==================== uart_host_bridge_flat
### Clock nets, uart_host_bridge_flat

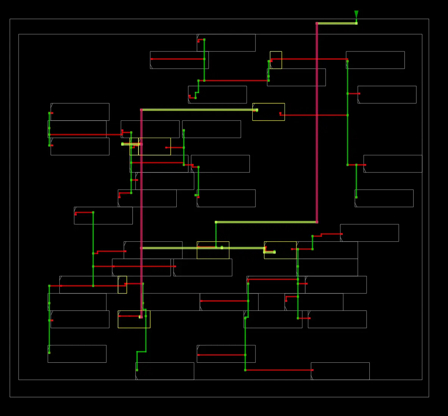

**src/rtl/uart_host_pkg.sv**
```systemverilog
// Shared definitions for the UART host bridge: FSM states, register map,
// interrupt source codes and the acknowledge-data helper.
package uart_host_pkg;

    // Bridge FSM states
    localparam logic [2:0] ST_IDLE       = 3'd0;
    localparam logic [2:0] ST_SETUP      = 3'd1;
    localparam logic [2:0] ST_STROBE     = 3'd2;
    localparam logic [2:0] ST_CAPTURE    = 3'd3;
    localparam logic [2:0] ST_ACK_SETUP  = 3'd4;
    localparam logic [2:0] ST_ACK_STROBE = 3'd5;
    localparam logic [2:0] ST_ACK_DONE   = 3'd6;

    // Component register map
    localparam logic [2:0] REG_CTL     = 3'd0;
    localparam logic [2:0] REG_RX_DATA = 3'd1;
    localparam logic [2:0] REG_TX_DATA = 3'd2;

    // Component interrupt sources
    localparam logic [2:0] IRQ_RX_AVAIL = 3'd1;
    localparam logic [2:0] IRQ_TX_DONE  = 3'd2;

    typedef enum logic [1:0] {
        IRQ_KIND_RX,
        IRQ_KIND_TX,
        IRQ_KIND_OTHER
    } irq_kind_t;

    // Classify an interrupt source code
    function automatic irq_kind_t decode_irq(input logic [2:0] id);
        case (id)
            IRQ_RX_AVAIL: return IRQ_KIND_RX;
            IRQ_TX_DONE:  return IRQ_KIND_TX;
            default:      return IRQ_KIND_OTHER;
        endcase
    endfunction

    // Data written to CTL to acknowledge source `id`
    function automatic logic [7:0] ack_data(input logic [7:0] ack_bit, input logic [2:0] id);
        return ack_bit | {5'b0, id};
    endfunction

endpackage

```
**src/rtl/uart_host_bridge_if.sv**
```systemverilog
// Strobe bus between the host bridge (master) and the UART component (slave).
interface uart_host_bridge_if;
    logic       cs;
    logic       rd;
    logic       wr;
    logic [2:0] addr;
    logic [7:0] in_data;
    logic [7:0] out_data;
    logic       irq;
    logic [2:0] irq_id;

    modport master (output cs, rd, wr, addr, in_data, input out_data, irq, irq_id);
    modport slave  (input cs, rd, wr, addr, in_data, output out_data, irq, irq_id);
endinterface

```
**src/rtl/uart_host_fifo.sv**
```systemverilog
// Byte FIFO for received data; DEPTH must be a power of two so the
// pointers wrap naturally. A push while full succeeds if a pop happens
// in the same cycle.
module uart_host_fifo #(
    parameter int unsigned DEPTH = 4
) (
    input  logic       clock,
    input  logic       reset,
    input  logic       push,
    input  logic       pop,
    input  logic [7:0] din,
    output logic [7:0] dout,
    output logic       empty,
    output logic       full
);
    localparam int unsigned AW = (DEPTH > 1) ? $clog2(DEPTH) : 1;
    localparam int unsigned CW = AW + 1;

    logic [7:0]    mem [DEPTH];
    logic [AW-1:0] wr_ptr;
    logic [AW-1:0] rd_ptr;
    logic [CW-1:0] count;
    logic          do_push;
    logic          do_pop;

    assign empty   = (count == '0);
    assign full    = (count == CW'(DEPTH));
    assign do_pop  = pop && !empty;
    assign do_push = push && (!full || do_pop);
    assign dout    = mem[rd_ptr];

    // Pointer and occupancy tracking
    always_ff @(posedge clock or negedge reset) begin
        if (!reset) begin
            wr_ptr <= '0;
            rd_ptr <= '0;
            count  <= '0;
        end else begin
            if (do_push) wr_ptr <= wr_ptr + AW'(1);
            if (do_pop)  rd_ptr <= rd_ptr + AW'(1);
            count <= count + CW'(do_push) - CW'(do_pop);
        end
    end

    // Storage array
    always_ff @(posedge clock) begin
        if (do_push) mem[wr_ptr] <= din;
    end

endmodule

```
**src/rtl/uart_host_bridge.sv**
```systemverilog
// Host-side bridge to a strobe-bus UART component: services component
// interrupts (RX read, TX-done, other) with a CTL acknowledge write and
// forwards host TX bytes as TX_DATA writes.
// Build option: UART_HOST_RX_FIFO_EN selects an RX_DEPTH-entry receive FIFO;
// without it received bytes go to a single holding register.
module uart_host_bridge
    import uart_host_pkg::*;
#(
    parameter int unsigned RX_DEPTH = 4,
    parameter logic [7:0]  ACK_BIT  = 8'h80
) (
    input  logic               clock,
    input  logic               reset,
    uart_host_bridge_if.master bus,
    output logic               rx_valid,
    output logic [7:0]         rx_byte,
    input  logic               rx_ready,
    input  logic               tx_valid,
    input  logic [7:0]         tx_byte,
    output logic               tx_ready,
    output logic               rx_overrun
);
    if (RX_DEPTH < 2 || RX_DEPTH > 16 || (RX_DEPTH & (RX_DEPTH - 1)) != 0) begin : g_bad_depth
        $error("uart_host_bridge: RX_DEPTH must be a power of two in 2..16");
    end

    logic [2:0] state, state_d;
    logic       op_rd, op_rd_d;
    logic [2:0] id_q, id_d;
    logic       tx_busy, tx_busy_d;
    logic       overrun_d;
    logic [2:0] addr_d;
    logic [7:0] data_d;
    logic       cs_d, rd_d, wr_d;
    logic [7:0] rx_data_q;
    logic       push_c;
    logic       rx_pop_c;
    logic       rx_full_c;
    irq_kind_t  kind_c;

    assign kind_c   = decode_irq(bus.irq_id);
    assign rx_pop_c = rx_valid && rx_ready;
    // Combinational so a same-cycle irq always wins over a host transfer
    assign tx_ready = reset && (state == ST_IDLE) && !bus.irq && !tx_busy;

    // Next-state and next-output decode
    always_comb begin
        state_d   = state;
        op_rd_d   = op_rd;
        id_d      = id_q;
        tx_busy_d = tx_busy;
        overrun_d = rx_overrun;
        addr_d    = bus.addr;
        data_d    = bus.in_data;
        push_c    = 1'b0;
        case (state)
            ST_IDLE: begin
                if (bus.irq) begin
                    if (kind_c == IRQ_KIND_RX) begin
                        if (rx_full_c) begin
                            overrun_d = 1'b1;
                        end else begin
                            state_d = ST_SETUP;
                            op_rd_d = 1'b1;
                            id_d    = bus.irq_id;
                            addr_d  = REG_RX_DATA;
                        end
                    end else begin
                        state_d = ST_ACK_SETUP;
                        id_d    = bus.irq_id;
                        addr_d  = REG_CTL;
                        data_d  = ack_data(ACK_BIT, bus.irq_id);
                        if (kind_c == IRQ_KIND_TX) tx_busy_d = 1'b0;
                    end
                end else if (tx_valid && tx_ready) begin
                    state_d   = ST_SETUP;
                    op_rd_d   = 1'b0;
                    addr_d    = REG_TX_DATA;
                    data_d    = tx_byte;
                    tx_busy_d = 1'b1;
                end
            end
            ST_SETUP:      state_d = ST_STROBE;
            ST_STROBE:     state_d = ST_CAPTURE;
            ST_CAPTURE: begin
                push_c = op_rd;
                if (op_rd) begin
                    state_d = ST_ACK_SETUP;
                    addr_d  = REG_CTL;
                    data_d  = ack_data(ACK_BIT, id_q);
                end else begin
                    state_d = ST_IDLE;
                end
            end
            ST_ACK_SETUP:  state_d = ST_ACK_STROBE;
            ST_ACK_STROBE: state_d = ST_ACK_DONE;
            ST_ACK_DONE:   state_d = ST_IDLE;
            default:       state_d = ST_IDLE;
        endcase
        cs_d = !(state_d == ST_SETUP || state_d == ST_STROBE ||
                 state_d == ST_ACK_SETUP || state_d == ST_ACK_STROBE);
        rd_d = !(state_d == ST_STROBE && op_rd_d);
        wr_d = !((state_d == ST_STROBE && !op_rd_d) || state_d == ST_ACK_STROBE);
    end

    // FSM state and control registers
    always_ff @(posedge clock or negedge reset) begin
        if (!reset) begin
            state      <= ST_IDLE;
            op_rd      <= 1'b0;
            id_q       <= 3'd0;
            tx_busy    <= 1'b0;
            rx_overrun <= 1'b0;
            rx_data_q  <= 8'd0;
        end else begin
            state      <= state_d;
            op_rd      <= op_rd_d;
            id_q       <= id_d;
            tx_busy    <= tx_busy_d;
            rx_overrun <= overrun_d;
            if (state == ST_STROBE && op_rd) rx_data_q <= bus.out_data;
        end
    end

    // Registered bus outputs
    always_ff @(posedge clock or negedge reset) begin
        if (!reset) begin
            bus.cs      <= 1'b1;
            bus.rd      <= 1'b1;
            bus.wr      <= 1'b1;
            bus.addr    <= 3'd0;
            bus.in_data <= 8'd0;
        end else begin
            bus.cs      <= cs_d;
            bus.rd      <= rd_d;
            bus.wr      <= wr_d;
            bus.addr    <= addr_d;
            bus.in_data <= data_d;
        end
    end

`ifdef UART_HOST_RX_FIFO_EN
    logic fifo_empty;

    uart_host_fifo #(.DEPTH(RX_DEPTH)) u_rx_fifo (
        .clock (clock),
        .reset (reset),
        .push  (push_c),
        .pop   (rx_pop_c),
        .din   (rx_data_q),
        .dout  (rx_byte),
        .empty (fifo_empty),
        .full  (rx_full_c)
    );

    assign rx_valid = !fifo_empty;
`else
    logic       hold_valid;
    logic [7:0] hold_data;

    // Single-entry receive holding register
    always_ff @(posedge clock or negedge reset) begin
        if (!reset) begin
            hold_valid <= 1'b0;
            hold_data  <= 8'd0;
        end else if (push_c) begin
            hold_valid <= 1'b1;
            hold_data  <= rx_data_q;
        end else if (rx_pop_c) begin
            hold_valid <= 1'b0;
        end
    end

    assign rx_full_c = hold_valid;
    assign rx_valid  = hold_valid;
    assign rx_byte   = hold_data;
`endif

endmodule

```
**src/flat_wrapper.sv**
```systemverilog
// flat-port wrapper written by rule: the top's interface ports become plain ports
module uart_host_bridge_flat import uart_host_pkg::*;
#(
    parameter int unsigned RX_DEPTH = 4,
    parameter logic [7:0]  ACK_BIT  = 8'h80
)
  (clock, reset, rx_valid, rx_byte, rx_ready, tx_valid, tx_byte, tx_ready, rx_overrun, bus_cs, bus_rd, bus_wr, bus_addr, bus_in_data, bus_out_data, bus_irq, bus_irq_id);
  uart_host_bridge_if bus_i ();
  input  logic clock;
  input  logic reset;
  output logic rx_valid;
  output logic [7:0] rx_byte;
  input  logic rx_ready;
  input  logic tx_valid;
  input  logic [7:0] tx_byte;
  output logic tx_ready;
  output logic rx_overrun;
  output wire logic [$bits(bus_i.cs)-1:0] bus_cs;
  output wire logic [$bits(bus_i.rd)-1:0] bus_rd;
  output wire logic [$bits(bus_i.wr)-1:0] bus_wr;
  output wire logic [$bits(bus_i.addr)-1:0] bus_addr;
  output wire logic [$bits(bus_i.in_data)-1:0] bus_in_data;
  input wire logic [$bits(bus_i.out_data)-1:0] bus_out_data;
  input wire logic [$bits(bus_i.irq)-1:0] bus_irq;
  input wire logic [$bits(bus_i.irq_id)-1:0] bus_irq_id;
  assign bus_cs = bus_i.cs;
  assign bus_rd = bus_i.rd;
  assign bus_wr = bus_i.wr;
  assign bus_addr = bus_i.addr;
  assign bus_in_data = bus_i.in_data;
  assign bus_i.out_data = bus_out_data;
  assign bus_i.irq = bus_irq;
  assign bus_i.irq_id = bus_irq_id;
  uart_host_bridge #(.RX_DEPTH(RX_DEPTH), .ACK_BIT(ACK_BIT)) u_core (.clock(clock), .reset(reset), .bus(bus_i), .rx_valid(rx_valid), .rx_byte(rx_byte), .rx_ready(rx_ready), .tx_valid(tx_valid), .tx_byte(tx_byte), .tx_ready(tx_ready), .rx_overrun(rx_overrun));
endmodule
```
**config.mk**
```make
export PLATFORM = sky130hd
export DESIGN_NAME = uart_host_bridge_flat
export DESIGN_NICKNAME = d
export VERILOG_FILES = /design/src/rtl/uart_host_pkg.sv /design/src/rtl/uart_host_bridge_if.sv /design/src/rtl/uart_host_fifo.sv /design/src/rtl/uart_host_bridge.sv /design/src/flat_wrapper.sv
export SDC_FILE = /design/constraint.sdc
export NUM_CORES = 1
export LEC_CHECK = 0
export ABC_CLOCK_PERIOD_IN_PS = 2200
export CAP_MARGIN = 40
export CORE_ASPECT_RATIO = 0.9
export CORE_UTILIZATION = 47
export CTS_CLUSTER_DIAMETER = 60
export CTS_CLUSTER_SIZE = 12
export DETAILED_ROUTE_END_ITERATION = 10
export PLACE_DENSITY = 0.86
export SLEW_MARGIN = 30
export SYNTH_ARGS = -nofsm -noshare
export SYNTH_HDL_FRONTEND = slang
export SYNTH_SLANG_ARGS = --single-unit
```
**constraint.sdc**
```tcl
create_clock -name clock -period 2.2 [get_ports clock]
set_input_delay 0.33 -clock clock [delete_from_list [all_inputs] [get_ports clock]]
set_output_delay 0.33 -clock clock [all_outputs]
set_load 0.02 [all_outputs]
```
==================== data_mem_responder
**src/rtl/dmem_pkg.sv**
```systemverilog
// Shared types and defaults for the data memory responder.
// Holds the FSM state enum, the access-type enum and byte-lane helpers.
package dmem_pkg;

  localparam int DEF_DEPTH_WORDS = 64;
  localparam int DEF_WAIT_CYCLES = 2;

  typedef enum logic [1:0] {
    ST_IDLE = 2'd0,
    ST_WAIT = 2'd1,
    ST_RESP = 2'd2
  } state_t;

  typedef enum logic {
    ACC_WORD = 1'b0,
    ACC_BYTE = 1'b1
  } acc_t;

  function automatic logic [3:0] lane_be(input logic [1:0] lane);
    logic [3:0] be;
    case (lane)
      2'd0:    be = 4'b0001;
      2'd1:    be = 4'b0010;
      2'd2:    be = 4'b0100;
      2'd3:    be = 4'b1000;
      default: be = 4'b0000;
    endcase
    return be;
  endfunction

  function automatic logic [7:0] lane_byte(input logic [31:0] word, input logic [1:0] lane);
    logic [7:0] b;
    case (lane)
      2'd0:    b = word[7:0];
      2'd1:    b = word[15:8];
      2'd2:    b = word[23:16];
      2'd3:    b = word[31:24];
      default: b = 8'h00;
    endcase
    return b;
  endfunction

endpackage

```
**src/rtl/dmem_array.sv**
```systemverilog
// Word storage with one synchronous byte-enabled write port and one
// combinational read port. Contents are deliberately not reset.
module dmem_array #(
  parameter int DEPTH_WORDS = 64,
  parameter int AW          = 6
) (
  input  logic          clk,
  input  logic          i_wr_en,
  input  logic [3:0]    i_wr_be,
  input  logic [AW-1:0] i_wr_addr,
  input  logic [31:0]   i_wr_data,
  input  logic [AW-1:0] i_rd_addr,
  output logic [31:0]   o_rd_data
);

  logic [31:0] r_mem [DEPTH_WORDS];

  // Byte-lane write; untouched lanes keep their previous contents.
  always_ff @(posedge clk) begin
    if (i_wr_en) begin
      for (int b = 0; b < 4; b++) begin
        if (i_wr_be[b]) begin
          r_mem[i_wr_addr][8*b +: 8] <= i_wr_data[8*b +: 8];
        end
      end
    end
  end

  assign o_rd_data = r_mem[i_rd_addr];

endmodule

```
**src/rtl/data_mem_responder.sv**
```systemverilog
// Single-outstanding load/store responder in front of dmem_array.
// Define DMEM_WAIT_STATE_EN to insert WAIT_CYCLES wait states per access.
module data_mem_responder
  import dmem_pkg::*;
#(
  parameter int DEPTH_WORDS = DEF_DEPTH_WORDS,
  parameter int WAIT_CYCLES = DEF_WAIT_CYCLES
) (
  input  logic        clk,
  input  logic        rst,
  input  logic        req_valid,
  output logic        req_ready,
  input  logic        req_we,
  input  logic        req_byte,
  input  logic [31:0] req_addr,
  input  logic [31:0] req_wdata,
  output logic        rsp_valid,
  input  logic        rsp_ready,
  output logic [31:0] rsp_rdata,
  output logic        rsp_err
);

  localparam int          AW        = $clog2(DEPTH_WORDS);
  localparam logic [29:0] DEPTH_IDX = 30'(DEPTH_WORDS);

  if ((DEPTH_WORDS < 4) || (DEPTH_WORDS > 1024) || ((DEPTH_WORDS & (DEPTH_WORDS - 1)) != 0) ||
      (WAIT_CYCLES < 0) || (WAIT_CYCLES > 15)) begin : g_param_check
    $error("data_mem_responder: DEPTH_WORDS or WAIT_CYCLES out of range");
  end

  state_t      r_state;
  state_t      w_state_nxt;
  logic        w_req_ready;
  logic        w_rsp_valid;
  logic        w_accept;
  logic        w_enter_resp;

  logic        r_we;
  logic        r_byte;
  logic [31:0] r_addr;
  logic [31:0] r_wdata;
  logic        r_rsp_err;
  logic [31:0] r_rsp_rdata;

  logic        w_acc_we;
  acc_t        w_acc_type;
  logic [31:0] w_acc_addr;
  logic [31:0] w_acc_wdata;
  logic [1:0]  w_lane;
  logic        w_idx_err;
  logic        w_align_err;
  logic        w_err;
  logic        w_wr_en;
  logic [3:0]  w_wr_be;
  logic [31:0] w_wr_data;
  logic [31:0] w_rd_word;
  logic [31:0] w_load_data;

  assign w_accept = req_valid && w_req_ready;

  // With no wait states the array is accessed on the acceptance edge itself,
  // so the live request must be used instead of the latched copy.
  assign w_acc_we    = (r_state == ST_IDLE) ? req_we    : r_we;
  assign w_acc_type  = ((r_state == ST_IDLE) ? req_byte : r_byte) ? ACC_BYTE : ACC_WORD;
  assign w_acc_addr  = (r_state == ST_IDLE) ? req_addr  : r_addr;
  assign w_acc_wdata = (r_state == ST_IDLE) ? req_wdata : r_wdata;

  assign w_lane       = w_acc_addr[1:0];
  assign w_idx_err    = (w_acc_addr[31:2] >= DEPTH_IDX);
  assign w_align_err  = (w_acc_type == ACC_WORD) && (w_lane != 2'b00);
  assign w_err        = w_idx_err || w_align_err;
  assign w_enter_resp = (w_state_nxt == ST_RESP) && (r_state != ST_RESP);

  assign w_wr_en   = w_enter_resp && w_acc_we && !w_err;
  assign w_wr_be   = (w_acc_type == ACC_BYTE) ? lane_be(w_lane) : 4'b1111;
  assign w_wr_data = (w_acc_type == ACC_BYTE) ? {4{w_acc_wdata[7:0]}} : w_acc_wdata;

  dmem_array #(
    .DEPTH_WORDS (DEPTH_WORDS),
    .AW          (AW)
  ) u_array (
    .clk       (clk),
    .i_wr_en   (w_wr_en),
    .i_wr_be   (w_wr_be),
    .i_wr_addr (w_acc_addr[AW+1:2]),
    .i_wr_data (w_wr_data),
    .i_rd_addr (w_acc_addr[AW+1:2]),
    .o_rd_data (w_rd_word)
  );

  // Lane select for byte loads (zero-extended, little-endian).
  always_comb begin
    w_load_data = 32'h0000_0000;
    case (w_acc_type)
      ACC_BYTE: w_load_data = {24'h00_0000, lane_byte(w_rd_word, w_lane)};
      ACC_WORD: w_load_data = w_rd_word;
      default:  w_load_data = 32'h0000_0000;
    endcase
  end

`ifdef DMEM_WAIT_STATE_EN
  localparam logic [3:0] CNT_LOAD = (WAIT_CYCLES > 0) ? 4'(WAIT_CYCLES - 1) : 4'd0;
  logic [3:0] r_cnt;

  // Wait-state down-counter, armed at acceptance.
  always_ff @(posedge clk or negedge rst) begin
    if (!rst) begin
      r_cnt <= 4'd0;
    end else if (w_accept) begin
      r_cnt <= CNT_LOAD;
    end else if ((r_state == ST_WAIT) && (r_cnt != 4'd0)) begin
      r_cnt <= r_cnt - 4'd1;
    end else begin
      r_cnt <= r_cnt;
    end
  end
`endif

  // State register.
  always_ff @(posedge clk or negedge rst) begin
    if (!rst) begin
      r_state <= ST_IDLE;
    end else begin
      r_state <= w_state_nxt;
    end
  end

  // Next-state logic.
  always_comb begin
    w_state_nxt = r_state;
    case (r_state)
      ST_IDLE: begin
        if (req_valid) begin
`ifdef DMEM_WAIT_STATE_EN
          w_state_nxt = (WAIT_CYCLES > 0) ? ST_WAIT : ST_RESP;
`else
          w_state_nxt = ST_RESP;
`endif
        end else begin
          w_state_nxt = ST_IDLE;
        end
      end
      ST_WAIT: begin
`ifdef DMEM_WAIT_STATE_EN
        if (r_cnt == 4'd0) begin
          w_state_nxt = ST_RESP;
        end else begin
          w_state_nxt = ST_WAIT;
        end
`else
        w_state_nxt = ST_IDLE;
`endif
      end
      ST_RESP: begin
        if (rsp_ready) begin
          w_state_nxt = ST_IDLE;
        end else begin
          w_state_nxt = ST_RESP;
        end
      end
      default: w_state_nxt = ST_IDLE;
    endcase
  end

  // Handshake outputs decoded from the state register.
  always_comb begin
    w_req_ready = 1'b0;
    w_rsp_valid = 1'b0;
    case (r_state)
      ST_IDLE: w_req_ready = 1'b1;
      ST_RESP: w_rsp_valid = 1'b1;
      default: begin
        w_req_ready = 1'b0;
        w_rsp_valid = 1'b0;
      end
    endcase
  end

  // Request capture at acceptance; later input changes are ignored.
  always_ff @(posedge clk or negedge rst) begin
    if (!rst) begin
      r_we    <= 1'b0;
      r_byte  <= 1'b0;
      r_addr  <= 32'h0000_0000;
      r_wdata <= 32'h0000_0000;
    end else if (w_accept) begin
      r_we    <= req_we;
      r_byte  <= req_byte;
      r_addr  <= req_addr;
      r_wdata <= req_wdata;
    end else begin
      r_we    <= r_we;
      r_byte  <= r_byte;
      r_addr  <= r_addr;
      r_wdata <= r_wdata;
    end
  end

  // Response payload, frozen for the whole RESP phase.
  always_ff @(posedge clk or negedge rst) begin
    if (!rst) begin
      r_rsp_err   <= 1'b0;
      r_rsp_rdata <= 32'h0000_0000;
    end else if (w_enter_resp) begin
      r_rsp_err   <= w_err;
      r_rsp_rdata <= (w_err || w_acc_we) ? 32'h0000_0000 : w_load_data;
    end else if ((r_state == ST_RESP) && rsp_ready) begin
      r_rsp_err   <= 1'b0;
      r_rsp_rdata <= 32'h0000_0000;
    end else begin
      r_rsp_err   <= r_rsp_err;
      r_rsp_rdata <= r_rsp_rdata;
    end
  end

  assign req_ready = w_req_ready;
  assign rsp_valid = w_rsp_valid;
  assign rsp_err   = r_rsp_err;
  assign rsp_rdata = r_rsp_rdata;

endmodule

```
**config.mk**
```make
export PLATFORM = sky130hd
export DESIGN_NAME = data_mem_responder
export DESIGN_NICKNAME = d
export VERILOG_FILES = /design/src/rtl/dmem_pkg.sv /design/src/rtl/dmem_array.sv /design/src/rtl/data_mem_responder.sv
export SDC_FILE = /design/constraint.sdc
export NUM_CORES = 2
export LEC_CHECK = 0
export ABC_AREA = 1
export CAP_MARGIN = 25
export CORE_AREA = 5 5 538 434
export DETAILED_ROUTE_END_ITERATION = 8
export DIE_AREA = 0 0 543 439
export GPL_TIMING_DRIVEN = 0
export PLACE_DENSITY_LB_ADDON = 0.15
export SLEW_MARGIN = 20
export SYNTH_ARGS = -nofsm -noshare
export SYNTH_HDL_FRONTEND = slang
export SYNTH_SLANG_ARGS = --single-unit
```
**constraint.sdc**
```tcl
create_clock -name clk -period 12.1 [get_ports clk]
set_clock_uncertainty 0.05 [all_clocks]
set_input_delay 2.42 -clock clk [delete_from_list [all_inputs] [get_ports clk]]
set_output_delay 2.42 -clock clk [all_outputs]
set_load 0.01 [all_outputs]
```
### Clock nets, data_mem_responder

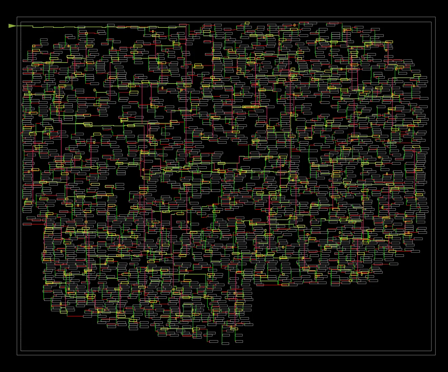
clk pwr: 6.86 mW
CTS buffer count: 224

==> reports/metrics.csv, data_mem_responder <==
metric;value;unit
Top cell area share;68.0;%
DRC;0;
Sink Count;2147;
Max FO, Critical Path;10;
Late-Pin Clk Latency;0.91;ns
CTS clk-pin slew, worst paths;0.06;ns
reg2reg path depth;8;
mapped cell area;90400;um2
Commonest cells post-synth;nand2_1 (2851), edfxtp_1 (2048), inv_1 (933);
Power Density;197;nW/um2
leak pwr;42.0;nW
pre-CTS WS;4.37;ns
Post-Syn Nets;8406;
ys async rst share;4.61;%
outcome;finished clean;
Cell area leaders;edfxtp_1 (68%), nand2_1 (12%), inv_1 (3.9%), nand3_1 (3.4%), dfrtp_1 (2.7%);
CP Capture Type;flip-flop;
Die Area;238000;um2
global-route wire length before repair;475;mm
fin crit share;58.0;%
WL per Instance;29.1;um
register area share after synthesis;70.8;%
Pwr Total;20.8;mW
## data_mem_responder: cell type report
cell class              count  area, um2
repair buffers            259       3920
diodes                     14       35.0
plain buffers             412       2200
clock inverters           120       1080
well taps                3021       3780
multi-input cells        4830      21200
fillers                 21000     122000
inverters                 947       3560
flip-flops and latches   2147      64000
clock buffers             279       5980
## data_mem_responder: routing by layer
metal  GRT usage (%)  share of wire, %  wire (um)  vias to the layer above
li1                -                 -          -                    28600
met1            40.6                41     144000                    32100
met2            41.3                42     147000                     3546
met3            8.33                12      41400                      676
met4            11.7               4.7      16600                       15
met5            1.58              0.12        436                        -
## data_mem_responder: sequential cells by signal, indices dropped and copies added, names as in the netlist
name / cells
r_state: 1
r_byte: 1
rsp_err: 1
rsp_rdata: 32
r_addr: 32
r_wdata: 32
u_array.r_mem: 2048
## data_mem_responder: critical path: stages
cell and delay (ns):
clkdlybuf4s50_1 0.45, inv_1 0.06, o21ai_2 0.40, inv_2 0.14
nor3_2 0.69, clkbuf_1 0.75, clkbuf_1 0.48, nand2_1 0.88
nor2_1 1.16
## data_mem_responder: cell families after synthesis
logic type | synth area share [%]
simple gates | 19.8
flops | 70.8
buf+inv | 6.37
compound gates | 3.04
### Register map, names as in the netlist, uart_host_bridge_flat

Bar = 20 um.
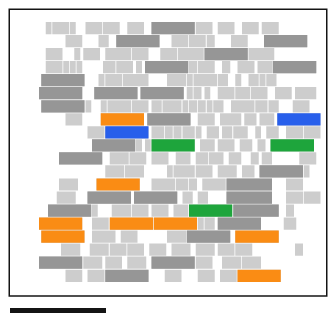
Key: u_core.rx_byte = orange [placed flops 8]; u_core.state = green [placed flops 3]; u_core.bus.addr = blue [placed flops 2]
final core utilization: 68.6%
P_seq: 1.22 mW

## Picture notes: 'Clock nets' of uart_host_bridge_flat
final clock skew: 0.00584 ns
CTS buffer count: 5

==> reports/metrics.csv, uart_host_bridge_flat <==
metric;value;unit
outcome;finished clean;
setup ws final;0.307;ns
Port-buffer cells;47;
Hold WC Path Type;in2async;
register area share after synthesis;56.7;%
CP required;2.40;ns
Ant. Diodes;0;
comb area leader;multiplexers;
metal3 WL;149;um
worst vdd ir;528;uV
mapped cell area;1730;um2
CTS clk-pin slew, worst paths;0.07;ns
Switch Pwr;1.04;mW
Yosys chip area;1730;um2
Top Ports;49;
Post-Syn Nets;161;
CTS root buf;clkbuf_8;
Gate power share;44.5;%
largest net degree at the start of global routing;34;
worst reg-to-reg setup slack;0.31;ns
Clock Tree Buf Depth;2;
CP Capture Type;flip-flop;
Setup crit end;u_core.bus.in_data[6];
synthesized area per cell;12.6;um2
Rows;20;
Setup Buffers After CTS;0;
clk pwr;0.452;mW
Worst-Margin Slew;0.524;ns
Post-synth EDFFs;0;
placed instance count;231;
layout cell share with drive strength beyond 1;26.0;%
power share of the clock group;15.0;%
-- uart_host_bridge_flat: area by class of cell --
| type | count | area (um2) |
|---|---|---|
| fill | 262 | 1080 |
| sequential | 39 | 980 |
| multi-input combinational | 84 | 674 |
| timing repair buffer | 58 | 553 |
| clock buffer | 7 | 76.3 |
| tap | 44 | 55.1 |
| inverter | 7 | 26.3 |
| clock inverter | 1 | 5.00 |
-- uart_host_bridge_flat: placed cells by master, fill, tap and decap left out, types with 2 or more instances in the layout --
master / netlist / routed
nand2b_1: 3 / 3
dfrtp_1: 36 / 36
nand4_1: 2 / 2
o21ai_0: 4 / 4
mux2i_1: 8 / 8
nor2_1: 9 / 9
clkbuf_1: 1 / 2
nor3b_2: 2 / 2
inv_1: 7 / 7
buf_4: 2 / 10
dfstp_2: 3 / 3
nand2_1: 6 / 6
clkdlybuf4s50_1: 0 / 45
clkbuf_8: 0 / 5
and3_1: 4 / 4
a21oi_1: 6 / 6
or2_2: 2 / 2
mux2_4: 4 / 4
mux2_2: 18 / 18

==================== aqp_esp_uart_tx
### Routed clock nets over the placement, aqp_esp_uart_tx

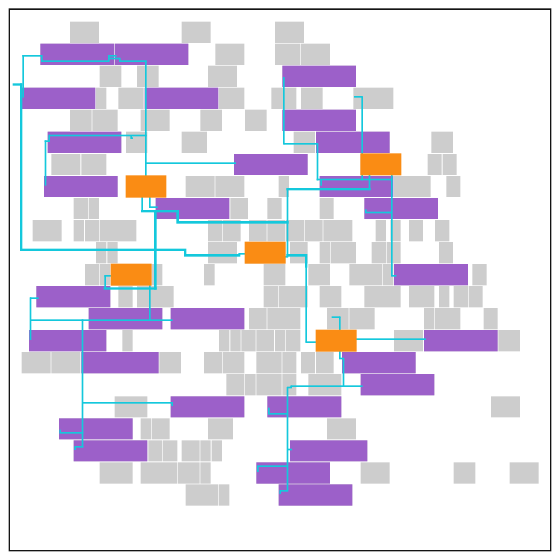

===== src/rtl/aqp_esp_uart_tx.sv =====
// ESP UART transmitter: drains a 9-bit TX FIFO and sends 8N1 frames (LSB first),
// or holds the line low for a programmable break when entry bit 8 is set.
module aqp_esp_uart_tx #(
  parameter int CLKS_PER_BIT = 25,
  parameter int BREAK_BITS   = 12
) (
  input  logic       clk,
  input  logic       reset_n,
  input  logic [8:0] fifo_rddata,
  input  logic       fifo_empty,
  output logic       fifo_rd_en,
  input  logic       uart_cts_n,
  output logic       uart_txd,
  output logic       busy
);

  localparam int BAUD_W = $clog2(CLKS_PER_BIT);
  localparam int BRK_W  = (BREAK_BITS > 1) ? $clog2(BREAK_BITS) : 1;
  localparam logic [BAUD_W-1:0] BAUD_LAST = BAUD_W'(CLKS_PER_BIT - 1);
  localparam logic [BAUD_W-1:0] BAUD_ONE  = BAUD_W'(1);
  localparam logic [BAUD_W-1:0] BAUD_ZERO = BAUD_W'(0);
  localparam logic [BRK_W-1:0]  BRK_LAST  = BRK_W'(BREAK_BITS - 1);
  localparam logic [BRK_W-1:0]  BRK_ONE   = BRK_W'(1);
  localparam logic [BRK_W-1:0]  BRK_ZERO  = BRK_W'(0);

  typedef enum logic [2:0] {
    IDLE  = 3'd0,
    FETCH = 3'd1,
    START = 3'd2,
    DATA  = 3'd3,
    STOP  = 3'd4,
    BREAK = 3'd5
  } state_t;

  state_t            state_r, state_s;
  logic [BAUD_W-1:0] baud_cnt_r, baud_cnt_s;
  logic [BRK_W-1:0]  brk_cnt_r, brk_cnt_s;
  logic [2:0]        bit_cnt_r, bit_cnt_s;
  logic [8:0]        shift_r, shift_s;
  logic [1:0]        cts_sync_r;
  logic              txd_s;
  logic              cts_ok_s;
  logic              baud_end_s;

  assign cts_ok_s   = (cts_sync_r[1] == 1'b0);
  assign baud_end_s = (baud_cnt_r == BAUD_LAST);

  // CTS synchroniser; resets to "not clear" so nothing starts before it settles
  always_ff @(posedge clk or negedge reset_n) begin
    if (!reset_n) begin
      cts_sync_r <= 2'b11;
    end else begin
      cts_sync_r <= {cts_sync_r[0], uart_cts_n};
    end
  end

  // State, counters and registered outputs; outputs are derived from next state
  always_ff @(posedge clk or negedge reset_n) begin
    if (!reset_n) begin
      state_r    <= IDLE;
      baud_cnt_r <= BAUD_ZERO;
      brk_cnt_r  <= BRK_ZERO;
      bit_cnt_r  <= 3'd0;
      shift_r    <= 9'd0;
      uart_txd   <= 1'b1;
      fifo_rd_en <= 1'b0;
      busy       <= 1'b0;
    end else begin
      state_r    <= state_s;
      baud_cnt_r <= baud_cnt_s;
      brk_cnt_r  <= brk_cnt_s;
      bit_cnt_r  <= bit_cnt_s;
      shift_r    <= shift_s;
      uart_txd   <= txd_s;
      fifo_rd_en <= (state_s == FETCH);
      busy       <= (state_s != IDLE);
    end
  end

  // Next-state, counter and line-level logic
  always_comb begin
    state_s    = state_r;
    baud_cnt_s = baud_cnt_r;
    brk_cnt_s  = brk_cnt_r;
    bit_cnt_s  = bit_cnt_r;
    shift_s    = shift_r;
    txd_s      = 1'b1;
    case (state_r)
      IDLE: begin
        baud_cnt_s = BAUD_ZERO;
        if (!fifo_empty && cts_ok_s) begin
          state_s = FETCH;
        end else begin
          state_s = IDLE;
        end
      end
      FETCH: begin
        shift_s    = fifo_rddata;
        baud_cnt_s = BAUD_ZERO;
        if (fifo_rddata[8]) begin
          state_s = BREAK;
        end else begin
          state_s = START;
        end
      end
      START: begin
        if (baud_end_s) begin
          baud_cnt_s = BAUD_ZERO;
          bit_cnt_s  = 3'd0;
          state_s    = DATA;
        end else begin
          baud_cnt_s = baud_cnt_r + BAUD_ONE;
        end
      end
      DATA: begin
        if (baud_end_s) begin
          baud_cnt_s = BAUD_ZERO;
          shift_s    = {1'b0, shift_r[8:1]};
          bit_cnt_s  = bit_cnt_r + 3'd1;
          if (bit_cnt_r == 3'd7) begin
            state_s = STOP;
          end else begin
            state_s = DATA;
          end
        end else begin
          baud_cnt_s = baud_cnt_r + BAUD_ONE;
        end
      end
      STOP: begin
        if (baud_end_s) begin
          baud_cnt_s = BAUD_ZERO;
          state_s    = IDLE;
        end else begin
          baud_cnt_s = baud_cnt_r + BAUD_ONE;
        end
      end
      BREAK: begin
        if (baud_end_s) begin
          baud_cnt_s = BAUD_ZERO;
          if (brk_cnt_r == BRK_LAST) begin
            brk_cnt_s = BRK_ZERO;
            state_s   = STOP;
          end else begin
            brk_cnt_s = brk_cnt_r + BRK_ONE;
          end
        end else begin
          baud_cnt_s = baud_cnt_r + BAUD_ONE;
        end
      end
      default: begin
        state_s = IDLE;
      end
    endcase
    // The line level follows the state being entered so uart_txd stays a clean flop output
    case (state_s)
      START:   txd_s = 1'b0;
      BREAK:   txd_s = 1'b0;
      DATA:    txd_s = shift_s[0];
      default: txd_s = 1'b1;
    endcase
  end

endmodule


===== config.mk =====
export PLATFORM = sky130hd
export DESIGN_NAME = aqp_esp_uart_tx
export DESIGN_NICKNAME = d
export VERILOG_FILES = /design/src/rtl/aqp_esp_uart_tx.sv
export SDC_FILE = /design/constraint.sdc
export NUM_CORES = 1
export LEC_CHECK = 0
export CAP_MARGIN = 20
export CORE_UTILIZATION = 35
export CTS_BUF_LIST = sky130_fd_sc_hd__clkbuf_4 sky130_fd_sc_hd__clkbuf_8 sky130_fd_sc_hd__clkbuf_16
export CTS_CLUSTER_SIZE = 30
export DETAILED_ROUTE_END_ITERATION = 7
export PLACE_DENSITY = 0.54
export SETUP_SLACK_MARGIN = 0.2
export SLEW_MARGIN = 5
export SYNTH_ARGS = -nofsm -noshare
export SYNTH_HDL_FRONTEND = slang
export SYNTH_SLANG_ARGS = --single-unit

===== constraint.sdc =====
create_clock -name clk -period 2.5 [get_ports clk]
set_clock_uncertainty 0.1 [all_clocks]
set_input_delay 0.375 -clock clk [delete_from_list [all_inputs] [get_ports clk]]
set_output_delay 0.375 -clock clk [all_outputs]
set_load 0.01 [all_outputs]

==================== change_dispenser_flat
==> src/rtl/change_dispenser_if.sv <==
// rtl/change_dispenser_if.sv - request, hopper and coin handshake bundle for the change dispenser
interface change_dispenser_if #(
  parameter int COIN_W = 2
);
  logic              start;
  logic [4:0]        amount;
  logic              q_empty;
  logic              d_empty;
  logic              n_empty;
  logic              coin_ack;
  logic [COIN_W-1:0] coin;
  logic              coin_valid;
  logic              busy;
  logic              done;
  logic              err;
  logic [4:0]        remaining;

  modport master (
    output start, amount, q_empty, d_empty, n_empty, coin_ack,
    input  coin, coin_valid, busy, done, err, remaining
  );

  modport slave (
    input  start, amount, q_empty, d_empty, n_empty, coin_ack,
    output coin, coin_valid, busy, done, err, remaining
  );
endinterface

==> src/rtl/change_dispenser.sv <==
// rtl/change_dispenser.sv - greedy quarter/dime/nickel change dispenser with coin handshake
module change_dispenser #(
  parameter int COIN_W = 2
) (
  input logic             clk,
  input logic             rst,
  change_dispenser_if.slave bus
);

  typedef enum logic [2:0] {
    IDLE   = 3'd0,
    SELECT = 3'd1,
    ISSUE  = 3'd2,
    DONE   = 3'd3,
    ERR    = 3'd4
  } state_t;

  localparam logic [COIN_W-1:0] COIN_NONE    = COIN_W'(0);
  localparam logic [COIN_W-1:0] COIN_NICKEL  = COIN_W'(1);
  localparam logic [COIN_W-1:0] COIN_DIME    = COIN_W'(2);
  localparam logic [COIN_W-1:0] COIN_QUARTER = COIN_W'(3);

  state_t            state, state_nxt;
  logic [COIN_W-1:0] coin_q, coin_nxt;
  logic              valid_q, valid_nxt;
  logic              busy_q, busy_nxt;
  logic              done_q, done_nxt;
  logic              err_q, err_nxt;
  logic [4:0]        rem_q, rem_nxt;
  logic [4:0]        coin_value;

  // Cent value of the coin currently presented; subtracted on the ack edge.
  always_comb begin
    coin_value = 5'd0;
    case (coin_q)
      COIN_QUARTER: coin_value = 5'd25;
      COIN_DIME:    coin_value = 5'd10;
      COIN_NICKEL:  coin_value = 5'd5;
      default:      coin_value = 5'd0;
    endcase
  end

  // State register and registered outputs; reset abandons any coin in flight.
  always_ff @(posedge clk or negedge rst) begin
    if (!rst) begin
      state   <= IDLE;
      coin_q  <= COIN_NONE;
      valid_q <= 1'b0;
      busy_q  <= 1'b0;
      done_q  <= 1'b0;
      err_q   <= 1'b0;
      rem_q   <= 5'd0;
    end else begin
      state   <= state_nxt;
      coin_q  <= coin_nxt;
      valid_q <= valid_nxt;
      busy_q  <= busy_nxt;
      done_q  <= done_nxt;
      err_q   <= err_nxt;
      rem_q   <= rem_nxt;
    end
  end

  // Next state and next output values; outputs follow the state being entered.
  always_comb begin
    state_nxt = state;
    coin_nxt  = coin_q;
    valid_nxt = valid_q;
    rem_nxt   = rem_q;
    case (state)
      IDLE: begin
        if (bus.start) begin
          rem_nxt   = bus.amount;
          state_nxt = SELECT;
        end
      end
      SELECT: begin
        if ((rem_q % 5'd5) != 5'd0) begin
          state_nxt = ERR;
        end else if (rem_q == 5'd0) begin
          state_nxt = DONE;
        end else if (rem_q >= 5'd25 && !bus.q_empty) begin
          coin_nxt  = COIN_QUARTER;
          valid_nxt = 1'b1;
          state_nxt = ISSUE;
        end else if (rem_q >= 5'd10 && !bus.d_empty) begin
          coin_nxt  = COIN_DIME;
          valid_nxt = 1'b1;
          state_nxt = ISSUE;
        end else if (rem_q >= 5'd5 && !bus.n_empty) begin
          coin_nxt  = COIN_NICKEL;
          valid_nxt = 1'b1;
          state_nxt = ISSUE;
        end else begin
          state_nxt = ERR;
        end
      end
      ISSUE: begin
        // Hopper flags are ignored here so a presented coin is never withdrawn.
        if (bus.coin_ack && valid_q) begin
          rem_nxt   = rem_q - coin_value;
          coin_nxt  = COIN_NONE;
          valid_nxt = 1'b0;
          state_nxt = SELECT;
        end
      end
      DONE:    state_nxt = IDLE;
      ERR:     state_nxt = IDLE;
      default: state_nxt = IDLE;
    endcase
    busy_nxt = (state_nxt != IDLE);
    done_nxt = (state_nxt == DONE);
    err_nxt  = (state_nxt == ERR);
  end

  assign bus.coin       = coin_q;
  assign bus.coin_valid = valid_q;
  assign bus.busy       = busy_q;
  assign bus.done       = done_q;
  assign bus.err        = err_q;
  assign bus.remaining  = rem_q;

endmodule

==> src/flat_wrapper.sv <==
// flat-port wrapper written by rule: the top's interface ports become plain ports
module change_dispenser_flat 
#(
  parameter int COIN_W = 2
)
  (clk, rst, bus_start, bus_amount, bus_q_empty, bus_d_empty, bus_n_empty, bus_coin_ack, bus_coin, bus_coin_valid, bus_busy, bus_done, bus_err, bus_remaining);
  change_dispenser_if #(.COIN_W(COIN_W)) bus_i ();
  input logic clk;
  input logic rst;
  input wire logic [$bits(bus_i.start)-1:0] bus_start;
  input wire logic [$bits(bus_i.amount)-1:0] bus_amount;
  input wire logic [$bits(bus_i.q_empty)-1:0] bus_q_empty;
  input wire logic [$bits(bus_i.d_empty)-1:0] bus_d_empty;
  input wire logic [$bits(bus_i.n_empty)-1:0] bus_n_empty;
  input wire logic [$bits(bus_i.coin_ack)-1:0] bus_coin_ack;
  output wire logic [$bits(bus_i.coin)-1:0] bus_coin;
  output wire logic [$bits(bus_i.coin_valid)-1:0] bus_coin_valid;
  output wire logic [$bits(bus_i.busy)-1:0] bus_busy;
  output wire logic [$bits(bus_i.done)-1:0] bus_done;
  output wire logic [$bits(bus_i.err)-1:0] bus_err;
  output wire logic [$bits(bus_i.remaining)-1:0] bus_remaining;
  assign bus_i.start = bus_start;
  assign bus_i.amount = bus_amount;
  assign bus_i.q_empty = bus_q_empty;
  assign bus_i.d_empty = bus_d_empty;
  assign bus_i.n_empty = bus_n_empty;
  assign bus_i.coin_ack = bus_coin_ack;
  assign bus_coin = bus_i.coin;
  assign bus_coin_valid = bus_i.coin_valid;
  assign bus_busy = bus_i.busy;
  assign bus_done = bus_i.done;
  assign bus_err = bus_i.err;
  assign bus_remaining = bus_i.remaining;
  change_dispenser #(.COIN_W(COIN_W)) u_core (.clk(clk), .rst(rst), .bus(bus_i));
endmodule
==> config.mk <==
export PLATFORM = sky130hd
export DESIGN_NAME = change_dispenser_flat
export DESIGN_NICKNAME = d
export VERILOG_FILES = /design/src/rtl/change_dispenser_if.sv /design/src/rtl/change_dispenser.sv /design/src/flat_wrapper.sv
export SDC_FILE = /design/constraint.sdc
export NUM_CORES = 1
export LEC_CHECK = 0
export ABC_AREA = 1
export CAP_MARGIN = 20
export CORE_ASPECT_RATIO = 1.4
export CORE_MARGIN = 8
export CORE_UTILIZATION = 53
export DETAILED_ROUTE_END_ITERATION = 7
export GPL_TIMING_DRIVEN = 0
export PLACE_DENSITY = 0.84
export SYNTH_ARGS = -nofsm -noshare
export SYNTH_HDL_FRONTEND = slang
export SYNTH_SLANG_ARGS = --single-unit
export TNS_END_PERCENT = 50
==> constraint.sdc <==
create_clock -name clk -period 4.6 [get_ports clk]
set_clock_uncertainty 0.2 [all_clocks]
set_input_delay 0.46 -clock clk [delete_from_list [all_inputs] [get_ports clk]]
set_output_delay 0.46 -clock clk [all_outputs]
set_load 0.1 [all_outputs]
==================== adder_pipe
## config.mk

```make
export PLATFORM = sky130hd
export DESIGN_NAME = adder_pipe
export DESIGN_NICKNAME = d
export VERILOG_FILES = /design/src/rtl/adder_pipe_pkg.sv /design/src/rtl/adder_slice.sv /design/src/rtl/full_adder.sv /design/src/rtl/adder_pipe.sv
export SDC_FILE = /design/constraint.sdc
export NUM_CORES = 1
export LEC_CHECK = 0
export CAP_MARGIN = 25
export CORE_MARGIN = 1.5
export CORE_UTILIZATION = 60
export DETAILED_ROUTE_END_ITERATION = 8
export PLACE_DENSITY = 0.85
export SYNTH_ARGS = -nofsm -noshare
export SYNTH_HDL_FRONTEND = slang
export SYNTH_SLANG_ARGS = --single-unit
```

## constraint.sdc

```tcl
create_clock -name clk -period 15.56 [get_ports clk]
set_clock_uncertainty 0.1 [all_clocks]
set_input_delay 3.112 -clock clk [delete_from_list [all_inputs] [get_ports clk]]
set_output_delay 3.112 -clock clk [all_outputs]
set_load 0.02 [all_outputs]
```

## src/rtl/adder_pipe_pkg.sv

```systemverilog
// Shared constants for the pipelined adder: default geometry and the add/sub mode encoding.
package adder_pipe_pkg;

  localparam int DEF_WIDTH  = 32;
  localparam int DEF_STAGES = 4;

  typedef enum logic {
    MODE_ADD = 1'b0,
    MODE_SUB = 1'b1
  } mode_e;

endpackage

```

## src/rtl/adder_slice.sv

```systemverilog
// Registered SW-bit ripple adder built from full_adder cells; one cycle latency, holds when en_i=0.
// Also registers the carry into its MSB so the top slice can form signed overflow.
module adder_slice #(
  parameter int SW = 8
) (
  input  logic          clk_i,
  input  logic          rst_i,
  input  logic          en_i,
  input  logic [SW-1:0] a_i,
  input  logic [SW-1:0] b_i,
  input  logic          ci_i,
  output logic [SW-1:0] s_o,
  output logic          co_o,
  output logic          cm_o
);

  logic [SW-1:0] s_d;
  logic [SW-1:0] s_q;
  logic          co_q;
  logic          cm_q;

  // Per-bit carry wires keep the ripple chain as distinct nets.
  for (genvar i = 0; i < SW; i++) begin : g_bit
    logic ci;
    logic co;
    if (i == 0) begin : g_lsb
      assign ci = ci_i;
    end else begin : g_chain
      assign ci = g_bit[i-1].co;
    end
    full_adder u_fa (
      .a_i (a_i[i]),
      .b_i (b_i[i]),
      .c_i (ci),
      .s_o (s_d[i]),
      .c_o (co)
    );
  end

  always_ff @(posedge clk_i) begin
    if (rst_i) begin
      s_q  <= '0;
      co_q <= 1'b0;
      cm_q <= 1'b0;
    end else if (en_i) begin
      s_q  <= s_d;
      co_q <= g_bit[SW-1].co;
      cm_q <= g_bit[SW-1].ci;
    end
  end

  assign s_o  = s_q;
  assign co_o = co_q;
  assign cm_o = cm_q;

endmodule

```

## src/rtl/full_adder.sv

```systemverilog
// One-bit full adder cell; purely combinational.
module full_adder (
  input  logic a_i,
  input  logic b_i,
  input  logic c_i,
  output logic s_o,
  output logic c_o
);

  assign s_o = a_i ^ b_i ^ c_i;
  assign c_o = (a_i & b_i) | (c_i & (a_i ^ b_i));

endmodule

```

## src/rtl/adder_pipe.sv

```systemverilog
// STAGES-deep carry-pipelined add/sub, one SW-bit slice per stage; latency STAGES cycles.
// Whole pipeline freezes while the output is valid and not accepted; in_ready = !stall.
module adder_pipe
  import adder_pipe_pkg::*;
#(
  parameter int WIDTH  = DEF_WIDTH,
  parameter int STAGES = DEF_STAGES
) (
  input  logic             clk,
  input  logic             rst,
  input  logic             in_valid,
  output logic             in_ready,
  input  logic [WIDTH-1:0] a,
  input  logic [WIDTH-1:0] b,
  input  logic             cin,
  input  logic             sub,
  output logic             out_valid,
  input  logic             out_ready,
  output logic [WIDTH-1:0] sum,
  output logic             cout,
  output logic             ovf
);

  localparam int SW = (STAGES >= 1) ? WIDTH / STAGES : 1;

  if (STAGES < 1 || WIDTH < 2 || (WIDTH % ((STAGES >= 1) ? STAGES : 1)) != 0) begin : g_param_check
    $error("adder_pipe: WIDTH must be >= 2 and divisible by STAGES >= 1");
  end

  mode_e            mode;
  logic [WIDTH-1:0] b_eff;
  logic             ci0;
  logic             stall;
  logic             en;

  assign mode     = mode_e'(sub);
  assign b_eff    = (mode == MODE_SUB) ? ~b : b;
  assign ci0      = (mode == MODE_SUB) ? 1'b1 : cin;
  assign in_ready = ~stall;
  assign en       = ~stall;

  if (STAGES == 1) begin : g_single
    logic          vld_q;
    logic          vld_d;
    logic [SW-1:0] sl_s;
    logic          sl_co;
    logic          sl_cm;

    adder_slice #(.SW(SW)) u_slice (
      .clk_i (clk),
      .rst_i (rst),
      .en_i  (en),
      .a_i   (a),
      .b_i   (b_eff),
      .ci_i  (ci0),
      .s_o   (sl_s),
      .co_o  (sl_co),
      .cm_o  (sl_cm)
    );

    assign vld_d = in_valid;

    always_ff @(posedge clk) begin
      if (rst) begin
        vld_q <= 1'b0;
      end else if (en) begin
        vld_q <= vld_d;
      end
    end

    assign stall     = vld_q & ~out_ready;
    assign out_valid = vld_q;
    assign sum       = sl_s;
    assign cout      = sl_co;
    assign ovf       = sl_co ^ sl_cm;

  end else begin : g_multi
    localparam int PW = WIDTH - SW;

    logic [STAGES-1:0] vld_q;
    logic [STAGES-1:0] vld_d;
    logic [SW-1:0]     sl_a [STAGES];
    logic [SW-1:0]     sl_b [STAGES];
    logic [SW-1:0]     sl_s [STAGES];
    logic [STAGES-1:0] sl_ci;
    logic [STAGES-1:0] sl_co;
    logic [STAGES-1:0] sl_cm;
    logic [WIDTH-1:0]  xa   [STAGES];
    // pa_q: finished low sum slices on top of the not-yet-added a slices; pb_q: pending b slices.
    logic [PW-1:0]     pa_q [STAGES];
    logic [PW-1:0]     pa_d [STAGES];
    logic [PW-1:0]     pb_q [STAGES-1];
    logic [PW-1:0]     pb_d [STAGES-1];

    for (genvar k = 0; k < STAGES; k++) begin : g_stage
      adder_slice #(.SW(SW)) u_slice (
        .clk_i (clk),
        .rst_i (rst),
        .en_i  (en),
        .a_i   (sl_a[k]),
        .b_i   (sl_b[k]),
        .ci_i  (sl_ci[k]),
        .s_o   (sl_s[k]),
        .co_o  (sl_co[k]),
        .cm_o  (sl_cm[k])
      );
    end

    always_comb begin
      vld_d   = {vld_q[STAGES-2:0], in_valid};
      xa[0]   = a;
      sl_b[0] = b_eff[SW-1:0];
      pb_d[0] = b_eff[WIDTH-1:SW];
      sl_ci   = '0;
      sl_ci[0] = ci0;
      for (int k = 1; k < STAGES; k++) begin
        xa[k]    = {sl_s[k-1], pa_q[k-1]};
        sl_b[k]  = pb_q[k-1][SW-1:0];
        sl_ci[k] = sl_co[k-1];
      end
      for (int k = 0; k < STAGES; k++) begin
        sl_a[k] = xa[k][SW-1:0];
        pa_d[k] = xa[k][WIDTH-1:SW];
      end
      for (int k = 1; k < STAGES-1; k++) begin
        pb_d[k] = pb_q[k-1] >> SW;
      end
    end

    always_ff @(posedge clk) begin
      if (rst) begin
        vld_q <= '0;
        for (int k = 0; k < STAGES; k++) pa_q[k] <= '0;
        for (int k = 0; k < STAGES-1; k++) pb_q[k] <= '0;
      end else if (en) begin
        vld_q <= vld_d;
        for (int k = 0; k < STAGES; k++) pa_q[k] <= pa_d[k];
        for (int k = 0; k < STAGES-1; k++) pb_q[k] <= pb_d[k];
      end
    end

    // Only the last stage's MSB carry-in and the low b slice of the last pb word are consumed.
    logic unused_cm;
    assign unused_cm = ^sl_cm;
    if (STAGES > 2) begin : g_sink
      logic unused_b;
      assign unused_b = ^(pb_q[STAGES-2] >> SW);
    end

    assign stall     = vld_q[STAGES-1] & ~out_ready;
    assign out_valid = vld_q[STAGES-1];
    assign sum       = {sl_s[STAGES-1], pa_q[STAGES-1]};
    assign cout      = sl_co[STAGES-1];
    assign ovf       = sl_co[STAGES-1] ^ sl_cm[STAGES-1];
  end

endmodule

```

==================== axis_filler_flat
**config.mk**
```make
export PLATFORM = sky130hd
export DESIGN_NAME = axis_filler_flat
export DESIGN_NICKNAME = d
export VERILOG_FILES = /design/src/rtl/axis_filler_pkg.sv /design/src/rtl/axi_stream_inf.sv /design/src/rtl/axis_filler.sv /design/src/flat_wrapper.sv
export SDC_FILE = /design/constraint.sdc
export NUM_CORES = 1
export LEC_CHECK = 0
export ABC_AREA = 0
export CORE_MARGIN = 8
export CORE_UTILIZATION = 33
export CTS_CLUSTER_DIAMETER = 200
export DETAILED_ROUTE_END_ITERATION = 8
export PLACE_DENSITY_LB_ADDON = 0.05
export REMOVE_ABC_BUFFERS = 1
export SLEW_MARGIN = 10
export SYNTH_ARGS = -nofsm -noshare
export SYNTH_HDL_FRONTEND = slang
export SYNTH_SLANG_ARGS = --single-unit
```
**constraint.sdc**
```tcl
create_clock -name aclk -period 1.1 [get_ports aclk]
set_input_delay 0.165 -clock aclk [delete_from_list [all_inputs] [get_ports aclk]]
set_output_delay 0.165 -clock aclk [all_outputs]
set_load 0.01 [all_outputs]
```
**src/rtl/axis_filler_pkg.sv**
```systemverilog
`default_nettype none
// ============================================================================
// Module   : axis_filler_pkg
// Purpose  : Shared types and constants for the AXI-Stream filler generator.
// Revision : 1.0 - initial release
// ============================================================================
package axis_filler_pkg;

    // Top-level FSM states: between packets, passing upstream, filler, gap.
    typedef enum logic [1:0] {
        S_IDLE = 2'd0,
        S_PASS = 2'd1,
        S_FILL = 2'd2,
        S_GAP  = 2'd3
    } filler_state_e;

    // Width of the optional completed-filler-packet counter.
    localparam int FILL_CNT_W = 16;

endpackage : axis_filler_pkg
`default_nettype wire

```
**src/rtl/axi_stream_inf.sv**
```systemverilog
`default_nettype none
// ============================================================================
// Module   : axi_stream_inf
// Purpose  : Minimal AXI-Stream interface carrying clock and reset with the
//            stream signals; master/slaver modports.
// Revision : 1.0 - initial release
// ============================================================================
interface axi_stream_inf #(
    parameter int DSIZE = 8
) (
    input logic aclk,
    input logic aresetn
);
    localparam int KSIZE = (DSIZE + 7) / 8;

    logic             tvalid;
    logic             tready;
    logic [DSIZE-1:0] tdata;
    logic [KSIZE-1:0] tkeep;
    logic             tuser;
    logic             tlast;

    modport master (
        input  aclk, aresetn, tready,
        output tvalid, tdata, tkeep, tuser, tlast
    );

    modport slaver (
        input  aclk, aresetn, tvalid, tdata, tkeep, tuser, tlast,
        output tready
    );
endinterface : axi_stream_inf
`default_nettype wire

```
**src/rtl/axis_filler.sv**
```systemverilog
`default_nettype none
// ============================================================================
// Module   : axis_filler
// Purpose  : Packet-aligned filler generator. With button high the upstream
//            stream passes through combinationally; with button low upstream
//            is held off and fixed filler packets (FILL_LEN beats followed by
//            FILL_GAP idle cycles) are sent. Switching only at packet edges.
// Options  : AXIS_FILLER_CNT_EN adds the fill_pkt_cnt port (16-bit wrapping
//            count of completed filler packets).
// Revision : 1.0 - initial release
// ============================================================================
module axis_filler
    import axis_filler_pkg::*;
#(
    parameter int               DSIZE     = 8,   // must match the interfaces
    parameter int               FILL_LEN  = 4,
    parameter int               FILL_GAP  = 2,
    parameter logic [DSIZE-1:0] FILL_DATA = '0
) (
    input  logic                  button,
    axi_stream_inf.slaver         axis_in,
    axi_stream_inf.master         axis_out
`ifdef AXIS_FILLER_CNT_EN
    ,
    output logic [FILL_CNT_W-1:0] fill_pkt_cnt
`endif
);

    localparam int BEAT_W = $clog2(FILL_LEN + 1);
    // A zero-length gap still needs a 1-bit counter to keep widths legal.
    localparam int GAP_W  = (FILL_GAP > 0) ? $clog2(FILL_GAP + 1) : 1;
    localparam logic [BEAT_W-1:0] BEAT_LAST = BEAT_W'(FILL_LEN - 1);
    localparam logic [GAP_W-1:0]  GAP_LAST  = GAP_W'(FILL_GAP - 1);

    logic              clk;
    logic              rstn;
    filler_state_e     state;
    logic [BEAT_W-1:0] beat_cnt;
    logic [GAP_W-1:0]  gap_cnt;
    logic              pass_sel;
    logic              fill_sel;
    logic              fill_last;
    logic              out_hs;

    assign clk  = axis_in.aclk;
    assign rstn = axis_in.aresetn;

    // Which source owns axis_out this cycle; button only matters in S_IDLE.
    assign pass_sel  = (state == S_PASS) || ((state == S_IDLE) && button);
    assign fill_sel  = (state == S_FILL) || ((state == S_IDLE) && !button);
    assign fill_last = (state == S_IDLE) ? (FILL_LEN == 1) : (beat_cnt == BEAT_LAST);
    assign out_hs    = axis_out.tvalid && axis_out.tready;

    // Output mux: combinational pass path, constant filler beats, quiet gap.
    always_comb begin
        axis_out.tvalid = 1'b0;
        axis_out.tdata  = '0;
        axis_out.tkeep  = '0;
        axis_out.tuser  = 1'b0;
        axis_out.tlast  = 1'b0;
        axis_in.tready  = 1'b0;
        if (rstn) begin
            if (pass_sel) begin
                axis_out.tvalid = axis_in.tvalid;
                axis_out.tdata  = axis_in.tdata;
                axis_out.tkeep  = axis_in.tkeep;
                axis_out.tuser  = axis_in.tuser;
                axis_out.tlast  = axis_in.tlast;
                axis_in.tready  = axis_out.tready;
            end else if (fill_sel) begin
                axis_out.tvalid = 1'b1;
                axis_out.tdata  = FILL_DATA;
                axis_out.tkeep  = '1;
                axis_out.tlast  = fill_last;
            end
        end
    end

    // Packet-boundary FSM with beat and gap counters.
    always_ff @(posedge clk) begin
        if (!rstn) begin
            state    <= S_IDLE;
            beat_cnt <= '0;
            gap_cnt  <= '0;
        end else begin
            case (state)
                S_IDLE: begin
                    if (button) begin
                        if (out_hs && !axis_in.tlast) begin
                            state <= S_PASS;
                        end
                    end else if (out_hs) begin
                        if (FILL_LEN == 1) begin
                            gap_cnt <= '0;
                            if (FILL_GAP != 0) begin
                                state <= S_GAP;
                            end
                        end else begin
                            state    <= S_FILL;
                            beat_cnt <= BEAT_W'(1);
                        end
                    end
                end
                S_PASS: begin
                    if (out_hs && axis_in.tlast) begin
                        state <= S_IDLE;
                    end
                end
                S_FILL: begin
                    if (out_hs) begin
                        if (fill_last) begin
                            beat_cnt <= '0;
                            gap_cnt  <= '0;
                            state    <= (FILL_GAP != 0) ? S_GAP : S_IDLE;
                        end else begin
                            beat_cnt <= beat_cnt + BEAT_W'(1);
                        end
                    end
                end
                S_GAP: begin
                    if (gap_cnt == GAP_LAST) begin
                        gap_cnt <= '0;
                        state   <= S_IDLE;
                    end else begin
                        gap_cnt <= gap_cnt + GAP_W'(1);
                    end
                end
                default: begin
                    state <= S_IDLE;
                end
            endcase
        end
    end

`ifdef AXIS_FILLER_CNT_EN
    // Count filler packets on their tlast handshake; wraps naturally.
    always_ff @(posedge clk) begin
        if (!rstn) begin
            fill_pkt_cnt <= '0;
        end else if (fill_sel && out_hs && fill_last) begin
            fill_pkt_cnt <= fill_pkt_cnt + FILL_CNT_W'(1);
        end
    end
`endif

endmodule : axis_filler
`default_nettype wire
```
**src/flat_wrapper.sv**
```systemverilog
// flat-port wrapper written by rule: the top's interface ports become plain ports
module axis_filler_flat import axis_filler_pkg::*;
#(
    parameter int               DSIZE     = 8,                               
    parameter int               FILL_LEN  = 4,
    parameter int               FILL_GAP  = 2,
    parameter logic [DSIZE-1:0] FILL_DATA = '0
)
  (button, aclk, aresetn, axis_in_tvalid, axis_in_tdata, axis_in_tkeep, axis_in_tuser, axis_in_tlast, axis_in_tready, axis_out_tready, axis_out_tvalid, axis_out_tdata, axis_out_tkeep, axis_out_tuser, axis_out_tlast);
  axi_stream_inf #(.DSIZE(DSIZE)) axis_in_i (.aclk(aclk), .aresetn(aresetn));
  axi_stream_inf #(.DSIZE(DSIZE)) axis_out_i (.aclk(aclk), .aresetn(aresetn));
  input  logic button;
  input wire logic aclk;
  input wire logic aresetn;
  input wire logic [$bits(axis_in_i.tvalid)-1:0] axis_in_tvalid;
  input wire logic [$bits(axis_in_i.tdata)-1:0] axis_in_tdata;
  input wire logic [$bits(axis_in_i.tkeep)-1:0] axis_in_tkeep;
  input wire logic [$bits(axis_in_i.tuser)-1:0] axis_in_tuser;
  input wire logic [$bits(axis_in_i.tlast)-1:0] axis_in_tlast;
  output wire logic [$bits(axis_in_i.tready)-1:0] axis_in_tready;
  input wire logic [$bits(axis_out_i.tready)-1:0] axis_out_tready;
  output wire logic [$bits(axis_out_i.tvalid)-1:0] axis_out_tvalid;
  output wire logic [$bits(axis_out_i.tdata)-1:0] axis_out_tdata;
  output wire logic [$bits(axis_out_i.tkeep)-1:0] axis_out_tkeep;
  output wire logic [$bits(axis_out_i.tuser)-1:0] axis_out_tuser;
  output wire logic [$bits(axis_out_i.tlast)-1:0] axis_out_tlast;
  assign axis_in_i.tvalid = axis_in_tvalid;
  assign axis_in_i.tdata = axis_in_tdata;
  assign axis_in_i.tkeep = axis_in_tkeep;
  assign axis_in_i.tuser = axis_in_tuser;
  assign axis_in_i.tlast = axis_in_tlast;
  assign axis_in_tready = axis_in_i.tready;
  assign axis_out_i.tready = axis_out_tready;
  assign axis_out_tvalid = axis_out_i.tvalid;
  assign axis_out_tdata = axis_out_i.tdata;
  assign axis_out_tkeep = axis_out_i.tkeep;
  assign axis_out_tuser = axis_out_i.tuser;
  assign axis_out_tlast = axis_out_i.tlast;
  axis_filler #(.DSIZE(DSIZE), .FILL_LEN(FILL_LEN), .FILL_GAP(FILL_GAP), .FILL_DATA(FILL_DATA)) u_core (.button(button), .axis_in(axis_in_i), .axis_out(axis_out_i));
endmodule
```
### Placement by cell class, axis_filler_flat

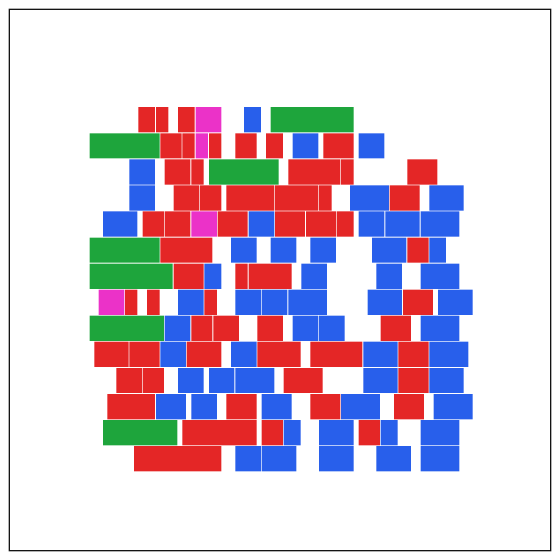
Key: flip-flops = green [cells 7]; all other logic = red [cells 57]; clock drivers and dummy loads = magenta [cells 4]; other buffers and delay cells = blue [cells 54]
Core ar.: 1520 um2
Seq area share: 13.1%
final core utilization: 75.0%

==> reports/metrics.csv, axis_filler_flat <==
metric;value;unit
post-CTS sizing;83;
Max Fclk;690;MHz
# hold bufs at CTS;0;
most common logic cells in the final layout;buf_4 (23), clkdlybuf4s50_1 (13), buf_6 (11);
register area share after synthesis;26.1;%
total gr overflow;0;
NonClk Buf Share;41.0;%
Top Ports;29;
Critical R2R Capture;u_core.state[0];
GR Util met1;14.5;%
Seq cells post-synth;7;
global-route wire length before repair;3.57;mm
Switch Pwr;0.254;mW
vias per cell;5.11;
aoi share;25.2;%
final setup fails;15;
Gate Area;467;um2
Max FO, Critical Path;2;
Layout Cell Area excl Fill;1140;um2
vias in the first global route;744;
Setup Buffers After CTS;6;
largest net degree at the start of global routing;12;
Gate power share;42.0;%
initial antenna violation count;0;
failing checks;setup timing;
yosys cell count;67;
setup ws final;-0.349;ns
outcome;complete, but fails checks;
GR Util met3;3.37;%
axis_filler_flat: registers in the layout, summed over array words and instances (netlist names):
register	count
u_core.gap_cnt	2
u_core.state	2
u_core.beat_cnt	3
axis_filler_flat: synth_stat cells (2+ instances only):
library cell,count,area share [%]
and2_1,14,16
dfxtp_1,7,26
nand2_1,7,4.9
and3_1,2,2.3
buf_4,2,2.8
inv_1,2,1.4
nand2b_1,2,2.3
nand3b_1,2,2.8
nor2b_1,2,2.3
o2111ai_1,2,3.3
o21ai_0,2,1.9
axis_filler_flat: worst min-delay path by stage:
stage,start,endpoint,slack (ns),depth (start not counted)
after CTS,u_core.gap_cnt[1],u_core.gap_cnt[1],0.43,2
after global routing,u_core.gap_cnt[1],u_core.gap_cnt[1],0.46,2
after detailed placement,u_core.gap_cnt[1],u_core.gap_cnt[1],0.42,2
final,u_core.gap_cnt[1],u_core.gap_cnt[1],0.42,2
after global placement,u_core.gap_cnt[1],u_core.gap_cnt[1],0.41,2
after floorplan,aresetn,u_core.gap_cnt[1],0.29,2
axis_filler_flat: critical path, cell delays in order, from the launching register on:
cell	delay [ns]
dfxtp_2	0.33
ha_4	0.16
nor2b_4	0.12
and3_1	0.14
o21a_1	0.16
buf_2	0.14
### Drive-strength map, change_dispenser_flat

Bar = 20 um.
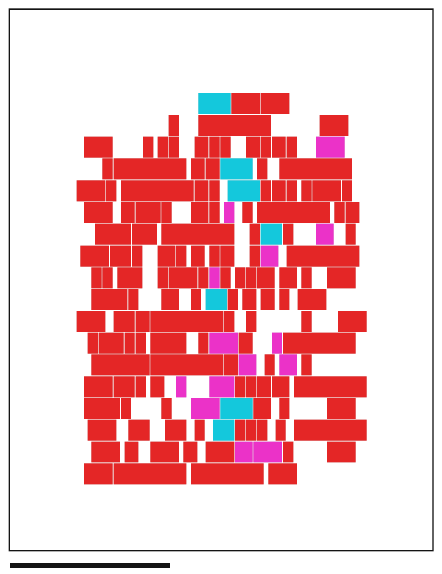
Key: drive 2 = magenta [cells 14]; drive 3 to 4 = cyan [cells 7]; drive 1 or less = red [cells 137]
P&R area growth vs syn: 26.7%
setup ws final: 1.92 ns
Repair and plain buffers: 23
Layout Cell Area excl Fill: 1270 um2

==> reports/metrics.csv, change_dispenser_flat <==
metric;value;unit
RSZ-0062 raised after global routing;false;
reg2reg path depth;8;
Critical R2R Capture;u_core.bus.remaining[4];
Arrival @ worst endpoint;2.02;ns
yosys adder share;6.99;%
met2 WL post-DR;1.21;mm
Post-Synth Simple-Gate Area;35.6;%
met1 wire length;955;um
GRT Overall Usage;14.7;%
CTS buffer count;3;
startpoint types;flip-flop;
Setup crit end;bus_remaining[2];
initial drt markers;44;
Fin. Hold Viols;0;
post-CTS sizing;0;
# hold bufs at CTS;0;
vias in the first global route;949;
layout cell share with drive strength beyond 1;13.3;%
Post-DP HPWL;1.90;mm
Ant. Diodes;0;
metal3 WL;122;um
beginning of the worst hold path;u_core.bus.coin_valid;
final WL;2.34;mm
GR Util met1;16.1;%
outcome;finished clean;
Top Metal Used;met4;
Worst R2R Start;u_core.bus.remaining[0];
==> change_dispenser_flat: synth_stat cells (all sizes together) <==
library cell   n  area, um2
a211oi         2       15.0
a21oi          5       28.8
a31oi          1       6.26
clkbuf         1       3.75
dfrtp         14        350
fa             1       20.0
ha             4       50.1
inv           19       71.3
nand2         37        171
nand3         10       65.1
nand4          3       18.8
nor2          16       70.1
nor3           4       25.0
o211ai         3       22.5
o21ai          6       30.0
o22ai          2       12.5
or2            1       6.26
xnor2          1       8.76
xor2           3       26.3
==> change_dispenser_flat: power breakdown <==
group / internal, mW / total (mW) / switching [mW]
Clock: 0.0304 / 0.0704 / 0.0400
Sequential: 0.123 / 0.123 / 0
Combinational: 0.00902 / 0.0142 / 0.00522
Total: 0.162 / 0.208 / 0.0452
==> change_dispenser_flat: final cells by class <==
class	instances	share of cell area, %
Buffer	1	0.296
Clock buffer	3	1.77
Inverter	19	5.62
Multi-Input combinational cell	99	45.4
Sequential cell	14	27.6
Tap cell	20	1.97
Timing Repair Buffer	22	17.3
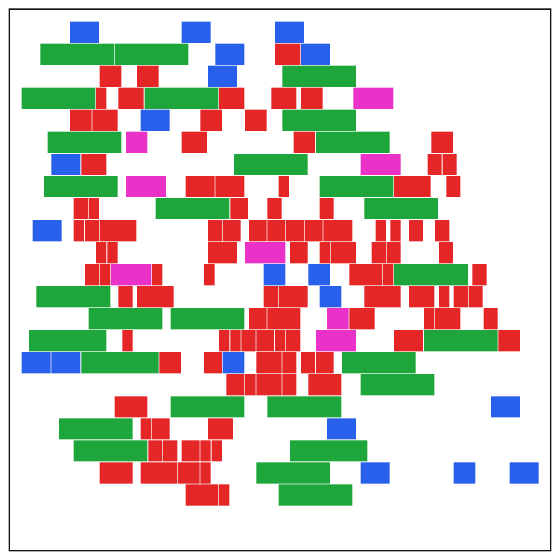
*Placement by cell class, aqp_esp_uart_tx*
Key: clock drivers and dummy loads = magenta [cells 8]; flip-flops = green [cells 29]; other buffers and delay cells = blue [cells 20]; all other logic = red [cells 108]
Core ar.: 4000 um2
Rows: 23

Notes on 'Routed clock nets over the placement' of aqp_esp_uart_tx above:
Key: clock wires = cyan [length 370 um]; flip-flops = purple [count 29]; cells driving clock nets = orange [count 5]
There are 6 routed clock nets.
power share of the clock group: 23.9%
Late-Pin Clk Latency: 0.28 ns

==> reports/metrics.csv, aqp_esp_uart_tx <==
metric;value;unit
Seq cells post-synth;29;
Commonest cells post-synth;dfrtp_1 (26), nand2_1 (14), a21o_1 (9), o21ai_0 (9), a21oi_1 (8);
Crit path depth;6;
initial drt markers;45;
H-tree Lvls;2;
Max FO, Critical Path;7;
outcome;finished clean;
post-CTS sizing;1;
DRC;0;
final core utilization;44.7;%
fp_density;36.6;%
Die Area;4440;um2
Post-Synth XOR/XNOR Area;0.598;%
tool warnings;28;
Max Fclk;447;MHz
beginning of the worst hold path;cts_sync_r[0];
Setup crit end;busy;
-- aqp_esp_uart_tx: layout by cell type (no fill, tap or decap), types with 2 or more instances in the layout --
cell type and n:
clkdlybuf4s50_1 15, buf_4 5, dfstp_2 3, clkbuf_8 6, and3_1 3, a21o_1 9
nor2_1 5, nand2_1 14, a22o_1 7, nand3_1 5, a21oi_1 8, inv_1 5
nor3_1 5, dfrtp_1 26, clkbuf_4 2, nand2b_1 3, o21ai_0 9, o32ai_1 2
o22ai_1 2, ha_1 5, mux2_1 3
-- aqp_esp_uart_tx: layer usage --
layer,wire length (um),up-vias,GRT usage (%)
li1,-,561,-
met1,1390,577,21.1
met2,1510,25,25.0
met3,126,4,6.16
met4,29,0,6.65
met5,0,-,0
-- aqp_esp_uart_tx: power groups by stage --
| stage | Sequential, mW | Combinational [mW] | Clock (mW) |
|---|---|---|---|
| after floorplan | 0.695 | 0.420 | 0 |
| after detailed placement | 0.764 | 0.534 | 0 |
| after CTS | 0.756 | 0.536 | 0.417 |
| after global routing | 0.782 | 0.603 | 0.449 |
| after global placement | 0.757 | 0.520 | 0 |
| final | 0.759 | 0.534 | 0.405 |
### Placement by cell class, adder_pipe

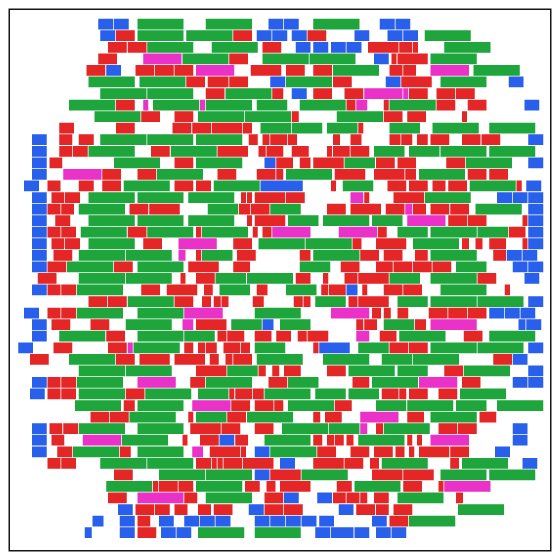
Key: all other logic = red [cells 347]; other buffers and delay cells = blue [cells 111]; flip-flops = green [cells 185]; clock drivers and dummy loads = magenta [cells 32]
final core utilization: 71.0%
Core ar.: 15100 um2
Seq area share: 47.8%

==> reports/metrics.csv, adder_pipe <==
metric;value;unit
GR peak layer;met2;
fin crit share;52.9;%
GR Util met3;4.36;%
Post-Syn Nets;690;
comb area leader;simple AND/OR/NAND/NOR gates;
global-route wire length before repair;24.0;mm
Top cell excl fill/tap;edfxtp_1;
setup TNS;0;ns
Port-buffer cells;105;
tool warnings;30;
outcome;finished clean;
Post-synth EDFFs;144;
Commonest cells post-synth;edfxtp_1 (144), nor3b_2 (119), dfxtp_1 (41);
yosys cell count;588;
WL per Instance;17.0;um
post-route ant nets;0;
final worst path period need;8.23;ns
metal3 WL;437;um
chip height;127;um
max reg flops;96;
CP Capture Type;output port;
-- adder_pipe: per-stage QoR --
stage                     hold WS (ns)  utilization, %
final                            0.342            71.0
after global routing             0.389            71.0
after CTS                        0.346            70.8
after detailed placement         0.340            67.0
after global placement           0.332            67.0
after floorplan                  0.325               -
-- adder_pipe: report_power, final --
part	switching, mW	internal (mW)	leakage [nW]
Clock	0.175	0.250	0.278
Combinational	0.0551	0.0670	1.66
Sequential	0.0135	0.568	2.05
-- adder_pipe: final cells by class --
cell class	count	area share, %
timing repair buffer	111	10.4
tap	188	2.19
clock inverter	14	1.45
sequential	185	47.8
inverter	32	1.12
clock buffer	18	3.99
multi-input combinational	315	33.0
-- adder_pipe: path summary, 6_finish.rpt --
check / to / slack, ns / cells after the start
min reg2reg: g_multi.vld_q[3] / 0.34 / 2
max: in_ready / 7.33 / 4
min: g_multi.vld_q[3] / 0.34 / 2
max reg2reg: g_multi.g_stage[2].u_slice.s_o[7] / 11.20 / 12

## Gallery

Clock nets.
image #1
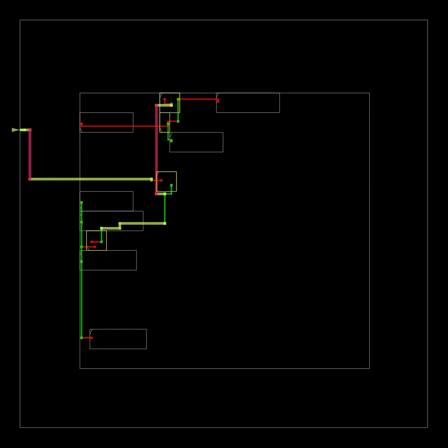
image #2
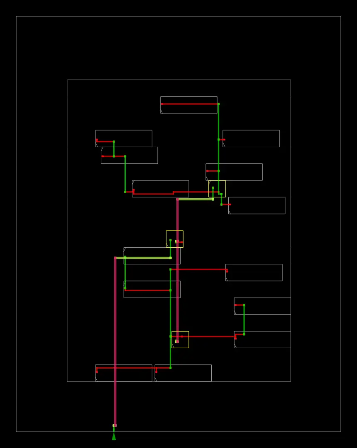
image #3
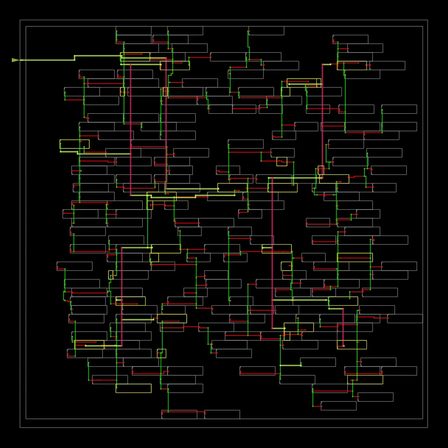
image #4
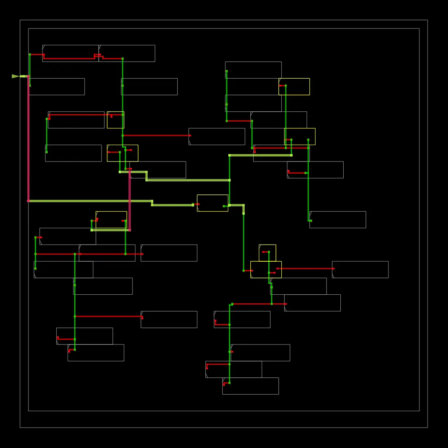
Of these, fewest sequential cells: image #1
Of these, most sequential cells: image #3
Image #2 is change_dispenser_flat.
Image #1 is axis_filler_flat.
Image #4 is aqp_esp_uart_tx.
Image #3 is adder_pipe.



==> screenshots <==
Drive-strength map.
(a)
Bar = 20 um.
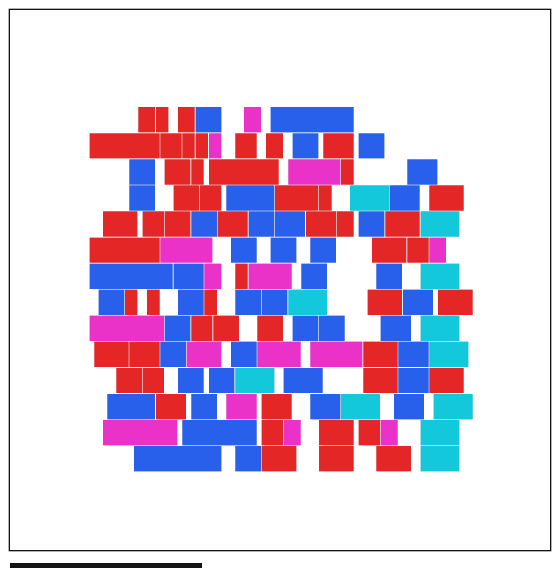
(b)
Bar = 20 um.
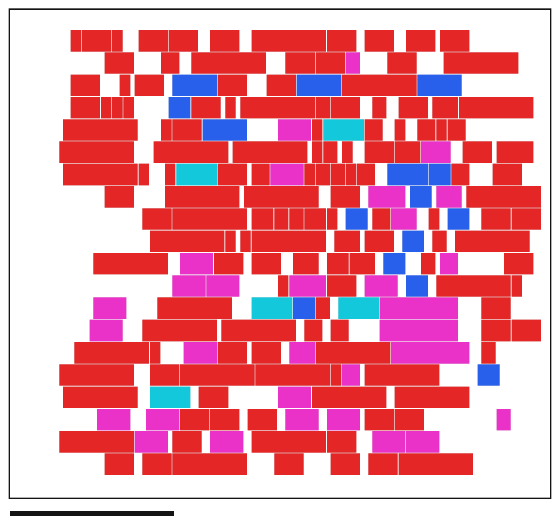
(c)
Bar = 50 um.
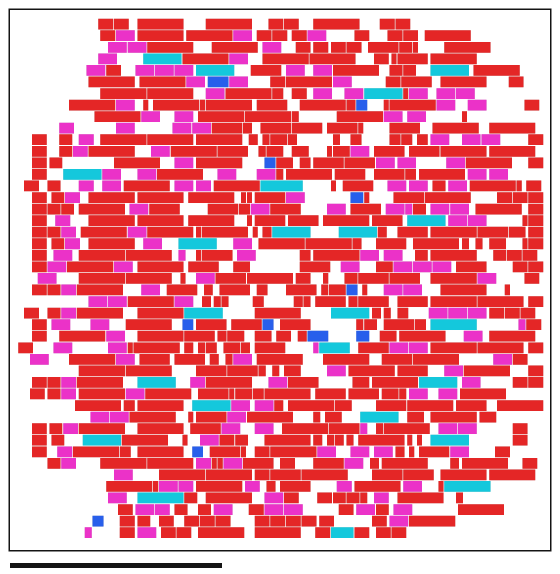
(d)
Bar = 20 um.
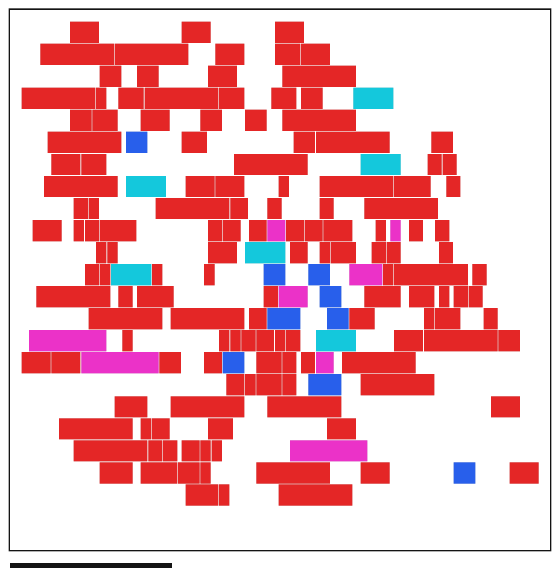
| from | picture |
|---|---|
| adder_pipe | (c) |
| aqp_esp_uart_tx | (d) |
| axis_filler_flat | (a) |
| uart_host_bridge_flat | (b) |
The one with the smallest die is (a).
The one with the most cells is (c).

Key to (c):
Key: drive 3 to 4 = blue [cells 11]; drive 2 = magenta [cells 164]; drive 1 or less = red [cells 477]; drive 6 and up = cyan [cells 23]


==> layout pictures side by side <==
Routed clock nets over the placement.
Plate I
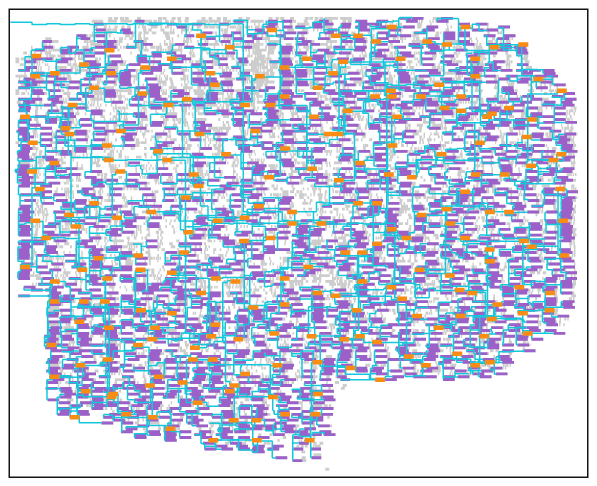
Plate II
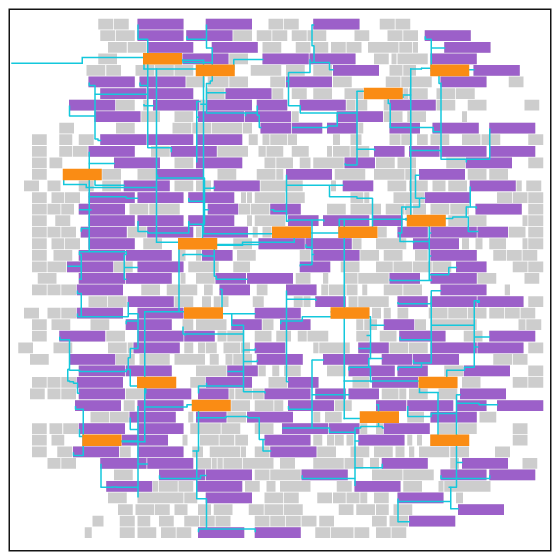
Plate III
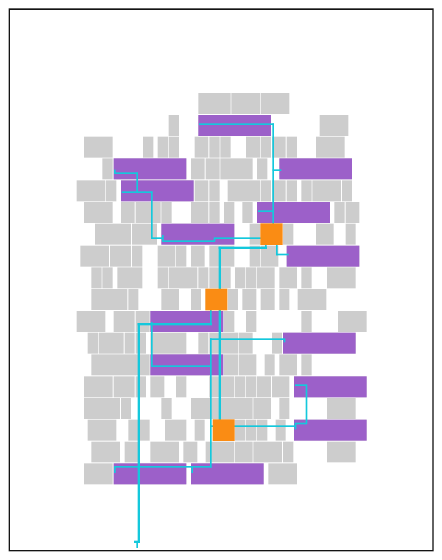
Plate IV
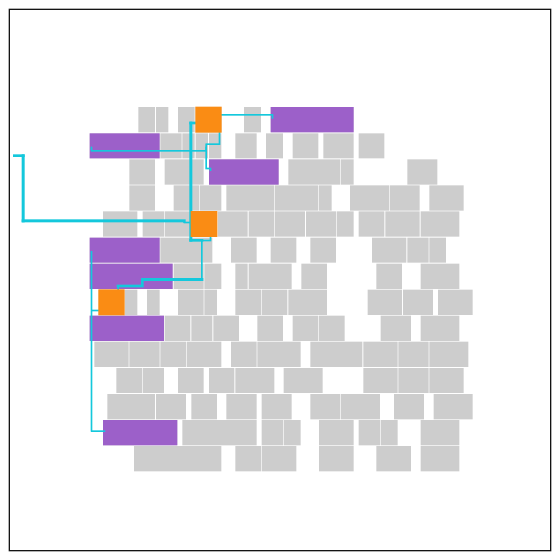
Plate V
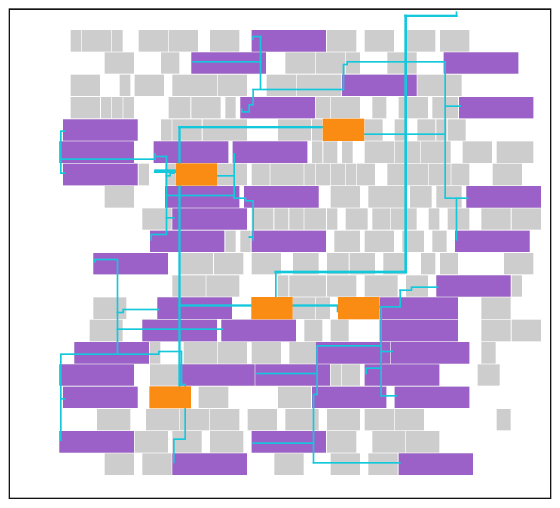
- most sequential cells: Plate I
| from | picture |
|---|---|
| axis_filler_flat | Plate IV |
| data_mem_responder | Plate I |
| uart_host_bridge_flat | Plate V |
| adder_pipe | Plate II |
| change_dispenser_flat | Plate III |

Key to Plate II:
Key: cells driving clock nets = orange [count 17]; clock wires = cyan [length 1890 um]; flip-flops = purple [count 185]
Position of the flops: widely spread.

No activity file was given, so power comes from the tool's default toggle rates.
